# block 1

Figure 1. Selected gate families (block 1).
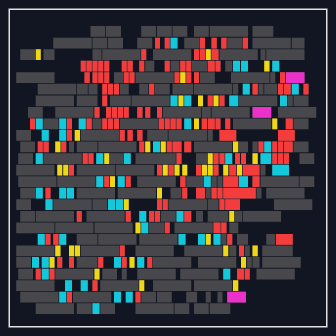

File: src/rtl/adc_spi_reader_pkg.sv
// Shared constants and FSM encoding for the DAC/ADC SPI blocks.
package adc_spi_reader_pkg;

  localparam int unsigned SPI_FRAME_BITS  = 16;
  localparam int unsigned SPI_HALF_PERIOD = 24;

  typedef enum logic [2:0] {
    IDLE       = 3'd0,
    SETUP      = 3'd1,
    SHIFT_LOW  = 3'd2,
    SHIFT_HIGH = 3'd3,
    HOLD       = 3'd4,
    GAP        = 3'd5
  } spi_state_t;

endpackage

File: src/rtl/adc_spi_reader_sclk_phase_gen.sv
// Half-period counter for the SPI master; strobes the end of each SCLK half.
module sclk_phase_gen
  import adc_spi_reader_pkg::*;
#(
  parameter int unsigned HALF_PERIOD = SPI_HALF_PERIOD
) (
  input  logic fpga_clock,
  input  logic reset,
  input  logic enable,
  input  logic sclk_high,
  output logic half_done_c,
  output logic rise_c,
  output logic fall_c
);

  localparam logic [7:0] LAST_COUNT = 8'(HALF_PERIOD - 1);

  logic [7:0] half_cnt;

  assign half_done_c = enable && (half_cnt == LAST_COUNT);
  assign rise_c      = half_done_c && !sclk_high;
  assign fall_c      = half_done_c && sclk_high;

  // Held at zero while idle so every frame starts on a fresh half-period.
  always_ff @(posedge fpga_clock or posedge reset) begin
    if (reset)
      half_cnt <= 8'd0;
    else if (!enable || half_done_c)
      half_cnt <= 8'd0;
    else
      half_cnt <= half_cnt + 8'd1;
  end

endmodule

File: src/rtl/adc_spi_reader.sv
// SPI mode-0 master that shifts a command word out and reads one ADC word back.
module adc_spi_reader
  import adc_spi_reader_pkg::*;
#(
  parameter int unsigned HALF_PERIOD = SPI_HALF_PERIOD,
  parameter int unsigned FRAME_BITS  = SPI_FRAME_BITS
) (
  input  logic                  fpga_clock,
  input  logic                  reset,
  input  logic                  start,
  input  logic [FRAME_BITS-1:0] cmd_in,
  output logic                  busy,
  output logic [FRAME_BITS-1:0] data_out,
  output logic                  data_valid,
  output logic                  spi_cs_out,
  output logic                  spi_clock_out,
  output logic                  spi_mosi_out,
  input  logic                  spi_miso_in
);

  localparam int unsigned BIT_W = $clog2(FRAME_BITS) + 1;
  localparam logic [BIT_W-1:0] LAST_BIT = BIT_W'(FRAME_BITS - 1);

  spi_state_t             state;
  logic [BIT_W-1:0]       bit_cnt;
  logic [FRAME_BITS-2:0]  tx_reg;
  logic [FRAME_BITS-1:0]  rx_reg;
  logic                   half_done_c;
  logic                   rise_c;
  logic                   fall_c;
  logic                   accept_c;

  sclk_phase_gen #(
    .HALF_PERIOD(HALF_PERIOD)
  ) u_phase (
    .fpga_clock (fpga_clock),
    .reset      (reset),
    .enable     (state != IDLE),
    .sclk_high  (spi_clock_out),
    .half_done_c(half_done_c),
    .rise_c     (rise_c),
    .fall_c     (fall_c)
  );

  // A start arriving as the gap expires is taken immediately, giving back-to-back frames.
  assign accept_c = start && ((state == IDLE) || ((state == GAP) && half_done_c));

  always_ff @(posedge fpga_clock or posedge reset) begin
    if (reset) begin
      state         <= IDLE;
      bit_cnt       <= '0;
      tx_reg        <= '0;
      rx_reg        <= '0;
      busy          <= 1'b0;
      data_out      <= '0;
      data_valid    <= 1'b0;
      spi_cs_out    <= 1'b1;
      spi_clock_out <= 1'b0;
      spi_mosi_out  <= 1'b0;
    end else begin
      data_valid <= 1'b0;
      if (accept_c) begin
        state        <= SETUP;
        bit_cnt      <= '0;
        tx_reg       <= cmd_in[FRAME_BITS-2:0];
        spi_mosi_out <= cmd_in[FRAME_BITS-1];
        spi_cs_out   <= 1'b0;
        busy         <= 1'b1;
      end else begin
        case (state)
          IDLE: ;
          SETUP: begin
            if (half_done_c) state <= SHIFT_LOW;
          end
          SHIFT_LOW: begin
            if (rise_c) begin
              state         <= SHIFT_HIGH;
              spi_clock_out <= 1'b1;
              rx_reg        <= {rx_reg[FRAME_BITS-2:0], spi_miso_in};
            end
          end
          SHIFT_HIGH: begin
            if (fall_c) begin
              spi_clock_out <= 1'b0;
              if (bit_cnt == LAST_BIT) begin
                state        <= HOLD;
                spi_mosi_out <= 1'b0;
              end else begin
                state        <= SHIFT_LOW;
                bit_cnt      <= bit_cnt + BIT_W'(1);
                spi_mosi_out <= tx_reg[FRAME_BITS-2];
                tx_reg       <= tx_reg << 1;
              end
            end
          end
          HOLD: begin
            if (half_done_c) begin
              state      <= GAP;
              spi_cs_out <= 1'b1;
              data_out   <= rx_reg;
              data_valid <= 1'b1;
            end
          end
          GAP: begin
            if (half_done_c) begin
              state <= IDLE;
              busy  <= 1'b0;
            end
          end
          default: state <= IDLE;
        endcase
      end
    end
  end

endmodule
File: config.mk
export PLATFORM = sky130hd
export DESIGN_NAME = adc_spi_reader
export DESIGN_NICKNAME = d
export VERILOG_FILES = /design/src/rtl/adc_spi_reader_pkg.sv /design/src/rtl/adc_spi_reader_sclk_phase_gen.sv /design/src/rtl/adc_spi_reader.sv
export SDC_FILE = /design/constraint.sdc
export NUM_CORES = 1
export LEC_CHECK = 0
export ABC_AREA = 1
export CAP_MARGIN = 20
export CORE_UTILIZATION = 59
export DETAILED_ROUTE_END_ITERATION = 7
export PLACE_DENSITY = 0.93
export SYNTH_ARGS = -nofsm -noshare
export SYNTH_HDL_FRONTEND = slang
export SYNTH_SLANG_ARGS = --single-unit
File: constraint.sdc
create_clock -name fpga_clock -period 5.6 [get_ports fpga_clock]
set_input_delay 1.12 -clock fpga_clock [delete_from_list [all_inputs] [get_ports fpga_clock]]
set_output_delay 1.12 -clock fpga_clock [all_outputs]
set_load 0.03 [all_outputs]
# block 2

## src/rtl/btn_cond_pkg.sv

```systemverilog
// btn_cond_pkg
// Shared constants, the auto-repeat state type and the priority helper
// used by the button conditioner.
package btn_cond_pkg;

    localparam int NUM_BTN  = 4;
    localparam int BTN_INC  = 0;
    localparam int BTN_ALT  = 1;
    localparam int BTN_NEXT = 2;
    localparam int BTN_CLR  = 3;

    typedef enum logic [1:0] {
        RPT_IDLE   = 2'd0,
        RPT_DELAY  = 2'd1,
        RPT_REPEAT = 2'd2
    } rpt_state_t;

    // Keep only the highest-numbered request; lower ones are dropped.
    function automatic logic [NUM_BTN-1:0] prio_pick(input logic [NUM_BTN-1:0] req);
        logic [NUM_BTN-1:0] grant;
        grant = '0;
        for (int i = 0; i < NUM_BTN; i++) begin
            if (req[i]) begin
                grant    = '0;
                grant[i] = 1'b1;
            end
        end
        return grant;
    endfunction

endpackage

```

## src/rtl/btn_debounce.sv

```systemverilog
// btn_debounce
// One-bit button conditioner: 2-flop synchronizer, stability counter,
// debounced level and a registered one-cycle rising-edge strobe.
// Ports:
//   clk   - system clock
//   rst   - synchronous active-high reset
//   raw   - asynchronous raw button input
//   lvl   - registered debounced level
//   rise  - registered one-cycle strobe, the cycle after lvl goes high
//   flip  - combinational: lvl toggles at the coming clock edge
module btn_debounce #(
    parameter int DB_CYC = 4
) (
    input  logic clk,
    input  logic rst,
    input  logic raw,
    output logic lvl,
    output logic rise,
    output logic flip
);

    localparam int CW = $clog2(DB_CYC) + 1;

    logic          sync1;
    logic          sync2;
    logic [CW-1:0] cnt;

    // The DB_CYC-th consecutive differing sample flips the level.
    assign flip = (sync2 != lvl) && (cnt == CW'(DB_CYC - 1));

    // Synchronizer, stability counter and level/strobe registers.
    // The counter restarts whenever the synchronized input agrees with
    // the current level, so any shorter bounce is forgotten.
    always_ff @(posedge clk) begin
        if (rst) begin
            sync1 <= 1'b0;
            sync2 <= 1'b0;
            cnt   <= '0;
            lvl   <= 1'b0;
            rise  <= 1'b0;
        end else begin
            sync1 <= raw;
            sync2 <= sync1;
            rise  <= flip & ~lvl;
            if (sync2 == lvl) begin
                cnt <= '0;
            end else if (flip) begin
                cnt <= '0;
                lvl <= ~lvl;
            end else begin
                cnt <= cnt + CW'(1);
            end
        end
    end

endmodule

```

## src/rtl/btn_cond.sv

```systemverilog
// btn_cond
// Four-button conditioner: debounces every button, turns rising edges
// into single-cycle press pulses, adds auto-repeat on selected buttons
// and arbitrates so that at most one press pulse is issued per cycle.
// Ports:
//   clk   - system clock
//   rst   - synchronous active-high reset
//   btn_i - raw buttons: [0] increment, [1] alt-confirm, [2] next, [3] clear
//   num_o - registered one-hot press pulses (or zero)
//   lvl_o - registered debounced button levels
module btn_cond
    import btn_cond_pkg::*;
#(
    parameter int                 DB_CYC   = 4,
    parameter int                 RPT_DLY  = 8,
    parameter int                 RPT_PER  = 4,
    parameter logic [NUM_BTN-1:0] RPT_MASK = 4'b0001
) (
    input  logic               clk,
    input  logic               rst,
    input  logic [NUM_BTN-1:0] btn_i,
    output logic [NUM_BTN-1:0] num_o,
    output logic [NUM_BTN-1:0] lvl_o
);

    localparam int RPT_MAX = (RPT_DLY > RPT_PER) ? RPT_DLY : RPT_PER;
    localparam int RCW     = $clog2(RPT_MAX) + 1;

    logic [NUM_BTN-1:0] lvl;
    logic [NUM_BTN-1:0] rise;
    logic [NUM_BTN-1:0] flip;
    logic [NUM_BTN-1:0] rpt_cand;

    rpt_state_t         state_q [NUM_BTN];
    rpt_state_t         state_d [NUM_BTN];
    logic [RCW-1:0]     cnt_q   [NUM_BTN];
    logic [RCW-1:0]     cnt_d   [NUM_BTN];

    for (genvar g = 0; g < NUM_BTN; g++) begin : g_db
        btn_debounce #(
            .DB_CYC (DB_CYC)
        ) u_db (
            .clk  (clk),
            .rst  (rst),
            .raw  (btn_i[g]),
            .lvl  (lvl[g]),
            .rise (rise[g]),
            .flip (flip[g])
        );
    end

    assign lvl_o = lvl;

    // Auto-repeat next-state logic. The counter is loaded on entry to a
    // state and counts down; reaching zero raises a repeat candidate and
    // reloads with the repeat period. A level that is low, or about to
    // fall at this edge, cancels the FSM and any candidate at once. A
    // clear press overrides everything, including a simultaneous press.
    always_comb begin
        rpt_cand = '0;
        for (int i = 0; i < NUM_BTN; i++) begin
            state_d[i] = state_q[i];
            cnt_d[i]   = cnt_q[i];
            if (RPT_MASK[i]) begin
                case (state_q[i])
                    RPT_IDLE: begin
                        if (rise[i]) begin
                            state_d[i] = RPT_DELAY;
                            cnt_d[i]   = RCW'(RPT_DLY - 1);
                        end
                    end
                    RPT_DELAY, RPT_REPEAT: begin
                        if (cnt_q[i] == '0) begin
                            rpt_cand[i] = 1'b1;
                            state_d[i]  = RPT_REPEAT;
                            cnt_d[i]    = RCW'(RPT_PER - 1);
                        end else begin
                            cnt_d[i] = cnt_q[i] - RCW'(1);
                        end
                    end
                    default: begin
                        state_d[i] = RPT_IDLE;
                        cnt_d[i]   = '0;
                    end
                endcase
                if (!lvl[i] || flip[i] || rise[BTN_CLR]) begin
                    state_d[i]  = RPT_IDLE;
                    cnt_d[i]    = '0;
                    rpt_cand[i] = 1'b0;
                end
            end
        end
    end

    // Repeat FSM registers and the arbitrated, registered press output.
    always_ff @(posedge clk) begin
        if (rst) begin
            for (int i = 0; i < NUM_BTN; i++) begin
                state_q[i] <= RPT_IDLE;
                cnt_q[i]   <= '0;
            end
            num_o <= '0;
        end else begin
            for (int i = 0; i < NUM_BTN; i++) begin
                state_q[i] <= state_d[i];
                cnt_q[i]   <= cnt_d[i];
            end
            num_o <= prio_pick(rise | rpt_cand);
        end
    end

endmodule

```

## config.mk

```make
export PLATFORM = sky130hd
export DESIGN_NAME = btn_cond
export DESIGN_NICKNAME = d
export VERILOG_FILES = /design/src/rtl/btn_cond_pkg.sv /design/src/rtl/btn_debounce.sv /design/src/rtl/btn_cond.sv
export SDC_FILE = /design/constraint.sdc
export NUM_CORES = 1
export LEC_CHECK = 0
export CAP_MARGIN = 20
export CORE_ASPECT_RATIO = 0.8
export CORE_UTILIZATION = 59
export CTS_CLUSTER_SIZE = 16
export DETAILED_ROUTE_END_ITERATION = 7
export PLACE_DENSITY = 0.86
export SYNTH_ARGS = -nofsm -noshare
export SYNTH_HDL_FRONTEND = slang
export SYNTH_HIERARCHICAL = 1
export SYNTH_SLANG_ARGS = --single-unit
```

## constraint.sdc

```tcl
create_clock -name clk -period 3.1 [get_ports clk]
set_input_delay 0.62 -clock clk [delete_from_list [all_inputs] [get_ports clk]]
set_output_delay 0.62 -clock clk [all_outputs]
set_load 0.02 [all_outputs]
```

# block 3

===== src/rtl/bert_popcount.sv =====
// bert_popcount: combinational population count of a W-bit vector.
module bert_popcount #(
  parameter int W = 64
) (
  input  logic [W-1:0]       v,
  output logic [$clog2(W):0] cnt
);
  always_comb begin
    cnt = '0;
    for (int i = 0; i < W; i++) cnt += {{$clog2(W){1'b0}}, v[i]};
  end
endmodule


===== config.mk =====
export PLATFORM = sky130hd
export DESIGN_NAME = bert_popcount
export DESIGN_NICKNAME = d
export VERILOG_FILES = /design/src/rtl/bert_popcount.sv
export SDC_FILE = /design/constraint.sdc
export NUM_CORES = 1
export LEC_CHECK = 0
export ABC_AREA = 1
export CAP_MARGIN = 40
export CORE_UTILIZATION = 45
export DETAILED_ROUTE_END_ITERATION = 16
export PLACE_DENSITY = 0.84
export SYNTH_ARGS = -nofsm -noshare
export SYNTH_HDL_FRONTEND = slang
export SYNTH_SLANG_ARGS = --single-unit

===== constraint.sdc =====
create_clock -name vclk -period 9.5
set_clock_uncertainty 0.1 [all_clocks]
set_input_delay 0.95 -clock vclk [all_inputs]
set_output_delay 0.95 -clock vclk [all_outputs]
set_load 0.01 [all_outputs]

# block 4

===== config.mk =====
export PLATFORM = sky130hd
export DESIGN_NAME = eeprom_loader
export DESIGN_NICKNAME = d
export VERILOG_FILES = /design/src/rtl/computer_pkg.sv /design/src/rtl/loader_timeout.sv /design/src/rtl/eeprom_loader.sv
export SDC_FILE = /design/constraint.sdc
export NUM_CORES = 1
export LEC_CHECK = 0
export ABC_AREA = 1
export CAP_MARGIN = 20
export CELL_PAD_IN_SITES_DETAIL_PLACEMENT = 0
export CELL_PAD_IN_SITES_GLOBAL_PLACEMENT = 2
export CORE_ASPECT_RATIO = 1.25
export CORE_UTILIZATION = 26
export DETAILED_ROUTE_END_ITERATION = 10
export GPL_TIMING_DRIVEN = 0
export PLACE_DENSITY_LB_ADDON = 0.1
export SLEW_MARGIN = 30
export SYNTH_ARGS = -nofsm -noshare
export SYNTH_HDL_FRONTEND = slang
export SYNTH_SLANG_ARGS = --single-unit

===== constraint.sdc =====
create_clock -name clk -period 1.4 [get_ports clk]
set_input_delay 0.14 -clock clk [delete_from_list [all_inputs] [get_ports clk]]
set_output_delay 0.14 -clock clk [all_outputs]
set_load 0.005 [all_outputs]

===== src/rtl/computer_pkg.sv =====
// Shared definitions for the FPGAComputer boot path: loader FSM states, data width
// and the default EEPROM location of the program image.
package computer_pkg;

    localparam int DATA_W = 8;
    localparam logic [DATA_W-1:0] EE_BASE_DEFAULT = 8'h00;

    typedef enum logic [2:0] {
        S_IDLE      = 3'd0,
        S_REQ       = 3'd1,
        S_WAIT      = 3'd2,
        S_WRITE     = 3'd3,
        S_CSUM_REQ  = 3'd4,
        S_CSUM_WAIT = 3'd5,
        S_FIN       = 3'd6,
        S_FAIL      = 3'd7
    } loader_state_t;

    // States from which a GO pulse starts a fresh load.
    function automatic logic is_quiescent(loader_state_t s);
        return (s == S_IDLE) || (s == S_FIN) || (s == S_FAIL);
    endfunction

endpackage


===== src/rtl/loader_timeout.sv =====
// Loadable down-counter that bounds each EEPROM handshake wait; expired is high
// once the loaded budget has been counted down to zero.
module loader_timeout #(
    parameter int W = 10
) (
    input  logic         clk,
    input  logic         reset,
    input  logic         clear,
    input  logic         load,
    input  logic [W-1:0] load_val,
    input  logic         en,
    output logic         expired
);

    logic [W-1:0] count;

    // NOTE: sequential state uses non-blocking assignments so every flop samples pre-edge values.
    always_ff @(posedge clk or negedge reset) begin
        if (!reset) begin
            count <= '0;
        end else if (clear) begin
            count <= '0;
        end else if (load) begin
            count <= load_val;
        end else if (en && (count != '0)) begin
            count <= count - 1'b1;
        end
    end

    assign expired = (count == '0);

endmodule


===== src/rtl/eeprom_loader.sv =====
// Boot loader: copies DEPTH bytes from the I2C EEPROM controller into program RAM
// while holding the CPU halted. Optional trailing checksum byte: LOADER_CHECKSUM_EN.
module eeprom_loader
    import computer_pkg::*;
#(
    parameter int                DEPTH   = 16,
    parameter int                ADDR_W  = 4,
    parameter logic [DATA_W-1:0] EE_BASE = EE_BASE_DEFAULT,
    parameter int                TIMEOUT = 1023
) (
    input  logic              clk,
    input  logic              reset,
    input  logic              go,
    output logic              ee_req,
    output logic [DATA_W-1:0] ee_addr,
    input  logic              ee_ack,
    input  logic [DATA_W-1:0] ee_data,
    output logic              ram_we,
    output logic [ADDR_W-1:0] ram_addr,
    output logic [DATA_W-1:0] ram_data,
    output logic              hlt,
    output logic              busy,
    output logic              done,
    output logic              err,
    output logic              csum_err
);

    localparam int                TMO_W    = (TIMEOUT > 0) ? $clog2(TIMEOUT + 1) : 1;
    localparam logic [ADDR_W-1:0] LAST_IDX = ADDR_W'(DEPTH - 1);

    loader_state_t     state;
    logic [ADDR_W-1:0] idx;
    logic [DATA_W-1:0] sum;
    logic              busy_q;
    logic              tmo_clear;
    logic              tmo_load;
    logic              tmo_en;
    logic              tmo_expired;

    assign tmo_clear = go && is_quiescent(state);
    assign tmo_load  = (state == S_REQ) || (state == S_CSUM_REQ);
    assign tmo_en    = ((state == S_WAIT) || (state == S_CSUM_WAIT)) && !ee_ack;

    // Loading TIMEOUT in the request cycle gives TIMEOUT+1 wait cycles before expiry.
    loader_timeout #(
        .W(TMO_W)
    ) u_timeout (
        .clk      (clk),
        .reset    (reset),
        .clear    (tmo_clear),
        .load     (tmo_load),
        .load_val (TMO_W'(TIMEOUT)),
        .en       (tmo_en),
        .expired  (tmo_expired)
    );

`ifdef LOADER_CHECKSUM_EN
    logic csum_err_q;
`endif

    always_ff @(posedge clk or negedge reset) begin
        if (!reset) begin
            state    <= S_IDLE;
            idx      <= '0;
            sum      <= '0;
            ee_req   <= 1'b0;
            ee_addr  <= '0;
            ram_we   <= 1'b0;
            ram_addr <= '0;
            ram_data <= '0;
            busy_q   <= 1'b0;
            done     <= 1'b0;
            err      <= 1'b0;
`ifdef LOADER_CHECKSUM_EN
            csum_err_q <= 1'b0;
`endif
        end else begin
            // Strobes are single-cycle unless a transition below re-asserts them.
            ee_req <= 1'b0;
            ram_we <= 1'b0;

            case (state)
                S_IDLE, S_FIN, S_FAIL: begin
                    if (go) begin
                        done    <= 1'b0;
                        err     <= 1'b0;
`ifdef LOADER_CHECKSUM_EN
                        csum_err_q <= 1'b0;
`endif
                        idx     <= '0;
                        sum     <= '0;
                        ee_req  <= 1'b1;
                        ee_addr <= EE_BASE;
                        busy_q  <= 1'b1;
                        state   <= S_REQ;
                    end
                end

                S_REQ: begin
                    state <= S_WAIT;
                end

                S_WAIT: begin
                    if (ee_ack) begin
                        ram_we   <= 1'b1;
                        ram_addr <= idx;
                        ram_data <= ee_data;
                        state    <= S_WRITE;
                    end else if (tmo_expired) begin
                        err    <= 1'b1;
                        busy_q <= 1'b0;
                        state  <= S_FAIL;
                    end
                end

                S_WRITE: begin
                    sum <= sum + ram_data;
                    if (idx == LAST_IDX) begin
`ifdef LOADER_CHECKSUM_EN
                        ee_req  <= 1'b1;
                        ee_addr <= EE_BASE + DATA_W'(DEPTH);
                        state   <= S_CSUM_REQ;
`else
                        done   <= 1'b1;
                        busy_q <= 1'b0;
                        state  <= S_FIN;
`endif
                    end else begin
                        idx     <= idx + 1'b1;
                        ee_req  <= 1'b1;
                        ee_addr <= EE_BASE + DATA_W'(idx) + 8'd1;
                        state   <= S_REQ;
                    end
                end

`ifdef LOADER_CHECKSUM_EN
                S_CSUM_REQ: begin
                    state <= S_CSUM_WAIT;
                end

                S_CSUM_WAIT: begin
                    if (ee_ack) begin
                        csum_err_q <= (ee_data != sum);
                        done       <= 1'b1;
                        busy_q     <= 1'b0;
                        state      <= S_FIN;
                    end else if (tmo_expired) begin
                        err    <= 1'b1;
                        busy_q <= 1'b0;
                        state  <= S_FAIL;
                    end
                end
`endif

                default: begin
                    busy_q <= 1'b0;
                    state  <= S_IDLE;
                end
            endcase
        end
    end

    assign busy = busy_q;
    assign hlt  = busy_q;

`ifdef LOADER_CHECKSUM_EN
    assign csum_err = csum_err_q;
`else
    assign csum_err = 1'b0;
`endif

endmodule


Figure 2. Sequential cells grouped by signal name (block 4).
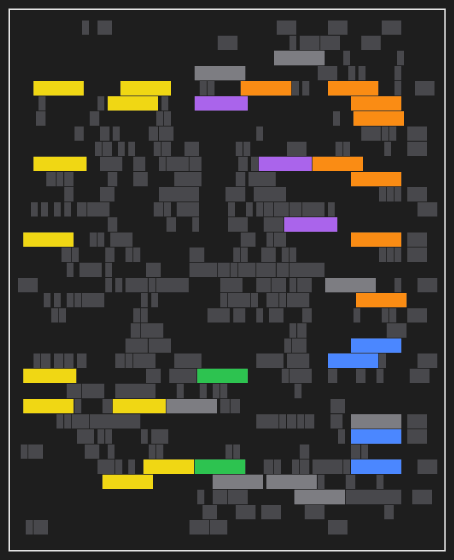
| colour | name in the netlist | placed flops |
|---|---|---|
| purple | state | 3 |
| yellow | u_timeout.count | 10 |
| blue | ram_addr | 4 |
| green | ee_addr | 2 |
| orange | ram_data | 8 |
not coloured: 8
share of cell area taken by flip-flops and latches: 31.7%
Core Util, Final: 40.0%
sequential cell area in the final layout: 883 µm²

Figure 3. Placed cells, one colour a class (block 4).
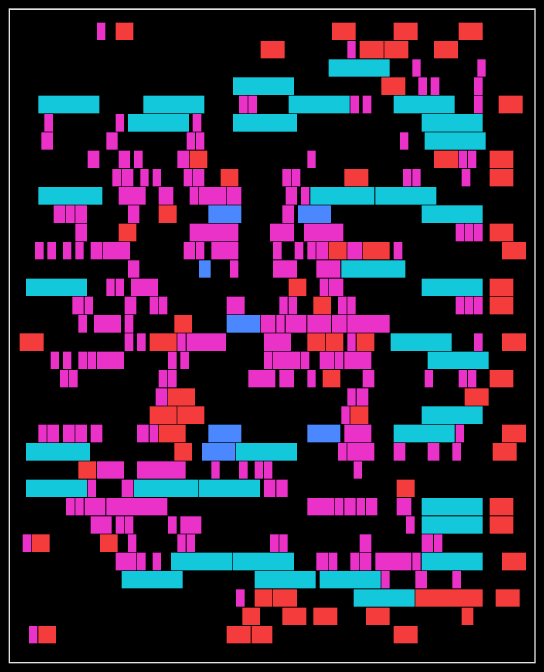
| colour | class | cells |
|---|---|---|
| magenta | all other logic | 202 |
| cyan | flip-flops | 35 |
| blue | clock drivers and dummy loads | 7 |
| red | other buffers and delay cells | 64 |
standard-cell rows: 34
Floorplan Core Area: 6980 µm²

==> ci_impl_report.md, block 4 <==
## Implementation flow summary

| Metric | Value |
|---|---|
| Met1 track demand over resource in global routing | approximately 17% |
| Most frequently used flop master after synthesis | sky130_fd_sc_hd__dfrtp_1 |
| Number of hold buffers added after CTS | 1 |
| Proportion of synthesized chip area in sequential cells | a little under half |
| Max layer used | met4 |
| Number of inserted diodes | 0 |
| Chip area | about 7600 µm² |
| Adder Area Share | 1.33% |
| Outcome | complete, no violations |
| Worst-skew pair later-pin latency | approximately 0.29 ns |
| Worst-path cell with the longest stage delay | sky130_fd_sc_hd__dfrtp_2 |
| Top cells by area | sky130_fd_sc_hd__dfrtp_1, sky130_fd_sc_hd__nand2_1, sky130_fd_sc_hd__nand3_1 |
| Maximum clock rate | 717 MHz |
| Number of warnings in the stage logs | 28 |
| Cell class ranked first by area | combinational gates |
| Total global routing overflow | 0 |
| Non-clock buffer instance count of the final layout | 64 |
| Via count | roughly 1,700 |
| Global-route wire length before repair | about 8 mm |
| Syn-to-layout area delta | 48.4% |
| Post-route cell area | 2790 µm² |
| Logic share of the area | between 30% and 40% |
| Largest net degree at the start of global routing | 21 |
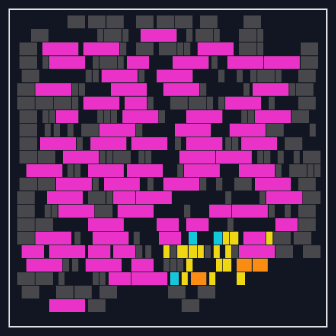
Figure 4: block 3, selected gate families.
| colour | family | cells | most used |
|---|---|---|---|
| magenta | adder and majority cells | 69 | fa_1 |
| cyan | inverting AOI/OAI gates | 3 | a21oi_1 |
| orange | XOR/XNOR gates | 3 | xor2_1 |
| yellow | NAND gates | 15 | nand2_1 |

Figure 5. Nets reached from selected ports (block 3).
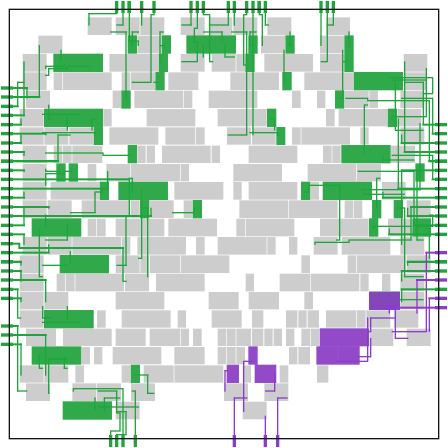
| colour | port | direction | edge | end cells | buffers | wire |
|---|---|---|---|---|---|---|
| purple | cnt | output | 4 right, 3 bottom | 7 | 7 | 104 µm |
| green | v | input | 27 left, 17 top, 16 right, 4 bottom | 44 | 64 | 932 µm |

==> ci_impl_report.md, block 3 <==
## Implementation flow summary

| Metric | Value |
|---|---|
| Max Cap Viol | 0 |
| Delay of the slowest cell on the worst path | around 0.55 ns |
| Logic depth of the worst path, buffers included | 21 |
| Type of the worst setup path | in -> out |
| Non-clock inverter count in the final layout | around 86 |
| Count of cell types in the netlist | 9 |
| Floorplan Core Area | 3660 µm² |
| Fraction of final layout cells sized beyond drive strength 1 | 0% |
| Worst hold path startpoint | v[2] |
| Setup repair after global routing missed its margin | no |
| Antenna violations before repair | 0 |
| Top post-synthesis cells by count | sky130_fd_sc_hd__inv_1, sky130_fd_sc_hd__fa_1, sky130_fd_sc_hd__ha_1, sky130_fd_sc_hd__nand2_1, sky130_fd_sc_hd__nand3_1 |
| Setup slack after placement | roughly 1.4 ns |
| Number of clock buffers in the layout | 0 |
| Number of tap instances | between 40 and 50 |
| Outcome | complete, no violations |
| Met2 track demand over resource | 26.9% |
| Met1 track demand over resource in global routing | a little under a fifth |
| Most frequently placed logic cell in the final layout | sky130_fd_sc_hd__inv_1 |
| Total global routing track utilization | roughly 14% |
| Non-clock buffer instance count of the final layout | between 70 and 80 |
| Number of design-rule violations left by the first detailed-router iteration | 9 |
| Met2 wire length | roughly 1.4 mm |
| Buffer share of cell area | 28.7% |
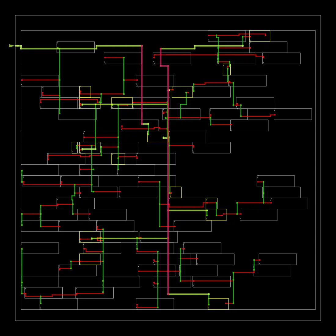
Figure 6: block 1, the clock network.
number of clock buffers in the layout: 11
Inserted Clock Buffers: 9
final clock skew: 0.00890 ns
number of sequential cells in the layout: 68

About Figure 1:
| colour | family | cells | most used |
|---|---|---|---|
| red | NAND gates | 142 | nand2_1 |
| magenta | adder and majority cells | 3 | ha_1 |
| cyan | inverting AOI/OAI gates | 54 | o21ai_0 |
| yellow | inverters | 43 | inv_1 |
logic share of the area: 31.5%
filler-free cell count of the finished design: 475
most frequently placed logic cell in the final layout: sky130_fd_sc_hd__nand2_1

==> ci_impl_report.md, block 1 <==
## Implementation flow summary

| Metric | Value |
|---|---|
| Standard-cell rows | 25 |
| Max Cap Viol | 0 |
| Number of hold buffers added after CTS | 0 |
| Chip area | about 5500 µm² |
| Kind of start point of the critical path | flop |
| Origin of the critical flop-to-flop path | u_phase.half_cnt[0] |
| Crit-path cells | clkdlybuf4s50_1 |
| Worst-path cell with the longest stage delay | sky130_fd_sc_hd__clkdlybuf4s50_1 |
| Antenna violations before repair | 0 |
| Outcome | complete, no violations |
| Post-DP Area | approximately 3500 µm² |
| Top post-synthesis cells by count | sky130_fd_sc_hd__nand2_1, sky130_fd_sc_hd__dfrtp_1, sky130_fd_sc_hd__inv_1, sky130_fd_sc_hd__o21ai_0, sky130_fd_sc_hd__nor2_1 |
Figure 7. Sequential cells grouped by signal name (block 2).
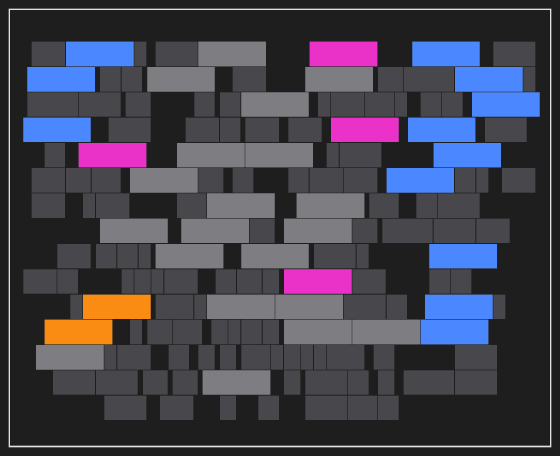
| colour | name in the netlist | placed flops |
|---|---|---|
| blue | g_db.u_db/cnt | 12 |
| orange | state_q | 2 |
| magenta | g_db.u_db/lvl | 4 |

==> ci_impl_report.md, block 2 <==
## Implementation flow summary

| Metric | Value |
|---|---|
| Outcome | complete, no violations |
| Global-route wire length before repair | 4.00 mm |
| Clock-pin slew on the worst setup and hold paths | about 0.10 ns |
| Headroom to the max-slew limit | approximately 68% |
| Buffer share of cell area | 8.06% |
| Number of hold buffers added after CTS | 0 |
| Largest register FFs | 12 |
| Total global routing track utilization | 20.8% |
| Number of cells traversed by the worst hold path | 1 |
| FF-to-FF path depth | 5 |
| Via count | around 1,000 |
| Antenna violations before repair | 0 |
| Clock Tree Buf Depth | 2 |
| Filler-free cell count of the finished design | ~190 |
| Layout multi-input combinational cell count | approximately 85 |
| Setup slack after placement | around 1.2 ns |
| Top-Level Pins | 14 |
| Worst-skew pair later-pin latency | approximately 0.33 ns |
| Inserted Clock Buffers | 5 |
| Floorplan Core Area | ~2300 µm² |
| Total clock sinks | 38 |
| DRC violations left | 0 |
| Post-DP Area | 1660 µm² |
| Clock tree from TritonCTS | yes |
| Filler cell count in the final layout | 159 |
| Worst hold slack across all endpoints | roughly 0.44 ns |

# block 5

Figure 8. Selected gate families (block 5).
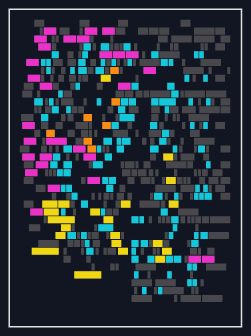

`config.mk`:
```
export PLATFORM = sky130hd
export DESIGN_NAME = alu_seq
export DESIGN_NICKNAME = d
export VERILOG_FILES = /design/src/rtl/alu_seq.sv
export SDC_FILE = /design/constraint.sdc
export NUM_CORES = 1
export LEC_CHECK = 0
export ABC_AREA = 0
export CAP_MARGIN = 20
export CORE_ASPECT_RATIO = 1.4
export CORE_MARGIN = 3
export CORE_UTILIZATION = 40
export DETAILED_ROUTE_END_ITERATION = 10
export GPL_TIMING_DRIVEN = 0
export RECOVER_POWER = 25
export SKIP_LAST_GASP = 1
export SYNTH_ARGS = -nofsm -noshare
export SYNTH_HDL_FRONTEND = slang
export SYNTH_SLANG_ARGS = --single-unit
```
`constraint.sdc`:
```
create_clock -name Clk -period 4.7 [get_ports Clk]
set_clock_uncertainty 0.2 [all_clocks]
set_input_delay 1.41 -clock Clk [delete_from_list [all_inputs] [get_ports Clk]]
set_output_delay 1.41 -clock Clk [all_outputs]
set_load 0.01 [all_outputs]
```
`src/rtl/alu_seq.sv`:
```
// Handshaked sequential ALU: one op at a time through valid/ready, registered result
// with Zero/Carry/Err flags. Shifts are either iterative (1 bit/cycle) or barrel.
module alu_seq #(
   parameter int W          = 8,
   parameter bit ITER_SHIFT = 1
) (
   input  logic         Clk,
   input  logic         Reset,
   input  logic         InValid,
   output logic         InReady,
   input  logic [W-1:0] InputA,
   input  logic [W-1:0] InputB,
   input  logic [3:0]   OP,
   output logic         OutValid,
   input  logic         OutReady,
   output logic [W-1:0] Out,
   output logic         Zero,
   output logic         Carry,
   output logic         Err
);
   localparam int SHW = $clog2(W);

   localparam logic [3:0] OP_LSH = 4'b0000;
   localparam logic [3:0] OP_RSH = 4'b0001;
   localparam logic [3:0] OP_AND = 4'b0010;
   localparam logic [3:0] OP_OR  = 4'b0011;
   localparam logic [3:0] OP_GEQ = 4'b1000;
   localparam logic [3:0] OP_EQ  = 4'b1001;
   localparam logic [3:0] OP_NEG = 4'b1010;
   localparam logic [3:0] OP_ADD = 4'b1011;
   localparam logic [3:0] OP_NEQ = 4'b1101;

   typedef enum logic [1:0] {IDLE, EXEC, DONE} state_t;

   state_t         state;
   logic [W-1:0]   work;
   logic [SHW-1:0] cnt;
   logic           op_rsh;

   logic [SHW-1:0] shamt;
   logic [2*W-1:0] lsh_full, rsh_full;
   logic [W:0]     sum;
   logic [W-1:0]   res;
   logic           res_c, res_e;
   logic           is_shift, go_exec;
   logic [W-1:0]   step;
   logic           step_c;

   assign shamt = InputB[SHW-1:0];
   // Widened shifts: the bit adjacent to the kept half is the last bit shifted out,
   // and becomes 0 once the shift walks past the operand.
   assign lsh_full = {{W{1'b0}}, InputA} << shamt;
   assign rsh_full = {InputA, {W{1'b0}}} >> shamt;
   assign sum      = {1'b0, InputA} + {1'b0, InputB};
   assign is_shift = (OP == OP_LSH) || (OP == OP_RSH);
   assign go_exec  = ITER_SHIFT && is_shift && (shamt != '0);

   always_comb begin
      res   = '0;
      res_c = 1'b0;
      res_e = 1'b0;
      case (OP)
         OP_LSH: begin res = lsh_full[W-1:0];     res_c = lsh_full[W];   end
         OP_RSH: begin res = rsh_full[2*W-1:W];   res_c = rsh_full[W-1]; end
         OP_AND: res = InputA & InputB;
         OP_OR:  res = InputA | InputB;
         OP_GEQ: res = {{(W-1){1'b0}}, InputA >= InputB};
         OP_EQ:  res = {{(W-1){1'b0}}, InputA == InputB};
         OP_NEQ: res = {{(W-1){1'b0}}, InputA != InputB};
         OP_NEG: res = ~InputA + W'(1);
         OP_ADD: begin res = sum[W-1:0]; res_c = sum[W]; end
         default: res_e = 1'b1;
      endcase
   end

   assign step   = op_rsh ? (work >> 1) : (work << 1);
   assign step_c = op_rsh ? work[0] : work[W-1];

   always_ff @(posedge Clk) begin
      if (Reset) begin
         state    <= IDLE;
         InReady  <= 1'b1;
         OutValid <= 1'b0;
         Out      <= '0;
         Zero     <= 1'b0;
         Carry    <= 1'b0;
         Err      <= 1'b0;
         work     <= '0;
         cnt      <= '0;
         op_rsh   <= 1'b0;
      end else begin
         case (state)
            IDLE: if (InValid) begin
               InReady <= 1'b0;
               if (go_exec) begin
                  work   <= InputA;
                  cnt    <= shamt;
                  op_rsh <= OP[0];
                  state  <= EXEC;
               end else begin
                  Out      <= res;
                  Zero     <= (res == '0);
                  Carry    <= res_c;
                  Err      <= res_e;
                  OutValid <= 1'b1;
                  state    <= DONE;
               end
            end
            // Only the final shift-out matters for Carry, so outputs load once at the end.
            EXEC: begin
               work <= step;
               cnt  <= cnt - 1'b1;
               if (cnt == SHW'(1)) begin
                  Out      <= step;
                  Zero     <= (step == '0);
                  Carry    <= step_c;
                  Err      <= 1'b0;
                  OutValid <= 1'b1;
                  state    <= DONE;
               end
            end
            DONE: if (OutReady) begin
               OutValid <= 1'b0;
               InReady  <= 1'b1;
               state    <= IDLE;
            end
            default: state <= IDLE;
         endcase
      end
   end
endmodule

```
# block 6

## config.mk

```make
export PLATFORM = sky130hd
export DESIGN_NAME = gray_conv_arbiter
export DESIGN_NICKNAME = d
export VERILOG_FILES = /design/src/rtl/gray_conv_arbiter.sv
export SDC_FILE = /design/constraint.sdc
export NUM_CORES = 1
export LEC_CHECK = 0
export CORE_MARGIN = 5
export CORE_UTILIZATION = 30
export DETAILED_ROUTE_END_ITERATION = 6
export GPL_ROUTABILITY_DRIVEN = 1
export SETUP_SLACK_MARGIN = 0.3
export SYNTH_ARGS = -nofsm -noshare
export SYNTH_HDL_FRONTEND = slang
export SYNTH_SLANG_ARGS = --single-unit
export TNS_END_PERCENT = 30
```

## constraint.sdc

```tcl
create_clock -name clk -period 2.5 [get_ports clk]
set_input_delay 0.25 -clock clk [delete_from_list [all_inputs] [get_ports clk]]
set_output_delay 0.25 -clock clk [all_outputs]
set_load 0.02 [all_outputs]
```

## src/rtl/gray_conv_arbiter.sv

```systemverilog
// Round-robin arbiter that shares one binary-to-Gray converter among NREQ
// requesters and returns the result, tagged with the requester index, on a
// valid/ready port.
module gray_conv_arbiter #(
    parameter  int WIDTH = 4,
    parameter  int NREQ  = 4,
    localparam int IDW   = $clog2(NREQ)
) (
    input  logic                  clk,
    input  logic                  rst_n,
    input  logic [NREQ-1:0]       req,
    input  logic [NREQ*WIDTH-1:0] bin_in,
    output logic [NREQ-1:0]       gnt,
    output logic                  out_valid,
    output logic [WIDTH-1:0]      out_gray,
    output logic [IDW-1:0]        out_id,
    input  logic                  out_ready,
    output logic                  busy
);

    localparam int unsigned NR = NREQ;

    typedef enum logic [1:0] {
        IDLE,
        CONV,
        HOLD
    } state_t;

    state_t           state;
    state_t           state_nxt;
    logic [IDW-1:0]   last_id;
    logic [IDW-1:0]   id_q;
    logic [WIDTH-1:0] bin_q;
    logic [IDW-1:0]   win_id;
    logic [WIDTH-1:0] win_bin;
    logic             win_found;
    int unsigned      rr_idx;
    logic [WIDTH-1:0] bin_arr [NREQ];

    // Split the flattened input bus into one word per requester
    always_comb begin
        for (int unsigned k = 0; k < NR; k++) begin
            bin_arr[k] = bin_in[k*WIDTH +: WIDTH];
        end
    end

    // Round-robin search starting just after the last served requester
    always_comb begin
        win_found = 1'b0;
        win_id    = '0;
        win_bin   = '0;
        rr_idx    = 0;
        for (int unsigned i = 1; i <= NR; i++) begin
            rr_idx = (32'(last_id) + i) % NR;
            if (!win_found && req[IDW'(rr_idx)]) begin
                win_found = 1'b1;
                win_id    = IDW'(rr_idx);
                win_bin   = bin_arr[IDW'(rr_idx)];
            end
        end
    end

    // Next-state decode; requests are only looked at in IDLE
    always_comb begin
        state_nxt = state;
        case (state)
            IDLE:    if (win_found) state_nxt = CONV;
            CONV:    state_nxt = HOLD;
            HOLD:    if (out_ready) state_nxt = IDLE;
            default: state_nxt = IDLE;
        endcase
    end

    // State register with busy flopped alongside it
    always_ff @(posedge clk or negedge rst_n) begin
        if (!rst_n) begin
            state <= IDLE;
            busy  <= 1'b0;
        end else begin
            state <= state_nxt;
            busy  <= (state_nxt != IDLE);
        end
    end

    // Grant, capture, convert and hold the result
    always_ff @(posedge clk or negedge rst_n) begin
        if (!rst_n) begin
            gnt       <= '0;
            out_valid <= 1'b0;
            out_gray  <= '0;
            out_id    <= '0;
            bin_q     <= '0;
            id_q      <= '0;
            last_id   <= IDW'(NREQ - 1);
        end else begin
            gnt <= '0;
            case (state)
                IDLE: begin
                    if (win_found) begin
                        gnt[win_id] <= 1'b1;
                        bin_q       <= win_bin;
                        id_q        <= win_id;
                        last_id     <= win_id;
                    end
                end
                CONV: begin
                    out_gray  <= bin_q ^ (bin_q >> 1);
                    out_id    <= id_q;
                    out_valid <= 1'b1;
                end
                HOLD: begin
                    if (out_ready) out_valid <= 1'b0;
                end
                default: ;
            endcase
        end
    end

endmodule
```

# block 7

`config.mk`:
```
export PLATFORM = sky130hd
export DESIGN_NAME = bus_frame_responder
export DESIGN_NICKNAME = d
export VERILOG_FILES = /design/src/rtl/bus_pkg.sv /design/src/rtl/resp_fifo.sv /design/src/rtl/bus_frame_responder.sv
export SDC_FILE = /design/constraint.sdc
export NUM_CORES = 1
export LEC_CHECK = 0
export CAP_MARGIN = 5
export CORE_MARGIN = 2
export CORE_UTILIZATION = 60
export CTS_BUF_LIST = sky130_fd_sc_hd__clkbuf_4 sky130_fd_sc_hd__clkbuf_8
export CTS_CLUSTER_SIZE = 24
export DETAILED_ROUTE_END_ITERATION = 6
export PLACE_DENSITY = 0.78
export SKIP_CTS_REPAIR_TIMING = 1
export SLEW_MARGIN = 0
export SYNTH_ARGS = -nofsm -noshare
export SYNTH_HDL_FRONTEND = slang
export SYNTH_SLANG_ARGS = --single-unit
export TNS_END_PERCENT = 50
```
`constraint.sdc`:
```
create_clock -name clk -period 4.4 [get_ports clk]
set_input_delay 0.66 -clock clk [delete_from_list [all_inputs] [get_ports clk]]
set_output_delay 0.66 -clock clk [all_outputs]
set_load 0.005 [all_outputs]
```
`src/rtl/bus_pkg.sv`:
```
// Shared definitions for the 8-bit crypto interconnect bus.
// Contents: endpoint ids, header field positions, the length decode,
// the responder FSM state type and the buffered payload entry.
package bus_pkg;

   localparam logic [1:0] ID_B    = 2'b00;
   localparam logic [1:0] ID_SHA  = 2'b01;
   localparam logic [1:0] ID_AES  = 2'b10;
   localparam logic [1:0] ID_CTRL = 2'b11;

   // Header byte: [7:6] dest, [5:4] src, [3:0] len
   localparam int HDR_DEST_MSB = 7;
   localparam int HDR_DEST_LSB = 6;
   localparam int HDR_SRC_MSB  = 5;
   localparam int HDR_SRC_LSB  = 4;
   localparam int HDR_LEN_MSB  = 3;
   localparam int HDR_LEN_LSB  = 0;

   typedef enum logic [1:0] {
      ST_IDLE = 2'd0,
      ST_RECV = 2'd1,
      ST_SKIP = 2'd2,
      ST_ACK  = 2'd3
   } state_t;

   typedef struct packed {
      logic [1:0] src;
      logic       last;
      logic [7:0] data;
   } entry_t;

   // A length field of 0 means a full 16-byte payload.
   function automatic logic [4:0] decode_len(input logic [3:0] len);
      return (len == 4'd0) ? 5'd16 : {1'b0, len};
   endfunction

endpackage

```
`src/rtl/resp_fifo.sv`:
```
// Commit/rollback FIFO for the bus frame responder.
// Writes advance a speculative pointer; only committed entries are visible
// to the reader. Rollback discards everything written since the last commit.
// Ports:
//   clk, rst       clock, synchronous active-high reset
//   wr_en/wr_entry speculative write
//   commit         publish all speculative entries
//   rollback       drop all uncommitted entries
//   rd_en          pop the head entry (ignored when empty)
//   rd_entry       head entry, zero when empty
//   valid          a committed entry is available
//   free           DEPTH minus entries held (committed + speculative)
module resp_fifo
   import bus_pkg::*;
#(
   parameter int DEPTH = 16
) (
   input  logic                     clk,
   input  logic                     rst,
   input  logic                     wr_en,
   input  entry_t                   wr_entry,
   input  logic                     commit,
   input  logic                     rollback,
   input  logic                     rd_en,
   output entry_t                   rd_entry,
   output logic                     valid,
   output logic [$clog2(DEPTH):0]   free
);

   localparam int AW = $clog2(DEPTH);

   logic [AW:0] wr_ptr;
   logic [AW:0] cm_ptr;
   logic [AW:0] rd_ptr;
   entry_t      mem [DEPTH];

   always_ff @(posedge clk) begin
      if (rst) begin
         wr_ptr <= '0;
         cm_ptr <= '0;
         rd_ptr <= '0;
      end else begin
         if (rollback)
            wr_ptr <= cm_ptr;
         else if (wr_en)
            wr_ptr <= wr_ptr + (AW+1)'(1);
         if (commit)
            cm_ptr <= wr_ptr;
         if (rd_en && valid)
            rd_ptr <= rd_ptr + (AW+1)'(1);
      end
   end

   always_ff @(posedge clk) begin
      if (wr_en)
         mem[wr_ptr[AW-1:0]] <= wr_entry;
   end

   assign valid    = (rd_ptr != cm_ptr);
   // Gate the head so the outputs read as zero when nothing is committed.
   assign rd_entry = valid ? mem[rd_ptr[AW-1:0]] : '0;
   // Measured against the speculative pointer so that a header arriving in
   // the commit cycle already sees the space taken by the frame being acked.
   assign free     = (AW+1)'(DEPTH) - (wr_ptr - rd_ptr);

endmodule

```
`src/rtl/bus_frame_responder.sv`:
```
// Receiving endpoint of the shared 8-bit crypto bus.
// Accepts frames addressed to MY_ID, buffers the payload, pulses ack after
// the last byte and then streams the payload to the local core.
// Ports:
//   clk, rst                 clock, synchronous active-high reset
//   bus_valid, bus_data      shared bus byte strobe and byte
//   ack                      1-cycle pulse, frame accepted
//   out_valid/out_ready      payload handshake to the local core
//   out_data/out_src/out_last payload byte, source id, end-of-frame flag
//   drop                     1-cycle pulse, frame discarded (overflow/timeout)
//   busy                     FSM not in IDLE
//
// state | meaning
// IDLE  | waiting for a header byte
// RECV  | storing payload of a frame addressed here
// SKIP  | consuming payload of a frame not stored
// ACK   | ack pulse and commit; a header here is handled as in IDLE
module bus_frame_responder
   import bus_pkg::*;
#(
   parameter logic [1:0] MY_ID   = ID_AES,
   parameter int         DEPTH   = 16,
   parameter int         TIMEOUT = 8
) (
   input  logic       clk,
   input  logic       rst,
   input  logic       bus_valid,
   input  logic [7:0] bus_data,
   output logic       ack,
   output logic       out_valid,
   input  logic       out_ready,
   output logic [7:0] out_data,
   output logic [1:0] out_src,
   output logic       out_last,
   output logic       drop,
   output logic       busy
);

   localparam int AW = $clog2(DEPTH);
   localparam int IW = $clog2(TIMEOUT + 1);

   if (DEPTH < 16 || (DEPTH & (DEPTH - 1)) != 0) begin : g_bad_depth
      $error("bus_frame_responder: DEPTH must be a power of two >= 16");
   end
   if (TIMEOUT < 1) begin : g_bad_timeout
      $error("bus_frame_responder: TIMEOUT must be >= 1");
   end

   state_t        state, state_next;
   logic [4:0]    remaining, remaining_next;
   logic [IW-1:0] idle_cnt, idle_cnt_next;
   logic [1:0]    src_q, src_next;
   logic          drop_q, drop_next;

   logic          wr_en;
   logic          commit;
   logic          rollback;
   entry_t        wr_entry;
   entry_t        rd_entry;
   logic [AW:0]   free;

   logic [1:0]    hdr_dest;
   logic [1:0]    hdr_src;
   logic [4:0]    hdr_len;
   logic [AW:0]   hdr_len_w;

   assign hdr_dest  = bus_data[HDR_DEST_MSB:HDR_DEST_LSB];
   assign hdr_src   = bus_data[HDR_SRC_MSB:HDR_SRC_LSB];
   assign hdr_len   = decode_len(bus_data[HDR_LEN_MSB:HDR_LEN_LSB]);
   assign hdr_len_w = (AW+1)'(hdr_len);

   always_ff @(posedge clk) begin
      if (rst) begin
         state     <= ST_IDLE;
         remaining <= '0;
         idle_cnt  <= '0;
         src_q     <= '0;
         drop_q    <= 1'b0;
      end else begin
         state     <= state_next;
         remaining <= remaining_next;
         idle_cnt  <= idle_cnt_next;
         src_q     <= src_next;
         drop_q    <= drop_next;
      end
   end

   always_comb begin
      state_next     = state;
      remaining_next = remaining;
      idle_cnt_next  = idle_cnt;
      src_next       = src_q;
      drop_next      = 1'b0;
      wr_en          = 1'b0;
      rollback       = 1'b0;
      commit         = (state == ST_ACK);
      wr_entry       = '{src: src_q, last: (remaining == 5'd1), data: bus_data};

      case (state)
         ST_IDLE, ST_ACK: begin
            state_next = ST_IDLE;
            if (bus_valid) begin
               remaining_next = hdr_len;
               idle_cnt_next  = IW'(TIMEOUT);
               if (hdr_dest != MY_ID) begin
                  state_next = ST_SKIP;
               end else if (free >= hdr_len_w) begin
                  state_next = ST_RECV;
                  src_next   = hdr_src;
               end else begin
                  state_next = ST_SKIP;
                  drop_next  = 1'b1;
               end
            end
         end

         ST_RECV: begin
            if (bus_valid) begin
               wr_en          = 1'b1;
               idle_cnt_next  = IW'(TIMEOUT);
               remaining_next = remaining - 5'd1;
               if (remaining == 5'd1)
                  state_next = ST_ACK;
            end else if (idle_cnt == IW'(1)) begin
               rollback   = 1'b1;
               drop_next  = 1'b1;
               state_next = ST_IDLE;
            end else begin
               idle_cnt_next = idle_cnt - IW'(1);
            end
         end

         ST_SKIP: begin
            if (bus_valid) begin
               idle_cnt_next  = IW'(TIMEOUT);
               remaining_next = remaining - 5'd1;
               if (remaining == 5'd1)
                  state_next = ST_IDLE;
            end else if (idle_cnt == IW'(1)) begin
               // Nothing was written, so the rollback is a no-op; no drop
               // is reported for frames that were never ours to keep.
               rollback   = 1'b1;
               state_next = ST_IDLE;
            end else begin
               idle_cnt_next = idle_cnt - IW'(1);
            end
         end

         default: state_next = ST_IDLE;
      endcase
   end

   resp_fifo #(
      .DEPTH (DEPTH)
   ) u_fifo (
      .clk      (clk),
      .rst      (rst),
      .wr_en    (wr_en),
      .wr_entry (wr_entry),
      .commit   (commit),
      .rollback (rollback),
      .rd_en    (out_ready),
      .rd_entry (rd_entry),
      .valid    (out_valid),
      .free     (free)
   );

   assign ack      = (state == ST_ACK);
   assign busy     = (state != ST_IDLE);
   assign drop     = drop_q;
   assign out_data = rd_entry.data;
   assign out_src  = rd_entry.src;
   assign out_last = rd_entry.last;

endmodule

```
# block 8

`config.mk`:
```
export PLATFORM = sky130hd
export DESIGN_NAME = button_conditioner
export DESIGN_NICKNAME = d
export VERILOG_FILES = /design/src/rtl/button_conditioner.sv
export SDC_FILE = /design/constraint.sdc
export NUM_CORES = 1
export LEC_CHECK = 0
export CELL_PAD_IN_SITES_DETAIL_PLACEMENT = 0
export CELL_PAD_IN_SITES_GLOBAL_PLACEMENT = 2
export CORE_ASPECT_RATIO = 1.1
export CORE_MARGIN = 5
export CORE_UTILIZATION = 35
export CTS_CLUSTER_SIZE = 30
export DETAILED_ROUTE_END_ITERATION = 8
export GPL_TIMING_DRIVEN = 0
export PLACE_DENSITY_LB_ADDON = 0.08
export SYNTH_ARGS = -nofsm -noshare
export SYNTH_HDL_FRONTEND = slang
export SYNTH_SLANG_ARGS = --single-unit
```
`constraint.sdc`:
```
create_clock -name clk -period 2.16 [get_ports clk]
set_input_delay 0.648 -clock clk [delete_from_list [all_inputs] [get_ports clk]]
set_output_delay 0.648 -clock clk [all_outputs]
set_load 0.05 [all_outputs]
```
`src/rtl/button_conditioner.sv`:
```
// Pushbutton front end: per-channel two-flop synchroniser, counter debounce,
// registered press/release strobes and an auto-repeat step strobe for held buttons.
module button_conditioner #(
  parameter int               N_BTN      = 5,
  parameter int               DB_CYCLES  = 2000000,
  parameter int               RPT_DELAY  = 50000000,
  parameter int               RPT_PERIOD = 10000000,
  parameter logic [N_BTN-1:0] RPT_MASK   = 5'b00011
) (
  input  logic             clk,
  input  logic             CLR,
  input  logic [N_BTN-1:0] btn_raw,
  output logic [N_BTN-1:0] btn_level,
  output logic [N_BTN-1:0] btn_press,
  output logic [N_BTN-1:0] btn_release,
  output logic [N_BTN-1:0] btn_step,
  output logic             any_held
);

  localparam int DW   = $clog2(DB_CYCLES + 1);
  localparam int RMAX = (RPT_DELAY > RPT_PERIOD) ? RPT_DELAY : RPT_PERIOD;
  localparam int RW   = $clog2(RMAX + 1);

  localparam logic [DW-1:0] DB_LAST     = DW'(DB_CYCLES - 1);
  localparam logic [RW-1:0] DELAY_LAST  = RW'(RPT_DELAY - 1);
  localparam logic [RW-1:0] PERIOD_LAST = RW'(RPT_PERIOD - 1);

  typedef enum logic [1:0] {
    IDLE   = 2'd0,
    DELAY  = 2'd1,
    REPEAT = 2'd2
  } rpt_state_e;

  // Per-channel repeat FSM state, collected in one place for observation.
  rpt_state_e rpt_state [N_BTN];

  for (genvar i = 0; i < N_BTN; i++) begin : g_ch
    logic [1:0]    sync_q;
    logic [DW-1:0] db_cnt;
    logic [RW-1:0] rpt_cnt;
    logic          level_q;
    logic          press_q;
    logic          release_q;
    logic          step_q;
    rpt_state_e    state;
    logic          mismatch;
    logic          accept;
    logic          rise;
    logic          fall;

    assign mismatch = sync_q[1] ^ level_q;
    assign accept   = mismatch && (db_cnt == DB_LAST);
    // Strobes are decided from the edge that flips the level, so they line up with it.
    assign rise     = accept && !level_q;
    assign fall     = accept && level_q;

    always_ff @(posedge clk) begin
      if (CLR) begin
        sync_q    <= '0;
        db_cnt    <= '0;
        level_q   <= 1'b0;
        press_q   <= 1'b0;
        release_q <= 1'b0;
        step_q    <= 1'b0;
        rpt_cnt   <= '0;
        state     <= IDLE;
      end else begin
        sync_q    <= {sync_q[0], btn_raw[i]};
        press_q   <= rise;
        release_q <= fall;
        step_q    <= 1'b0;

        if (!mismatch) begin
          db_cnt <= '0;
        end else if (accept) begin
          db_cnt  <= '0;
          level_q <= ~level_q;
        end else begin
          db_cnt <= db_cnt + 1'b1;
        end

        // Release takes priority over a repeat that expires in the same cycle.
        if (fall) begin
          state   <= IDLE;
          rpt_cnt <= '0;
        end else begin
          case (state)
            IDLE: begin
              if (rise) begin
                step_q  <= 1'b1;
                rpt_cnt <= '0;
                state   <= DELAY;
              end
            end
            DELAY: begin
              if (RPT_MASK[i]) begin
                if (rpt_cnt == DELAY_LAST) begin
                  step_q  <= 1'b1;
                  rpt_cnt <= '0;
                  state   <= REPEAT;
                end else begin
                  rpt_cnt <= rpt_cnt + 1'b1;
                end
              end
            end
            REPEAT: begin
              if (rpt_cnt == PERIOD_LAST) begin
                step_q  <= 1'b1;
                rpt_cnt <= '0;
              end else begin
                rpt_cnt <= rpt_cnt + 1'b1;
              end
            end
            default: state <= IDLE;
          endcase
        end
      end
    end

    assign btn_level[i]   = level_q;
    assign btn_press[i]   = press_q;
    assign btn_release[i] = release_q;
    assign btn_step[i]    = step_q;
    assign rpt_state[i]   = state;
  end

  assign any_held = |btn_level;

endmodule

```
# block 9

File: src/rtl/p251_pkg.sv
// Shared constants, FSM state type and the 2^8-fold helper for the GF(251)
// datapath blocks.
package p251_pkg;

    // Field modulus and the folding constant 2^8 mod 251.
    localparam int unsigned Q       = 251;
    localparam logic [15:0] FOLD8   = 16'd5;
    // Largest value a single fold of a 17-bit sum can produce: 511*5 + 255.
    localparam int unsigned ACC_MAX = 2810;

    typedef enum logic [2:0] {
        ST_IDLE  = 3'd0,
        ST_RUN   = 3'd1,
        ST_DRAIN = 3'd2,
        ST_EMIT  = 3'd3,
        ST_WAIT  = 3'd4,
        ST_DONE  = 3'd5
    } p251_state_e;

    // s[16:8]*2^8 + s[7:0] is congruent to s[16:8]*5 + s[7:0] mod 251.
    function automatic logic [15:0] p251_fold(input logic [16:0] s);
        return ({7'd0, s[16:8]} * FOLD8) + {8'd0, s[7:0]};
    endfunction

endpackage

File: src/rtl/p251_fold17.sv
// Combinational partial reduction of a 17-bit value to at most 2810,
// preserving the residue mod 251.
module p251_fold17
    import p251_pkg::*;
(
    input  logic [16:0] i_s,
    output logic [15:0] o_f
);

    // Single fold step; the result always fits in 12 bits.
    always_comb begin
        o_f = p251_fold(i_s);
    end

endmodule

File: src/rtl/p251_dot_acc.sv
// Streaming GF(251) dot-product front end. Multiplies accepted operand
// pairs, keeps a partially reduced running sum, then hands it to the
// downstream reducer and returns the canonical result.
module p251_dot_acc
    import p251_pkg::*;
#(
    parameter int LEN_W = 8
) (
    input  logic             i_clk,
    input  logic             i_rst,
    input  logic             i_start,
    input  logic [LEN_W-1:0] i_len,
    input  logic             i_valid,
    input  logic [7:0]       i_a,
    input  logic [7:0]       i_b,
    output logic             o_ready,
    output logic             o_red_start,
    output logic [15:0]      o_red_a,
    input  logic             i_red_done,
    input  logic [7:0]       i_red_c,
    output logic [7:0]       o_c,
    output logic             o_done,
    output logic             o_busy
);

    localparam logic [LEN_W-1:0] LEN_ONE = {{(LEN_W-1){1'b0}}, 1'b1};

    p251_state_e      state_q, state_d;
    logic [LEN_W-1:0] len_q, len_d;
    logic [LEN_W-1:0] cnt_q, cnt_d;
    logic [15:0]      acc_q, acc_d;
    logic [15:0]      prod_q, prod_d;
    logic             pv_q, pv_d;
    logic [7:0]       c_q, c_d;

    logic [16:0]      sum_s;
    logic [15:0]      sum_fold;

    // Accumulate stage: acc + product never exceeds 17 bits because acc
    // stays at or below 2810 after every fold.
    assign sum_s = {1'b0, acc_q} + {1'b0, prod_q};

    p251_fold17 u_fold (
        .i_s (sum_s),
        .o_f (sum_fold)
    );

    // Next-state, multiply stage and accumulate stage.
    always_comb begin
        state_d = state_q;
        len_d   = len_q;
        cnt_d   = cnt_q;
        acc_d   = acc_q;
        prod_d  = prod_q;
        pv_d    = 1'b0;
        c_d     = c_q;

        // The product registered last cycle folds in regardless of state;
        // this is what lets DRAIN absorb the final pair.
        if (pv_q) begin
            acc_d = sum_fold;
        end

        case (state_q)
            ST_IDLE: begin
                if (i_start) begin
                    len_d = i_len;
                    acc_d = '0;
                    cnt_d = '0;
                    pv_d  = 1'b0;
                    if (i_len == '0) begin
                        state_d = ST_EMIT;
                    end else begin
                        state_d = ST_RUN;
                    end
                end
            end
            ST_RUN: begin
                if (i_valid) begin
                    prod_d = {8'd0, i_a} * {8'd0, i_b};
                    pv_d   = 1'b1;
                    cnt_d  = cnt_q + LEN_ONE;
                    if (cnt_q == len_q - LEN_ONE) begin
                        state_d = ST_DRAIN;
                    end
                end
            end
            ST_DRAIN: begin
                state_d = ST_EMIT;
            end
            ST_EMIT: begin
                state_d = ST_WAIT;
            end
            ST_WAIT: begin
                if (i_red_done) begin
                    c_d     = i_red_c;
                    state_d = ST_DONE;
                end
            end
            ST_DONE: begin
                state_d = ST_IDLE;
            end
            default: begin
                state_d = ST_IDLE;
            end
        endcase
    end

    // State and datapath registers with synchronous reset.
    always_ff @(posedge i_clk) begin
        if (i_rst) begin
            state_q <= ST_IDLE;
            len_q   <= '0;
            cnt_q   <= '0;
            acc_q   <= '0;
            prod_q  <= '0;
            pv_q    <= 1'b0;
            c_q     <= '0;
        end else begin
            state_q <= state_d;
            len_q   <= len_d;
            cnt_q   <= cnt_d;
            acc_q   <= acc_d;
            prod_q  <= prod_d;
            pv_q    <= pv_d;
            c_q     <= c_d;
        end
    end

    // Handshake outputs depend on registered state only.
    assign o_ready     = (state_q == ST_RUN);
    assign o_red_start = (state_q == ST_EMIT);
    assign o_done      = (state_q == ST_DONE);
    assign o_busy      = (state_q != ST_IDLE);
    assign o_red_a     = acc_q;
    assign o_c         = c_q;

endmodule

File: config.mk
export PLATFORM = sky130hd
export DESIGN_NAME = p251_dot_acc
export DESIGN_NICKNAME = d
export VERILOG_FILES = /design/src/rtl/p251_pkg.sv /design/src/rtl/p251_fold17.sv /design/src/rtl/p251_dot_acc.sv
export SDC_FILE = /design/constraint.sdc
export NUM_CORES = 1
export LEC_CHECK = 0
export ABC_AREA = 1
export CORE_AREA = 2 2 139 141
export DETAILED_ROUTE_END_ITERATION = 8
export DIE_AREA = 0 0 141 143
export PLACE_DENSITY = 0.57
export RECOVER_POWER = 25
export REMOVE_ABC_BUFFERS = 1
export SYNTH_ARGS = -nofsm -noshare
export SYNTH_HDL_FRONTEND = slang
export SYNTH_HIERARCHICAL = 1
export SYNTH_SLANG_ARGS = --single-unit
File: constraint.sdc
create_clock -name i_clk -period 4.75 [get_ports i_clk]
set_clock_uncertainty 0.15 [all_clocks]
set_input_delay 1.1875 -clock i_clk [delete_from_list [all_inputs] [get_ports i_clk]]
set_output_delay 1.1875 -clock i_clk [all_outputs]
set_load 0.01 [all_outputs]
Figure 9. Clock wires, drivers and flops (block 5).
Bar = 20 µm.
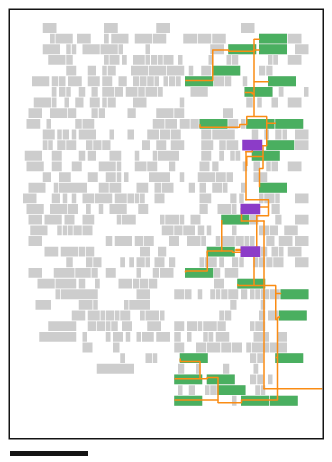
[orange] clock wires | length: 358 µm
[purple] cells driving clock nets | count: 3
[green] flip-flops | count: 27
routed clock nets: 4

About Figure 8:
| colour | family | cells | most used |
|---|---|---|---|
| magenta | adder and majority cells | 29 | ha_1 |
| cyan | inverting AOI/OAI gates | 110 | a21oi_1 |
| orange | XOR/XNOR gates | 7 | xnor2_1 |
| yellow | multiplexers | 21 | mux2i_1 |
logic share of the area: 63.1%
most frequently placed logic cell in the final layout: sky130_fd_sc_hd__nand2_1
filler-free cell count of the finished design: 542

==> ci_impl_report.md, block 5 <==
## Implementation flow summary

| Metric | Value |
|---|---|
| Outcome | complete, no violations |
| Power density over the cells | between 150 and 200 nW/µm² |
| Yosys top cell area share | 17.7% |
| Number of global-route vias before repair | ~3,100 |
| Logic depth of the worst path, buffers included | 11 |
| Routed length on met1 | between 4 and 5 mm |
| Setup slack after placement | -0.566 ns |
| Area of the mapped netlist | approximately 3000 µm² |
| Clock Tree Buf Depth | 2 |
| Share of flip-flops with an asynchronous set or reset after synthesis | 0% |
| Proportion of synthesized chip area in sequential cells | 17.7% |
| Total clock sinks | 27 |
| Registers with the most flip-flops | Out: 8 flops, work: 8 flops, cnt: 3 flops |
| Sequential share of power | about two fifths |
| Max layer used | met4 |
| Floorplan Core Area | about 7400 µm² |
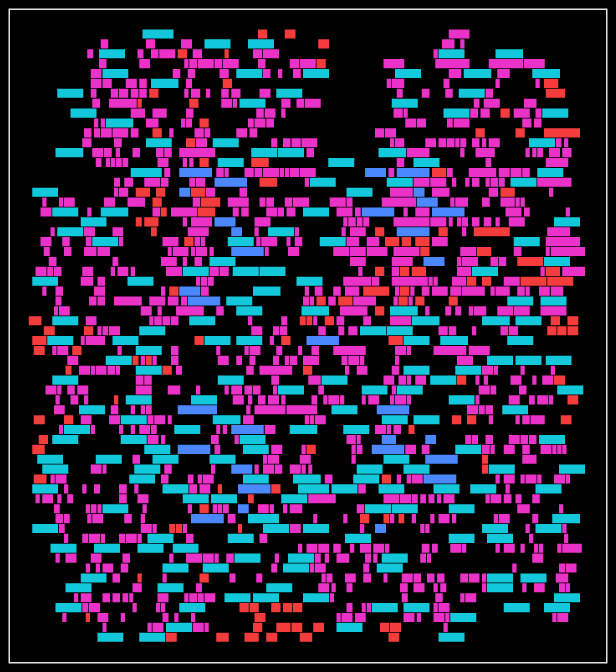
Figure 10: block 8, placed cells, one colour a class.
| colour | class | cells |
|---|---|---|
| cyan | flip-flops | 194 |
| magenta | all other logic | 809 |
| blue | clock drivers and dummy loads | 31 |
| red | other buffers and delay cells | 131 |
post-route cell area: 11,800 µm²
standard-cell rows: 62
share of cell area taken by flip-flops and latches: 33.1%

Figure 11. Clock wires, drivers and flops (block 8).
Bar = 50 µm.
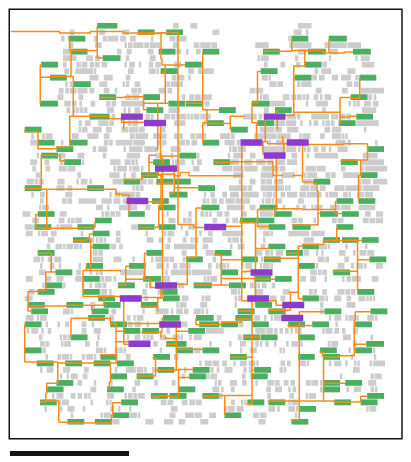
[green] flip-flops | count: 194
[orange] clock wires | length: 2,740 µm
[purple] cells driving clock nets | count: 17
flops lie: all over the die
routed clock nets: 18

==> ci_impl_report.md, block 8 <==
## Implementation flow summary

| Metric | Value |
|---|---|
| Setup slack after placement | -1.05 ns |
| Number of sequential cells in the layout | 194 |
| Syn-to-layout area delta | 29.8% |
| Overall die height | 179 µm |
| Count of nets after finishing | between 1,000 and 1,500 |
| Combinational-cell power consumption | between 0.1 and 0.15 mW |
| Share of total power consumed by net switching | approximately a quarter |
| Final cycle utilization of the critical path | 108% |
| Setup-violating endpoint count in the final report | 28 |
| Setup WS post-layout | -0.170 ns |
| Outcome | finished, violations left |
| Transition time at the pin with the least slew margin | 0.652 ns |
| Adder Area Share | 2.33% |
| Violated checks | negative setup slack |
| Net count after synthesis | about 1,100 |
| Fraction of the mapped netlist area in simple logic gates | between 30% and 40% |
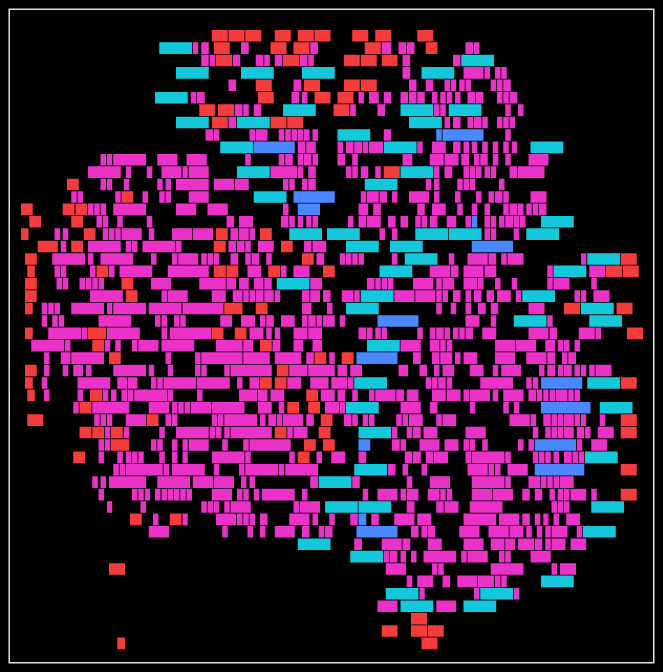
Figure 12: block 9, placed cells, one colour a class.
| colour | class | cells |
|---|---|---|
| red | other buffers and delay cells | 116 |
| magenta | all other logic | 825 |
| cyan | flip-flops | 60 |
| blue | clock drivers and dummy loads | 16 |

==> ci_impl_report.md, block 9 <==
## Implementation flow summary

| Metric | Value |
|---|---|
| Outcome | complete, no violations |
| Library cell with the largest summed area after synthesis | sky130_fd_sc_hd__dfxtp_1 |
| Setup-violating endpoint count in the final report | 0 |
| Fraction of final layout cells sized beyond drive strength 1 | between 10% and 20% |
| Floorplan Core Area | around 19,000 µm² |
| Maximum VDD drop | approximately 0.00021 V |
| Syn-to-layout area delta | 26.6% |
| TNS Setup | 0 ns |
| Headroom to the max-slew limit | between 10% and 20% |
| Count of nets after finishing | between 1,000 and 1,500 |
| Final wirelength | between 10 and 15 mm |
| Worst hold slack across all endpoints | a little over 0.3 ns |
| Cell class contributing the biggest share of worst-path delay | adder cells |
| Total global routing track utilization | 15.1% |
| Via count | around 5,700 |
| Number of sequential cells in the layout | roughly 60 |
| Wirelength per Cell | about 12 µm |
| Most frequently placed logic cell in the final layout | sky130_fd_sc_hd__inv_1 |
| Yosys top cell area share | 18.7% |
| Area of the mapped netlist | between 6000 and 7000 µm² |
| End point of the critical path | prod_q[12] |
| Final Max-Slew Violation Tally | 0 |
| Maximum clock rate | between 200 and 250 MHz |
| Detailed-routed wire length on met3 | ~300 µm |
| Count of cell types in the netlist | 41 |
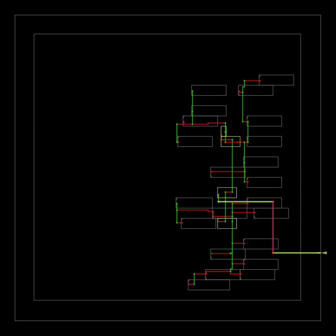
Figure 13: block 6, the clock network.
total clock sinks: 22
number of sequential cells in the layout: 22
reported clock group power: 0.215 mW

Figure 14. Selected gate families (block 6).
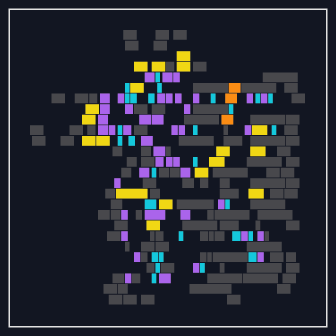
| colour | family | cells | most used |
|---|---|---|---|
| orange | XOR/XNOR gates | 3 | xnor2_1 |
| cyan | NAND gates | 28 | nand2_1 |
| purple | inverting AOI/OAI gates | 43 | o21ai_0 |
| yellow | multiplexers | 18 | mux2i_1 |
logic share of the area: 44.5%
most frequently placed logic cell in the final layout: sky130_fd_sc_hd__clkdlybuf4s50_1

==> ci_impl_report.md, block 6 <==
## Implementation flow summary

| Metric | Value |
|---|---|
| Share of flip-flops with an asynchronous set or reset after synthesis | 100% |
| Number of warning messages in the yosys log | 0 |
| Setup-violating endpoint count in the final report | 0 |
| Share of cell area taken by flip-flops and latches | between 20% and 30% |
| Final Total Pwr | about 2.2 mW |
| Adder Area Share | 0% |
| Critical Path End Type | flop |
| Total cells reported by yosys after synthesis | between 150 and 200 |
| Clock distribution area overhead in the final layout | approximately 2.3% |
| Post-DP Area | slightly below 2000 µm² |
| Outcome | complete, no violations |
| Most frequently used flop master after synthesis | sky130_fd_sc_hd__dfrtp_1 |
| Largest net degree at the start of global routing | 23 |
| Worst-skew pair later-pin latency | ~0.25 ns |
| Filler-free cell count of the finished design | between 200 and 300 |
| Sequential share of power | 32.8% |
| Cell class contributing the biggest share of worst-path delay | flip-flops |
| Root Driver | sky130_fd_sc_hd__clkbuf_8 |
| Maximum VDD drop | 0.000298 V |
| Max layer used | met4 |
| Minimum clock period | 2.00 ns |
Figure 15. The clock network (block 7).
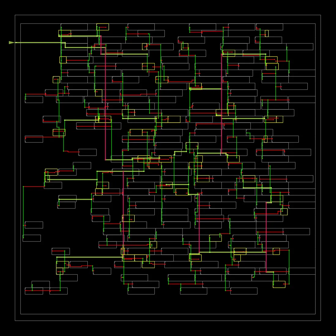
reported clock group power: 1.60 mW
number of sequential cells in the layout: 209
Inserted Clock Buffers: 34
worst-skew pair later-pin latency: 0.47 ns

==> ci_impl_report.md, block 7 <==
## Implementation flow summary

| Metric | Value |
|---|---|
| Worst hold path startpoint | u_fifo.cm_ptr[0] |
| Outcome | complete, no violations |
| Syn-to-layout area delta | 12.8% |
| Sequential share of power | between 50 and 60% |
| Largest net degree at the start of global routing | ~40 |
| Synthesis area per yosys | 8920 µm² |
| Power density over the cells | just under 400 nW/µm² |
| Wirelength per Cell | 21.5 µm |
| Clock distribution area overhead in the final layout | 6.55% |
| Fraction of final layout cells sized beyond drive strength 1 | 19.6% |
| Logic depth of the worst path, buffers included | 5 |
| Final Total Pwr | around 4 mW |
| Logic share of the area | roughly a quarter |
| Share of total power consumed by net switching | 20.6% |
| Number of warning messages in the yosys log | 0 |
| Count of cell types in the netlist | approximately 53 |
| Proportion of synthesized chip area in sequential cells | about two thirds |
| Top-Level Pins | 27 |
| Most used standard cell by instance count after synthesis | sky130_fd_sc_hd__edfxtp_1 |
| Global-route wire length before repair | between 20 and 30 mm |
| Total clock sinks | 209 |
| Net count after synthesis | a little under 600 |
| End point of the critical path | out_data[4] |
| Flops & latches, synth | 209 |
| Cell class ranked first by area | flip-flops and latches |
| Maximum clock rate | ~280 MHz |
| Share of cell area taken by flip-flops and latches | slightly below 60% |

# block 10

[src/rtl/idelay_tap_scheduler.sv]
// IDELAYCTRL bring-up sequencer plus a round-robin arbiter that shares one
// IDELAYE2 VAR_LOAD tap-load path across NUM_LANES lanes, with readback check.
module idelay_tap_scheduler #(
  parameter int NUM_LANES   = 4,
  parameter int INIT_CYCLES = 20000,
  parameter int RST_CYCLES  = 12,
  parameter int RDY_TIMEOUT = 4096
) (
  input  logic                   clk,
  input  logic                   reset,
  output logic                   idctl_rst,
  input  logic                   idctl_rdy,
  output logic                   ready,
  input  logic [NUM_LANES-1:0]   req,
  input  logic [5*NUM_LANES-1:0] tap_in,
  output logic [NUM_LANES-1:0]   ack,
  output logic                   err,
  output logic [NUM_LANES-1:0]   ld,
  output logic [4:0]             cntvaluein,
  input  logic [5*NUM_LANES-1:0] cntvalueout,
  output logic [7:0]             timeout_cnt
);
  localparam int GW    = (NUM_LANES > 1) ? $clog2(NUM_LANES) : 1;
  localparam int CMAX0 = (INIT_CYCLES > RDY_TIMEOUT) ? INIT_CYCLES : RDY_TIMEOUT;
  localparam int CMAX  = (CMAX0 > RST_CYCLES) ? CMAX0 : RST_CYCLES;
  localparam int CW    = $clog2(CMAX + 1);

  typedef enum logic [2:0] {
    S_RST_WAIT, S_RST_PULSE, S_WAIT_RDY, S_IDLE, S_LOAD, S_SETTLE, S_CHECK, S_ACK
  } state_t;

  state_t               state_q, state_d;
  logic [CW-1:0]        cnt_q, cnt_d;
  logic [GW-1:0]        grant_q, grant_d, ptr_q, ptr_d, pick;
  logic [GW:0]          lane;
  logic                 found;
  logic [4:0]           cv_q, cv_d, tap_sel, rb_sel;
  logic                 errp_q, errp_d;
  logic [7:0]           tmo_q, tmo_d;
  logic                 rst_q, rst_d, ready_q, ready_d, err_q, err_d;
  logic [NUM_LANES-1:0] ld_q, ld_d, ack_q, ack_d;

  function automatic logic [NUM_LANES-1:0] onehot(input logic [GW-1:0] g);
    logic [NUM_LANES-1:0] v;
    v = '0;
    for (int i = 0; i < NUM_LANES; i++) if (g == GW'(i)) v[i] = 1'b1;
    return v;
  endfunction

  // First requesting lane at or after the round-robin pointer, with wrap.
  always_comb begin
    found = 1'b0;
    pick  = '0;
    lane  = '0;
    for (int k = 0; k < NUM_LANES; k++) begin
      lane = {1'b0, ptr_q} + (GW+1)'(k);
      if (lane >= (GW+1)'(NUM_LANES)) lane = lane - (GW+1)'(NUM_LANES);
      if (!found && req[lane[GW-1:0]]) begin
        found = 1'b1;
        pick  = lane[GW-1:0];
      end
    end
  end

  always_comb begin
    tap_sel = '0;
    rb_sel  = '0;
    for (int i = 0; i < NUM_LANES; i++) begin
      if (pick == GW'(i))    tap_sel = tap_in[5*i +: 5];
      if (grant_q == GW'(i)) rb_sel  = cntvalueout[5*i +: 5];
    end
  end

  always_comb begin
    state_d = state_q;
    cnt_d   = cnt_q;
    grant_d = grant_q;
    ptr_d   = ptr_q;
    cv_d    = cv_q;
    errp_d  = errp_q;
    tmo_d   = tmo_q;
    case (state_q)
      S_RST_WAIT: begin
        if (cnt_q == CW'(INIT_CYCLES - 1)) begin
          state_d = S_RST_PULSE;
          cnt_d   = '0;
        end else cnt_d = cnt_q + CW'(1);
      end
      S_RST_PULSE: begin
        if (cnt_q == CW'(RST_CYCLES - 1)) begin
          state_d = S_WAIT_RDY;
          cnt_d   = '0;
        end else cnt_d = cnt_q + CW'(1);
      end
      S_WAIT_RDY: begin
        if (idctl_rdy) begin
          state_d = S_IDLE;
          cnt_d   = '0;
        end else if (cnt_q == CW'(RDY_TIMEOUT - 1)) begin
          state_d = S_RST_PULSE;
          cnt_d   = '0;
          if (tmo_q != 8'hFF) tmo_d = tmo_q + 8'd1;
        end else cnt_d = cnt_q + CW'(1);
      end
      default: begin
        // The ack shown in ACK commits the load, so the pointer advances even if RDY drops there.
        if (state_q == S_ACK)
          ptr_d = (grant_q == GW'(NUM_LANES - 1)) ? '0 : grant_q + GW'(1);
        if (!idctl_rdy) begin
          state_d = S_RST_PULSE;
          cnt_d   = '0;
        end else begin
          case (state_q)
            S_IDLE: if (found) begin
              grant_d = pick;
              cv_d    = tap_sel;
              state_d = S_LOAD;
            end
            S_LOAD:   state_d = S_SETTLE;
            S_SETTLE: state_d = S_CHECK;
            S_CHECK: begin
              errp_d  = (rb_sel != cv_q);
              state_d = S_ACK;
            end
            default:  state_d = S_IDLE;
          endcase
        end
      end
    endcase

    rst_d   = (state_d == S_RST_PULSE);
    ready_d = state_d inside {S_IDLE, S_LOAD, S_SETTLE, S_CHECK, S_ACK};
    ld_d    = (state_d == S_LOAD) ? onehot(grant_d) : '0;
    ack_d   = (state_d == S_ACK) ? onehot(grant_d) : '0;
    err_d   = (state_d == S_ACK) && errp_d;
  end

  always_ff @(posedge clk or posedge reset) begin
    if (reset) begin
      state_q <= S_RST_WAIT;
      cnt_q   <= '0;
      grant_q <= '0;
      ptr_q   <= '0;
      cv_q    <= '0;
      errp_q  <= 1'b0;
      tmo_q   <= '0;
      rst_q   <= 1'b0;
      ready_q <= 1'b0;
      ld_q    <= '0;
      ack_q   <= '0;
      err_q   <= 1'b0;
    end else begin
      state_q <= state_d;
      cnt_q   <= cnt_d;
      grant_q <= grant_d;
      ptr_q   <= ptr_d;
      cv_q    <= cv_d;
      errp_q  <= errp_d;
      tmo_q   <= tmo_d;
      rst_q   <= rst_d;
      ready_q <= ready_d;
      ld_q    <= ld_d;
      ack_q   <= ack_d;
      err_q   <= err_d;
    end
  end

  assign idctl_rst   = rst_q;
  assign ready       = ready_q;
  assign ld          = ld_q;
  assign ack         = ack_q;
  assign err         = err_q;
  assign cntvaluein  = cv_q;
  assign timeout_cnt = tmo_q;
endmodule

[config.mk]
export PLATFORM = sky130hd
export DESIGN_NAME = idelay_tap_scheduler
export DESIGN_NICKNAME = d
export VERILOG_FILES = /design/src/rtl/idelay_tap_scheduler.sv
export SDC_FILE = /design/constraint.sdc
export NUM_CORES = 1
export LEC_CHECK = 0
export ABC_AREA = 1
export CAP_MARGIN = 20
export CORE_MARGIN = 4
export CORE_UTILIZATION = 64
export DETAILED_ROUTE_END_ITERATION = 10
export DONT_BUFFER_PORTS = 1
export HOLD_SLACK_MARGIN = 0.03
export PLACE_DENSITY_LB_ADDON = 0.3
export SYNTH_ARGS = -nofsm -noshare
export SYNTH_HDL_FRONTEND = slang
export SYNTH_SLANG_ARGS = --single-unit
export TNS_END_PERCENT = 30
[constraint.sdc]
create_clock -name clk -period 2.85 [get_ports clk]
set_clock_uncertainty 0.2 [all_clocks]
set_input_delay 0.285 -clock clk [delete_from_list [all_inputs] [get_ports clk]]
set_output_delay 0.285 -clock clk [all_outputs]
set_load 0.01 [all_outputs]
# block 11

**src/rtl/tdm_demux_pkg.sv**
```systemverilog
// ---------------------------------------------------------------------------
// tdm_demux_pkg
// Shared types and constants for the 1:N TDM demultiplexer slice.
//   state_t      : alignment state (HUNT = waiting for sof, RECV = aligned)
//   slot_w()     : width of the slot index for a given channel count
//   FRAME_CNT_W  : width of the optional completed-frame counter
// Optional feature macro: TDM_DEMUX_FRAME_CNT_EN (adds frame_cnt output).
// ---------------------------------------------------------------------------
package tdm_demux_pkg;

    typedef enum logic {
        HUNT = 1'b0,
        RECV = 1'b1
    } state_t;

    localparam int FRAME_CNT_W = 16;

`ifdef TDM_DEMUX_FRAME_CNT_EN
    localparam bit HAS_FRAME_CNT = 1'b1;
`else
    localparam bit HAS_FRAME_CNT = 1'b0;
`endif

    // A single-slot frame still needs one index bit to keep ports legal.
    function automatic int slot_w(input int num_ch);
        return (num_ch > 1) ? $clog2(num_ch) : 1;
    endfunction

endpackage

```
**src/rtl/tdm_demux_1to4_if.sv**
```systemverilog
// ---------------------------------------------------------------------------
// tdm_demux_1to4_if
// Bundles the TDM lane input and the parallel frame output of the demux.
//   din/din_valid/sof : incoming slot sample, its qualifier, start of frame
//   q/q_valid         : assembled frame and its one-cycle publish pulse
//   slot              : slot index expected for the next accepted sample
//   frame_err         : one-cycle framing violation pulse
//   frame_cnt         : completed-frame count (only with TDM_DEMUX_FRAME_CNT_EN)
// Modports: master = lane source / frame consumer, slave = the demux.
// ---------------------------------------------------------------------------
interface tdm_demux_1to4_if #(
    parameter int NUM_CH = 4,
    parameter int DATA_W = 1
);
    import tdm_demux_pkg::*;

    localparam int SLOT_W = slot_w(NUM_CH);

    logic [DATA_W-1:0]        din;
    logic                     din_valid;
    logic                     sof;
    logic [NUM_CH*DATA_W-1:0] q;
    logic                     q_valid;
    logic [SLOT_W-1:0]        slot;
    logic                     frame_err;
`ifdef TDM_DEMUX_FRAME_CNT_EN
    logic [FRAME_CNT_W-1:0]   frame_cnt;
`endif

    modport master (
        output din, din_valid, sof,
        input  q, q_valid, slot, frame_err
`ifdef TDM_DEMUX_FRAME_CNT_EN
        , input frame_cnt
`endif
    );

    modport slave (
        input  din, din_valid, sof,
        output q, q_valid, slot, frame_err
`ifdef TDM_DEMUX_FRAME_CNT_EN
        , output frame_cnt
`endif
    );

endinterface

```
**src/rtl/tdm_slot_ctr.sv**
```systemverilog
// ---------------------------------------------------------------------------
// tdm_slot_ctr
// Modulo-NUM_CH slot counter.
//   clk, rst_n : clock, asynchronous active-low reset (count -> 0)
//   clr        : synchronous clear to 0 (highest priority)
//   load1      : synchronous load of 1 (sof restart: slot 0 consumed)
//   en         : advance by one, wrapping NUM_CH-1 -> 0
//   cnt        : current slot index
// ---------------------------------------------------------------------------
module tdm_slot_ctr #(
    parameter int NUM_CH = 4,
    parameter int SLOT_W = 2
) (
    input  logic              clk,
    input  logic              rst_n,
    input  logic              en,
    input  logic              load1,
    input  logic              clr,
    output logic [SLOT_W-1:0] cnt
);

    always_ff @(posedge clk or negedge rst_n) begin
        if (!rst_n) begin
            cnt <= '0;
        end else if (clr) begin
            cnt <= '0;
        end else if (load1) begin
            cnt <= SLOT_W'(1);
        end else if (en) begin
            cnt <= (cnt == SLOT_W'(NUM_CH - 1)) ? '0 : cnt + 1'b1;
        end
    end

endmodule

```
**src/rtl/tdm_demux_1to4.sv**
```systemverilog
// ---------------------------------------------------------------------------
// tdm_demux_1to4
// Rebuilds a parallel NUM_CH-channel word from a TDM lane stream whose slot
// select runs 0,1,..,NUM_CH-1,0,... Samples land in per-slot capture
// registers; the sample of the last slot completes the frame, which is
// loaded into q with a one-cycle q_valid pulse. Framing violations raise a
// one-cycle frame_err and either resync on an early sof or fall back to HUNT.
//   clk, rst_n : clock, asynchronous active-low reset
//   bus        : tdm_demux_1to4_if.slave (din, din_valid, sof, q, q_valid,
//                slot, frame_err, and frame_cnt when enabled)
// Optional feature macro: TDM_DEMUX_FRAME_CNT_EN adds a 16-bit wrapping
// frame_cnt that increments on every edge that loads q.
// ---------------------------------------------------------------------------
module tdm_demux_1to4
    import tdm_demux_pkg::*;
#(
    parameter int NUM_CH = 4,
    parameter int DATA_W = 1
) (
    input  logic              clk,
    input  logic              rst_n,
    tdm_demux_1to4_if.slave   bus
);

    localparam int SLOT_W = slot_w(NUM_CH);

    state_t                   state;
    state_t                   state_next;
    logic [SLOT_W-1:0]        slot;
    logic                     ctr_en;
    logic                     ctr_load1;
    logic                     ctr_clr;
    logic                     cap_we;
    logic [SLOT_W-1:0]        cap_sel;
    logic                     frame_done;
    logic                     err;
    logic [NUM_CH*DATA_W-1:0] frame_word;

    logic [DATA_W-1:0]        cap_p0 [NUM_CH-1];
    logic [NUM_CH*DATA_W-1:0] q_p1;
    logic                     q_valid_p1;
    logic                     frame_err_p1;

    tdm_slot_ctr #(
        .NUM_CH (NUM_CH),
        .SLOT_W (SLOT_W)
    ) u_slot_ctr (
        .clk   (clk),
        .rst_n (rst_n),
        .en    (ctr_en),
        .load1 (ctr_load1),
        .clr   (ctr_clr),
        .cnt   (slot)
    );

    always_ff @(posedge clk or negedge rst_n) begin
        if (!rst_n) begin
            state <= HUNT;
        end else begin
            state <= state_next;
        end
    end

    always_comb begin
        state_next = state;
        ctr_en     = 1'b0;
        ctr_load1  = 1'b0;
        ctr_clr    = 1'b0;
        cap_we     = 1'b0;
        cap_sel    = slot;
        frame_done = 1'b0;
        err        = 1'b0;

        if (bus.din_valid) begin
            unique case (state)
                HUNT: begin
                    // Unaligned samples are dropped silently until sof.
                    if (bus.sof) begin
                        cap_we     = 1'b1;
                        cap_sel    = '0;
                        ctr_load1  = 1'b1;
                        state_next = RECV;
                    end
                end
                RECV: begin
                    if (slot == '0) begin
                        if (bus.sof) begin
                            cap_we    = 1'b1;
                            cap_sel   = '0;
                            ctr_load1 = 1'b1;
                        end else begin
                            err        = 1'b1;
                            ctr_clr    = 1'b1;
                            state_next = HUNT;
                        end
                    end else if (bus.sof) begin
                        // Early sof: restart the frame right here; stale
                        // captures are overwritten before they can publish.
                        err       = 1'b1;
                        cap_we    = 1'b1;
                        cap_sel   = '0;
                        ctr_load1 = 1'b1;
                    end else if (slot == SLOT_W'(NUM_CH - 1)) begin
                        frame_done = 1'b1;
                        ctr_en     = 1'b1;
                    end else begin
                        cap_we = 1'b1;
                        ctr_en = 1'b1;
                    end
                end
                default: state_next = HUNT;
            endcase
        end
    end

    // The last slot is never stored: it goes straight from din into q.
    always_comb begin
        frame_word = '0;
        for (int k = 0; k < NUM_CH - 1; k++) begin
            frame_word[k*DATA_W +: DATA_W] = cap_p0[k];
        end
        frame_word[(NUM_CH-1)*DATA_W +: DATA_W] = bus.din;
    end

    // ---- stage p0: per-slot capture ----
    always_ff @(posedge clk or negedge rst_n) begin
        if (!rst_n) begin
            for (int k = 0; k < NUM_CH - 1; k++) begin
                cap_p0[k] <= '0;
            end
        end else begin
            for (int k = 0; k < NUM_CH - 1; k++) begin
                if (cap_we && (cap_sel == SLOT_W'(k))) begin
                    cap_p0[k] <= bus.din;
                end
            end
        end
    end

    // ---- stage p1: frame publish and error pulse ----
    always_ff @(posedge clk or negedge rst_n) begin
        if (!rst_n) begin
            q_p1         <= '0;
            q_valid_p1   <= 1'b0;
            frame_err_p1 <= 1'b0;
        end else begin
            q_valid_p1   <= frame_done;
            frame_err_p1 <= err;
            if (frame_done) begin
                q_p1 <= frame_word;
            end
        end
    end

`ifdef TDM_DEMUX_FRAME_CNT_EN
    logic [FRAME_CNT_W-1:0] frame_cnt_p1;

    always_ff @(posedge clk or negedge rst_n) begin
        if (!rst_n) begin
            frame_cnt_p1 <= '0;
        end else if (frame_done) begin
            frame_cnt_p1 <= frame_cnt_p1 + 1'b1;
        end
    end

    assign bus.frame_cnt = frame_cnt_p1;
`endif

    assign bus.q         = q_p1;
    assign bus.q_valid   = q_valid_p1;
    assign bus.frame_err = frame_err_p1;
    assign bus.slot      = slot;

endmodule

```
**src/flat_wrapper.sv**
```systemverilog
// flat-port wrapper written by rule: the top's interface ports become plain ports
module tdm_demux_1to4_flat import tdm_demux_pkg::*;
#(
    parameter int NUM_CH = 4,
    parameter int DATA_W = 1
)
  (clk, rst_n, bus_din, bus_din_valid, bus_sof, bus_q, bus_q_valid, bus_slot, bus_frame_err);
  tdm_demux_1to4_if #(.NUM_CH(NUM_CH), .DATA_W(DATA_W)) bus_i ();
  input  logic clk;
  input  logic rst_n;
  input wire logic [$bits(bus_i.din)-1:0] bus_din;
  input wire logic [$bits(bus_i.din_valid)-1:0] bus_din_valid;
  input wire logic [$bits(bus_i.sof)-1:0] bus_sof;
  output wire logic [$bits(bus_i.q)-1:0] bus_q;
  output wire logic [$bits(bus_i.q_valid)-1:0] bus_q_valid;
  output wire logic [$bits(bus_i.slot)-1:0] bus_slot;
  output wire logic [$bits(bus_i.frame_err)-1:0] bus_frame_err;
  assign bus_i.din = bus_din;
  assign bus_i.din_valid = bus_din_valid;
  assign bus_i.sof = bus_sof;
  assign bus_q = bus_i.q;
  assign bus_q_valid = bus_i.q_valid;
  assign bus_slot = bus_i.slot;
  assign bus_frame_err = bus_i.frame_err;
  tdm_demux_1to4 #(.NUM_CH(NUM_CH), .DATA_W(DATA_W)) u_core (.clk(clk), .rst_n(rst_n), .bus(bus_i));
endmodule
```
**config.mk**
```make
export PLATFORM = sky130hd
export DESIGN_NAME = tdm_demux_1to4_flat
export DESIGN_NICKNAME = d
export VERILOG_FILES = /design/src/rtl/tdm_demux_pkg.sv /design/src/rtl/tdm_demux_1to4_if.sv /design/src/rtl/tdm_slot_ctr.sv /design/src/rtl/tdm_demux_1to4.sv /design/src/flat_wrapper.sv
export SDC_FILE = /design/constraint.sdc
export NUM_CORES = 1
export LEC_CHECK = 0
export ABC_AREA = 1
export CORE_AREA = 2 2 39 41
export CTS_CLUSTER_SIZE = 25
export DETAILED_ROUTE_END_ITERATION = 12
export DIE_AREA = 0 0 41 43
export PLACE_DENSITY = 0.74
export SLEW_MARGIN = 15
export SYNTH_ARGS = -nofsm -noshare
export SYNTH_HDL_FRONTEND = slang
export SYNTH_SLANG_ARGS = --single-unit
```
**constraint.sdc**
```tcl
create_clock -name clk -period 2.2 [get_ports clk]
set_clock_uncertainty 0.15 [all_clocks]
set_input_delay 0.44 -clock clk [delete_from_list [all_inputs] [get_ports clk]]
set_output_delay 0.44 -clock clk [all_outputs]
set_load 0.01 [all_outputs]
```
# block 12

`src/rtl/encoder_8x3_seq_if.sv`:
```
// Output-side bundle of the 8-to-3 sequential encoder: request
// capture inputs plus the valid/ready index handshake.
interface encoder_8x3_seq_if;
   logic       EN;
   logic [7:0] D;
   logic       ready;
   logic       valid;
   logic [2:0] Y;
   logic [7:0] pending;

   modport master (
      output EN, D, ready,
      input  valid, Y, pending
   );

   modport slave (
      input  EN, D, ready,
      output valid, Y, pending
   );
endinterface

```
`src/rtl/encoder_8x3_seq.sv`:
```
// Registered 8-to-3 priority encoder: requests merge into a pending
// register and drain one index per accepted valid/ready transfer.
module encoder_8x3_seq #(
   parameter bit PRIO_HIGH = 1'b1
) (
   input logic              clk,
   input logic              rst_n,
   encoder_8x3_seq_if.slave bus
);
   logic [7:0] pendingQ;
   logic [7:0] pendingNext;
   logic [7:0] clrMask;
   logic       validQ;
   logic [2:0] yQ;
   logic [2:0] yNext;
   logic       accept;
   logic       outLoad;

   function automatic logic [2:0] priorityIndex(
      input logic [7:0] req
   );
      logic [2:0] idx;
      idx = '0;
      // Later hits overwrite earlier ones, so scan toward the winner.
      for (int i = 0; i < 8; i++) begin
         if (PRIO_HIGH) begin
            if (req[i]) idx = 3'(i);
         end else begin
            if (req[7-i]) idx = 3'(7 - i);
         end
      end
      return idx;
   endfunction

   always_comb begin
      accept      = validQ & bus.ready;
      clrMask     = accept ? (8'd1 << yQ) : 8'h00;
      // OR-ing the new requests last lets a set beat a same-bit clear.
      pendingNext = (pendingQ & ~clrMask)
                  | (bus.EN ? bus.D : 8'h00);
      outLoad     = !validQ | bus.ready;
      yNext       = priorityIndex(pendingNext);
   end

   always_ff @(posedge clk) begin
      if (!rst_n) begin
         pendingQ <= 8'h00;
         validQ   <= 1'b0;
         yQ       <= 3'b000;
      end else begin
         pendingQ <= pendingNext;
         if (outLoad) begin
            validQ <= |pendingNext;
            yQ     <= yNext;
         end
      end
   end

   assign bus.valid   = validQ;
   assign bus.Y       = yQ;
   assign bus.pending = pendingQ;
endmodule

```
`src/flat_wrapper.sv`:
```
// flat-port wrapper written by rule: the top's interface ports become plain ports
module encoder_8x3_seq_flat 
#(
   parameter bit PRIO_HIGH = 1'b1
)
  (clk, rst_n, bus_EN, bus_D, bus_ready, bus_valid, bus_Y, bus_pending);
  encoder_8x3_seq_if bus_i ();
  input logic clk;
  input logic rst_n;
  input wire logic [$bits(bus_i.EN)-1:0] bus_EN;
  input wire logic [$bits(bus_i.D)-1:0] bus_D;
  input wire logic [$bits(bus_i.ready)-1:0] bus_ready;
  output wire logic [$bits(bus_i.valid)-1:0] bus_valid;
  output wire logic [$bits(bus_i.Y)-1:0] bus_Y;
  output wire logic [$bits(bus_i.pending)-1:0] bus_pending;
  assign bus_i.EN = bus_EN;
  assign bus_i.D = bus_D;
  assign bus_i.ready = bus_ready;
  assign bus_valid = bus_i.valid;
  assign bus_Y = bus_i.Y;
  assign bus_pending = bus_i.pending;
  encoder_8x3_seq #(.PRIO_HIGH(PRIO_HIGH)) u_core (.clk(clk), .rst_n(rst_n), .bus(bus_i));
endmodule
```
`config.mk`:
```
export PLATFORM = sky130hd
export DESIGN_NAME = encoder_8x3_seq_flat
export DESIGN_NICKNAME = d
export VERILOG_FILES = /design/src/rtl/encoder_8x3_seq_if.sv /design/src/rtl/encoder_8x3_seq.sv /design/src/flat_wrapper.sv
export SDC_FILE = /design/constraint.sdc
export NUM_CORES = 1
export LEC_CHECK = 0
export ABC_AREA = 1
export CORE_UTILIZATION = 36
export CTS_CLUSTER_DIAMETER = 150
export DETAILED_ROUTE_END_ITERATION = 10
export MAX_ROUTING_LAYER = met4
export PLACE_DENSITY_LB_ADDON = 0.2
export SLEW_MARGIN = 20
export SYNTH_ARGS = -nofsm -noshare
export SYNTH_HDL_FRONTEND = slang
export SYNTH_SLANG_ARGS = --single-unit
```
`constraint.sdc`:
```
create_clock -name clk -period 1.2 [get_ports clk]
set_input_delay 0.18 -clock clk [delete_from_list [all_inputs] [get_ports clk]]
set_output_delay 0.18 -clock clk [all_outputs]
set_load 0.05 [all_outputs]
```
# block 13

==> config.mk <==
export PLATFORM = sky130hd
export DESIGN_NAME = mem_port_arbiter
export DESIGN_NICKNAME = d
export VERILOG_FILES = /design/src/rtl/mem_port_arbiter_pkg.sv /design/src/rtl/rr_pick2.sv /design/src/rtl/mem_port_arbiter.sv
export SDC_FILE = /design/constraint.sdc
export NUM_CORES = 1
export LEC_CHECK = 0
export ABC_AREA = 1
export CAP_MARGIN = 15
export CORE_ASPECT_RATIO = 1.2
export CORE_MARGIN = 2
export CORE_UTILIZATION = 35
export CTS_CLUSTER_DIAMETER = 40
export DETAILED_ROUTE_END_ITERATION = 8
export PLACE_DENSITY = 0.79
export SLEW_MARGIN = 20
export SYNTH_ARGS = -nofsm -noshare
export SYNTH_HDL_FRONTEND = slang
export SYNTH_SLANG_ARGS = --single-unit
==> constraint.sdc <==
create_clock -name clock -period 5.9 [get_ports clock]
set_input_delay 0.885 -clock clock [delete_from_list [all_inputs] [get_ports clock]]
set_output_delay 0.885 -clock clock [all_outputs]
set_load 0.01 [all_outputs]
==> src/rtl/mem_port_arbiter_pkg.sv <==
// Shared encodings for the two-port main-memory arbiter.
// Holds the FSM state type, requester ids and the wait-counter width.
package mem_port_arbiter_pkg;

  typedef enum logic [1:0] {
    IDLE  = 2'd0,
    ISSUE = 2'd1,
    WAIT  = 2'd2,
    DONE  = 2'd3
  } state_t;

  localparam logic CPU_ID = 1'b0;
  localparam logic LDR_ID = 1'b1;

  localparam int CNT_W = 3;

endpackage

==> src/rtl/rr_pick2.sv <==
// Combinational two-way round-robin picker.
// A lone request wins outright; on a tie the requester named by ptr wins.
module rr_pick2 (
  input  logic req0,
  input  logic req1,
  input  logic ptr,
  output logic valid,
  output logic id
);

  assign valid = req0 | req1;
  assign id    = (req0 & req1) ? ptr : req1;

endmodule

==> src/rtl/mem_port_arbiter.sv <==
// Arbitrates the single-port synchronous main memory between the CPU path
// and the loader/debug port with req/ack handshakes and round-robin grants.
module mem_port_arbiter
  import mem_port_arbiter_pkg::*;
#(
  parameter int ADDR_W = 9,
  parameter int DATA_W = 32,
  parameter int RD_LAT = 1
) (
  input  logic              clock,
  input  logic              reset,
  input  logic              req0,
  input  logic              we0,
  input  logic [ADDR_W-1:0] addr0,
  input  logic [DATA_W-1:0] wdata0,
  output logic              ack0,
  output logic [DATA_W-1:0] rdata0,
  input  logic              req1,
  input  logic              we1,
  input  logic [ADDR_W-1:0] addr1,
  input  logic [DATA_W-1:0] wdata1,
  output logic              ack1,
  output logic [DATA_W-1:0] rdata1,
  output logic [ADDR_W-1:0] mem_addr,
  output logic [DATA_W-1:0] mem_wdata,
  output logic              mem_we,
  output logic              mem_re,
  input  logic [DATA_W-1:0] mem_rdata,
  output logic              busy,
  output logic              grant
);

  localparam logic [CNT_W-1:0] LAT_M1 = CNT_W'(RD_LAT - 1);

  state_t             state, state_nxt;
  logic               ptr;
  logic               gnt_id;
  logic               lat_we;
  logic [ADDR_W-1:0]  lat_addr;
  logic [DATA_W-1:0]  lat_wdata;
  logic [CNT_W-1:0]   cnt;
  logic               pick_vld;
  logic               pick_id;
  logic               take;
  logic               capture;

  rr_pick2 u_pick (
    .req0  (req0),
    .req1  (req1),
    .ptr   (ptr),
    .valid (pick_vld),
    .id    (pick_id)
  );

  assign take    = (state == IDLE) && pick_vld;
  assign capture = (state == WAIT) && (cnt == '0);

  always_ff @(posedge clock or posedge reset) begin
    if (reset) state <= IDLE;
    else       state <= state_nxt;
  end

  always_comb begin
    state_nxt = state;
    case (state)
      IDLE:    if (pick_vld) state_nxt = ISSUE;
      ISSUE:   state_nxt = lat_we ? DONE : WAIT;
      WAIT:    if (cnt == '0) state_nxt = DONE;
      DONE:    state_nxt = IDLE;
      default: state_nxt = IDLE;
    endcase
  end

  // Memory strobes exist only in ISSUE, so idle address/data lines stay at zero
  always_comb begin
    mem_addr  = '0;
    mem_wdata = '0;
    mem_we    = 1'b0;
    mem_re    = 1'b0;
    ack0      = 1'b0;
    ack1      = 1'b0;
    case (state)
      ISSUE: begin
        mem_addr  = lat_addr;
        mem_wdata = lat_wdata;
        mem_we    = lat_we;
        mem_re    = ~lat_we;
      end
      DONE: begin
        ack0 = (gnt_id == CPU_ID);
        ack1 = (gnt_id == LDR_ID);
      end
      default: ;
    endcase
  end

  assign busy  = (state != IDLE);
  assign grant = gnt_id;

  always_ff @(posedge clock or posedge reset) begin
    if (reset) begin
      gnt_id <= CPU_ID;
      lat_we <= 1'b0;
      cnt    <= '0;
      ptr    <= CPU_ID;
    end else begin
      if (take) begin
        gnt_id <= pick_id;
        lat_we <= pick_id ? we1 : we0;
      end
      if ((state == ISSUE) && !lat_we)      cnt <= LAT_M1;
      else if ((state == WAIT) && cnt != '0) cnt <= cnt - 1'b1;
      if (state == DONE) ptr <= ~gnt_id;
    end
  end

  // Address and write data are only observed in ISSUE, after a fresh latch
  always_ff @(posedge clock) begin
    if (take) begin
      lat_addr  <= pick_id ? addr1 : addr0;
      lat_wdata <= pick_id ? wdata1 : wdata0;
    end
  end

  always_ff @(posedge clock or posedge reset) begin
    if (reset) begin
      rdata0 <= '0;
      rdata1 <= '0;
    end else if (capture) begin
      if (gnt_id == CPU_ID) rdata0 <= mem_rdata;
      else                  rdata1 <= mem_rdata;
    end
  end

endmodule
Figure 16. The clock network (block 13).
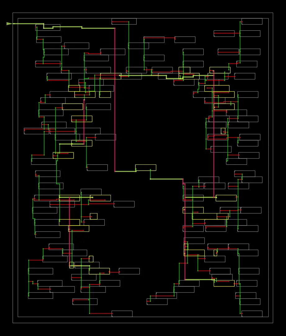
worst-skew pair later-pin latency: 0.42 ns
reported clock group power: 1.09 mW
number of clock buffers in the layout: 25
number of sequential cells in the layout: 113
Inserted Clock Buffers: 17

==> ci_impl_report.md, block 13 <==
## Implementation flow summary

| Metric | Value |
|---|---|
| Outcome | complete, no violations |
| Most used standard cell by instance count after synthesis | sky130_fd_sc_hd__nand2_1 |
| Cell class ranked first by area | flip-flops and latches |
| Post-route cell area | just over 8000 µm² |
| Global-route wire length before repair | 21.5 mm |
| Origin of the critical flop-to-flop path | state[0] |
| Worst hold path startpoint | rdata1[22] |
| Kind of start point of the critical path | flop |
| Max Cap Viol | 0 |
| Headroom to the max-slew limit | about two fifths |
| Clock tree from TritonCTS | yes |
| Post-synthesis share of cell area spent on xor and xnor gates | 0% |
| Top-Level Pins | roughly 230 |
| Non-clock inverter count in the final layout | roughly 94 |
| Mean instance size in the synthesized netlist | 9.08 µm² |
| Top post-synthesis cells by count | sky130_fd_sc_hd__nand2_1, sky130_fd_sc_hd__inv_1, sky130_fd_sc_hd__dfrtp_1, sky130_fd_sc_hd__nand3_1, sky130_fd_sc_hd__edfxtp_1 |
| Detailed-routed wire length on met3 | about 1.5 mm |
| WHS Endpoint | rdata1[22] |
| Most frequently placed logic cell in the final layout | sky130_fd_sc_hd__clkdlybuf4s50_1 |
| Buffer share of cell area | roughly 28% |
Figure 17. Placed cells, one colour a class (block 11).
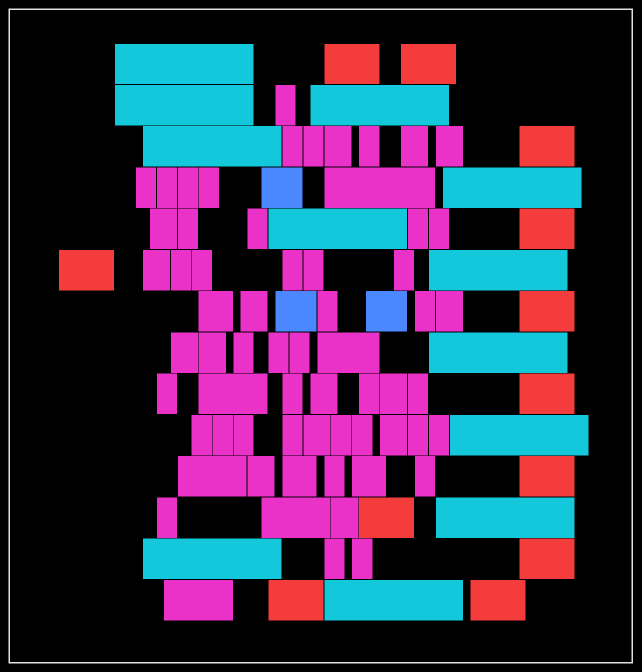
| colour | class | cells |
|---|---|---|
| magenta | all other logic | 63 |
| cyan | flip-flops | 12 |
| blue | cells driving clock nets | 3 |
| red | other buffers and delay cells | 12 |
standard-cell rows: 14
share of cell area taken by flip-flops and latches: 38.3%
Core Util, Final: 56.7%

Figure 18. Sequential cells grouped by signal name (block 11).
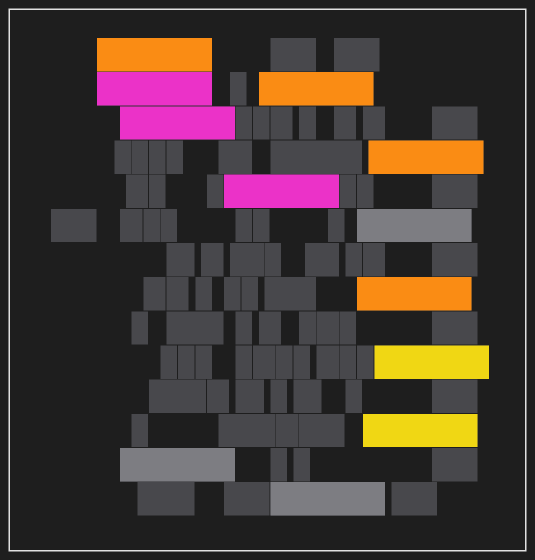
| colour | name in the netlist | placed flops |
|---|---|---|
| yellow | u_core.u_slot_ctr.cnt | 2 |
| orange | u_core.bus.q | 4 |
| magenta | u_core.cap_p0 | 3 |
not coloured: 3
sequential cell area in the final layout: 300 µm²
Sequential Power: 0.344 mW

==> ci_impl_report.md, block 11 <==
## Implementation flow summary

| Metric | Value |
|---|---|
| Comb area | roughly 280 µm² |
| Outcome | complete, no violations |
| Portion of netlist area occupied by mux cells | 0% |
| Post-CTS setup repair buffer count | 0 |
| Worst-skew pair later-pin latency | 0.25 ns |
| Delay of the slowest cell on the worst path | between 0.5 and 0.6 ns |
| Reported clock group power | 0.123 mW |
| Largest net degree at the start of global routing | 13 |
| Post-synth tally of flip-flops with integrated enable | 0 |
| Clock tree from TritonCTS | yes |
| Clock Tree Buf Depth | 2 |
| Clock distribution area overhead in the final layout | between 2 and 3% |
| Post-Synth AOI/OAI Area | 6.44% |
| TNS Setup | 0 ns |
| Count of port buffers added during placement | 12 |
| Type of the worst setup path | reg -> out |
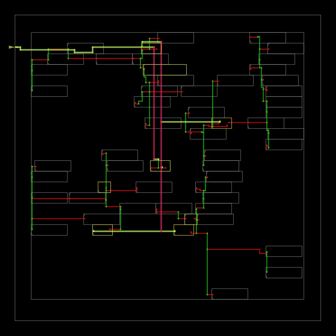
Figure 19: block 10, the clock network.
number of clock buffers in the layout: 5
reported clock group power: 0.493 mW
worst-skew pair later-pin latency: 0.30 ns
total clock sinks: 47
Inserted Clock Buffers: 5

==> ci_impl_report.md, block 10 <==
## Implementation flow summary

| Metric | Value |
|---|---|
| Via count | around 2,800 |
| Critical Path End Type | flop |
| Most frequent cells in the layout | sky130_fd_sc_hd__nand2_1, sky130_fd_sc_hd__inv_1, sky130_fd_sc_hd__dfrtp_1, sky130_fd_sc_hd__nor2_1, sky130_fd_sc_hd__nand3_1 |
| Number of hold buffers added after CTS | 7 |
| Root Driver | sky130_fd_sc_hd__clkbuf_8 |
| Worst hold path startpoint | tap_in[1] |
| Number of gates resized after CTS | 0 |
| R2R Path End | ld[2] |
| Most frequently used flop master after synthesis | sky130_fd_sc_hd__dfrtp_1 |
| Combinational share of power | a little under an eighth |
| Count of port buffers added during placement | 0 |
| Reg-to-reg setup timing slack | 0.55 ns |
| Pleak | between 1.5 and 2 nW |
| Headroom to the max-slew limit | a little over half |
| Layer with the highest usage after global routing | met2 |
| Total global routing overflow | 0 |
| Arr. time, crit path | 2.30 ns |
| Outcome | complete, no violations |
| Number of tap instances | 67 |
| Share of flip-flops with an asynchronous set or reset after synthesis | 100% |
| Syn Inst Count | between 400 and 500 |
| Crit-path cells | inv_2 > nand2_1 > nand2_2 > nand2_1 > inv_1 > a21boi_2 > nand2_1 > nor2_4 > nand2_2 > o21ai_2 > inv_2 > nand2_1 > nor2_1 |
| Fraction of the mapped netlist area in simple logic gates | approximately 37% |
| Final Total Pwr | approximately 1.4 mW |
| Buffer share of cell area | under 10% |
| Clock Tree Buf Depth | 2 |
| Cell class ranked first by area | combinational gates |
| FF-to-FF path depth | 13 |
Figure 20. Clock wires, drivers and flops (block 12).
Bar = 10 µm.
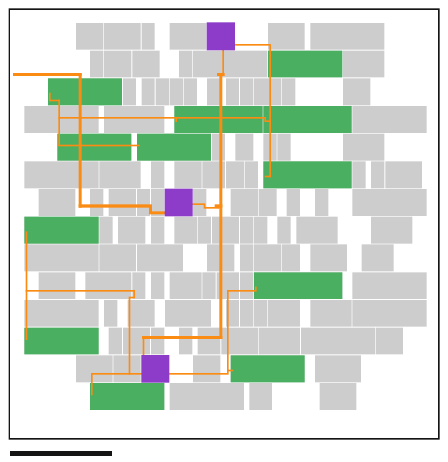
[purple] cells driving clock nets | count: 3
[green] flip-flops | count: 12
[orange] clock wires | length: 185 µm
routed clock nets: 4
final clock skew: 0.00154 ns
worst-skew pair later-pin latency: 0.28 ns
proportion of power drawn by the clock network: 20.5%

==> ci_impl_report.md, block 12 <==
## Implementation flow summary

| Metric | Value |
|---|---|
| Met2 track demand over resource | ~31% |
| Setup WS post-layout | -0.129 ns |
| Net switching power figure | ~0.46 mW |
| Post-synth tally of flip-flops with integrated enable | 0 |
| Antenna violations before repair | 0 |
| Layer with the highest usage after global routing | met2 |
| Cell repeated most along the worst path | sky130_fd_sc_hd__nand2_1 |
| Violated checks | design-rule violations, negative setup slack |
| Top cells by area | sky130_fd_sc_hd__dfxtp_1, sky130_fd_sc_hd__nand2_1, sky130_fd_sc_hd__nor2_1 |
| Logic depth of the worst path, buffers included | 10 |
| Count of buffer and inverter cells on the critical path | 0 |
| Max layer used | met4 |
| Number of tap instances | 16 |
| Post-CTS setup repair buffer count | 2 |
| Met2 wire length | about 730 µm |
| Setup-violating endpoint count in the final report | 5 |
| DRC violations left | 1 |
| Share of cell area taken by flip-flops and latches | 22.0% |
| Reg-to-reg setup timing slack | -0.13 ns |
| Library cell with the largest summed area after synthesis | sky130_fd_sc_hd__dfxtp_1 |
| Setup repair after global routing missed its margin | yes |
| Outcome | finished, violations left |
| Worst hold slack across all endpoints | 0.456 ns |

==> screenshots <==
Selected gate families.
image #1
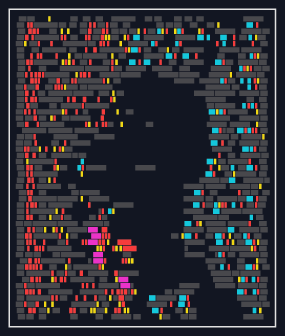
image #2
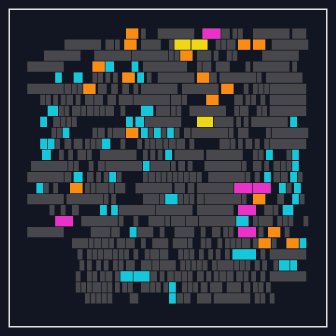
image #3
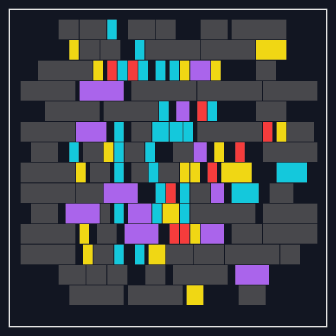
image #4
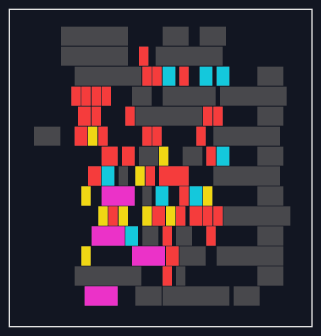
- block 10 = image #2
- block 11 = image #4
- block 13 = image #1
- block 12 = image #3
The one with the most cells is image #1.

Key to image #4:
| colour | family | cells | most used |
|---|---|---|---|
| magenta | adder and majority cells | 4 | ha_1 |
| red | NAND gates | 35 | nand2_1 |
| yellow | inverters | 10 | inv_1 |
| cyan | inverting AOI/OAI gates | 8 | o21ai_0 |



==> screenshots <==
The clock network.
picture 1
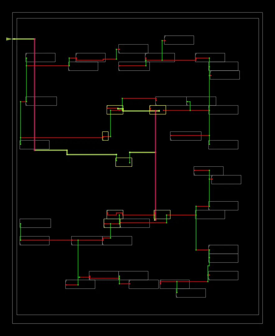
picture 2
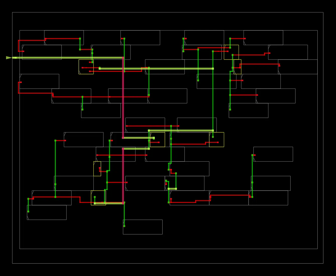
picture 3
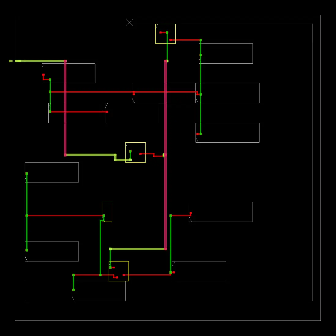
picture 4
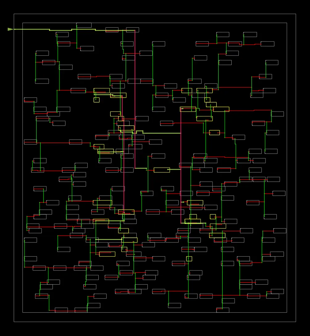
picture 5
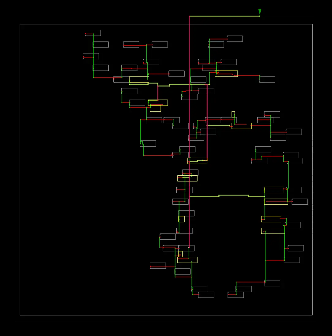
picture 6
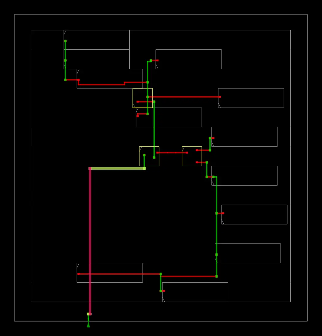
picture 3: block 12
picture 6: block 11
picture 1: block 4
picture 4: block 8
picture 5: block 9
picture 2: block 2


==> notes/layouts.md <==
Pictures saved along the way, in no particular order.

Placed cells, one colour a class.
shot_01.png
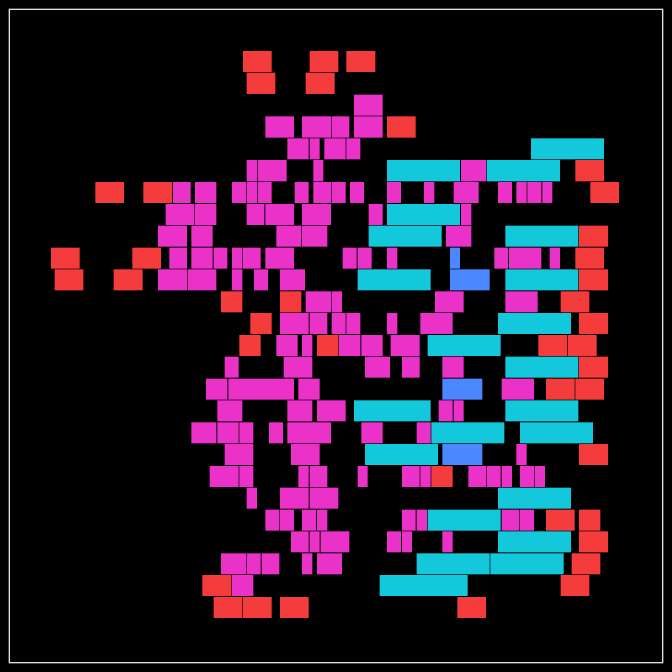
shot_02.png
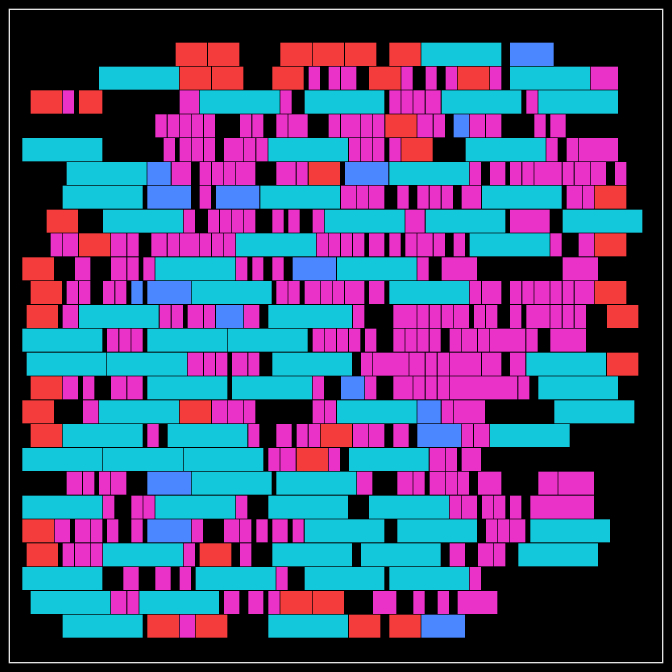
shot_03.png
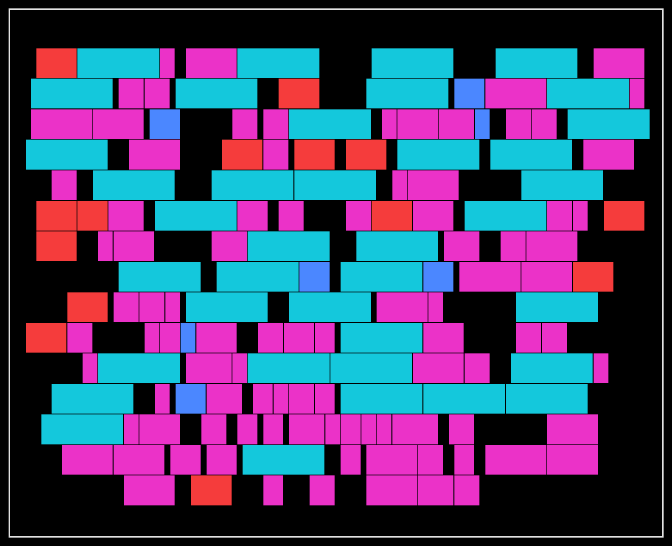
shot_04.png
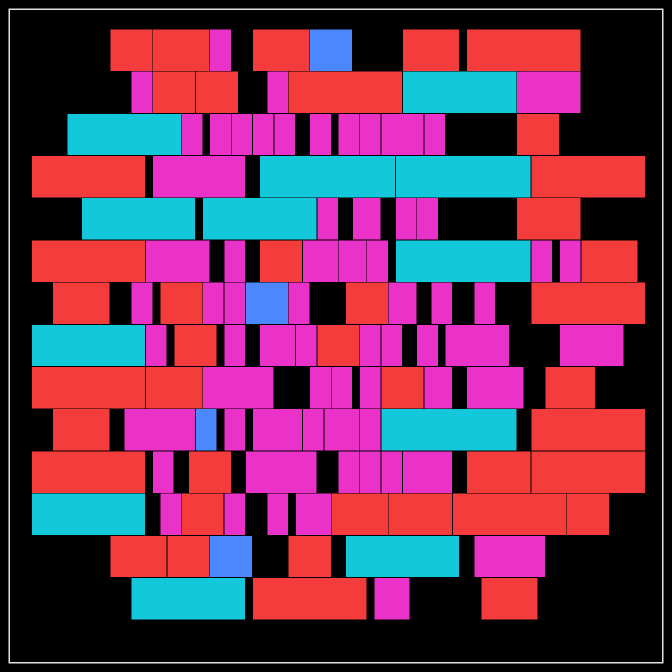
shot_05.png
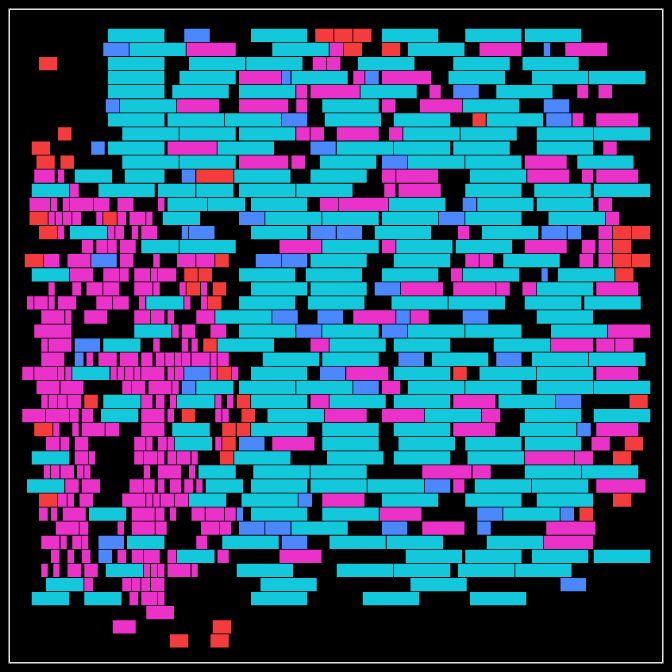
shot_06.png
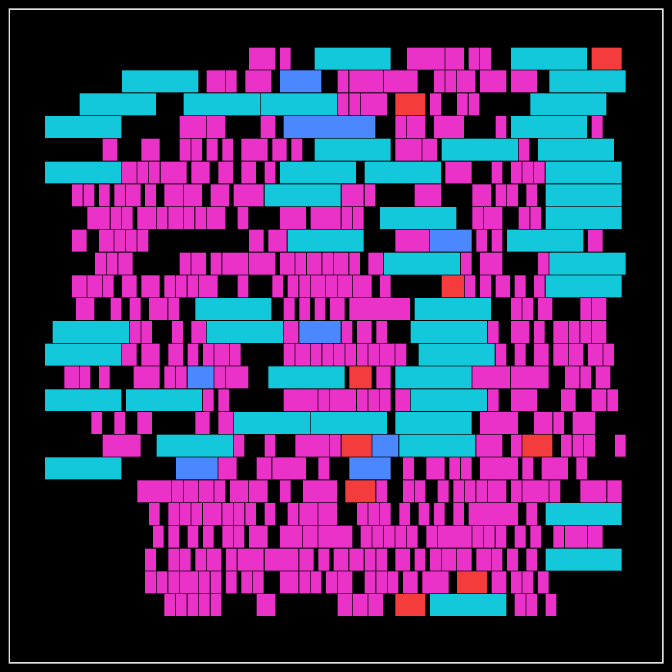
Of these, fewest sequential cells: shot_04.png
shot_06.png -> block 10
shot_04.png -> block 12
shot_02.png -> block 1
shot_01.png -> block 6
shot_05.png -> block 7
shot_03.png -> block 2

Key to shot_04.png:
| colour | class | cells |
|---|---|---|
| red | other buffers and delay cells | 41 |
| blue | clock drivers and dummy loads | 4 |
| magenta | all other logic | 66 |
| cyan | flip-flops | 12 |

Power figures rest on the tool's default switching activity, not on a simulated workload.
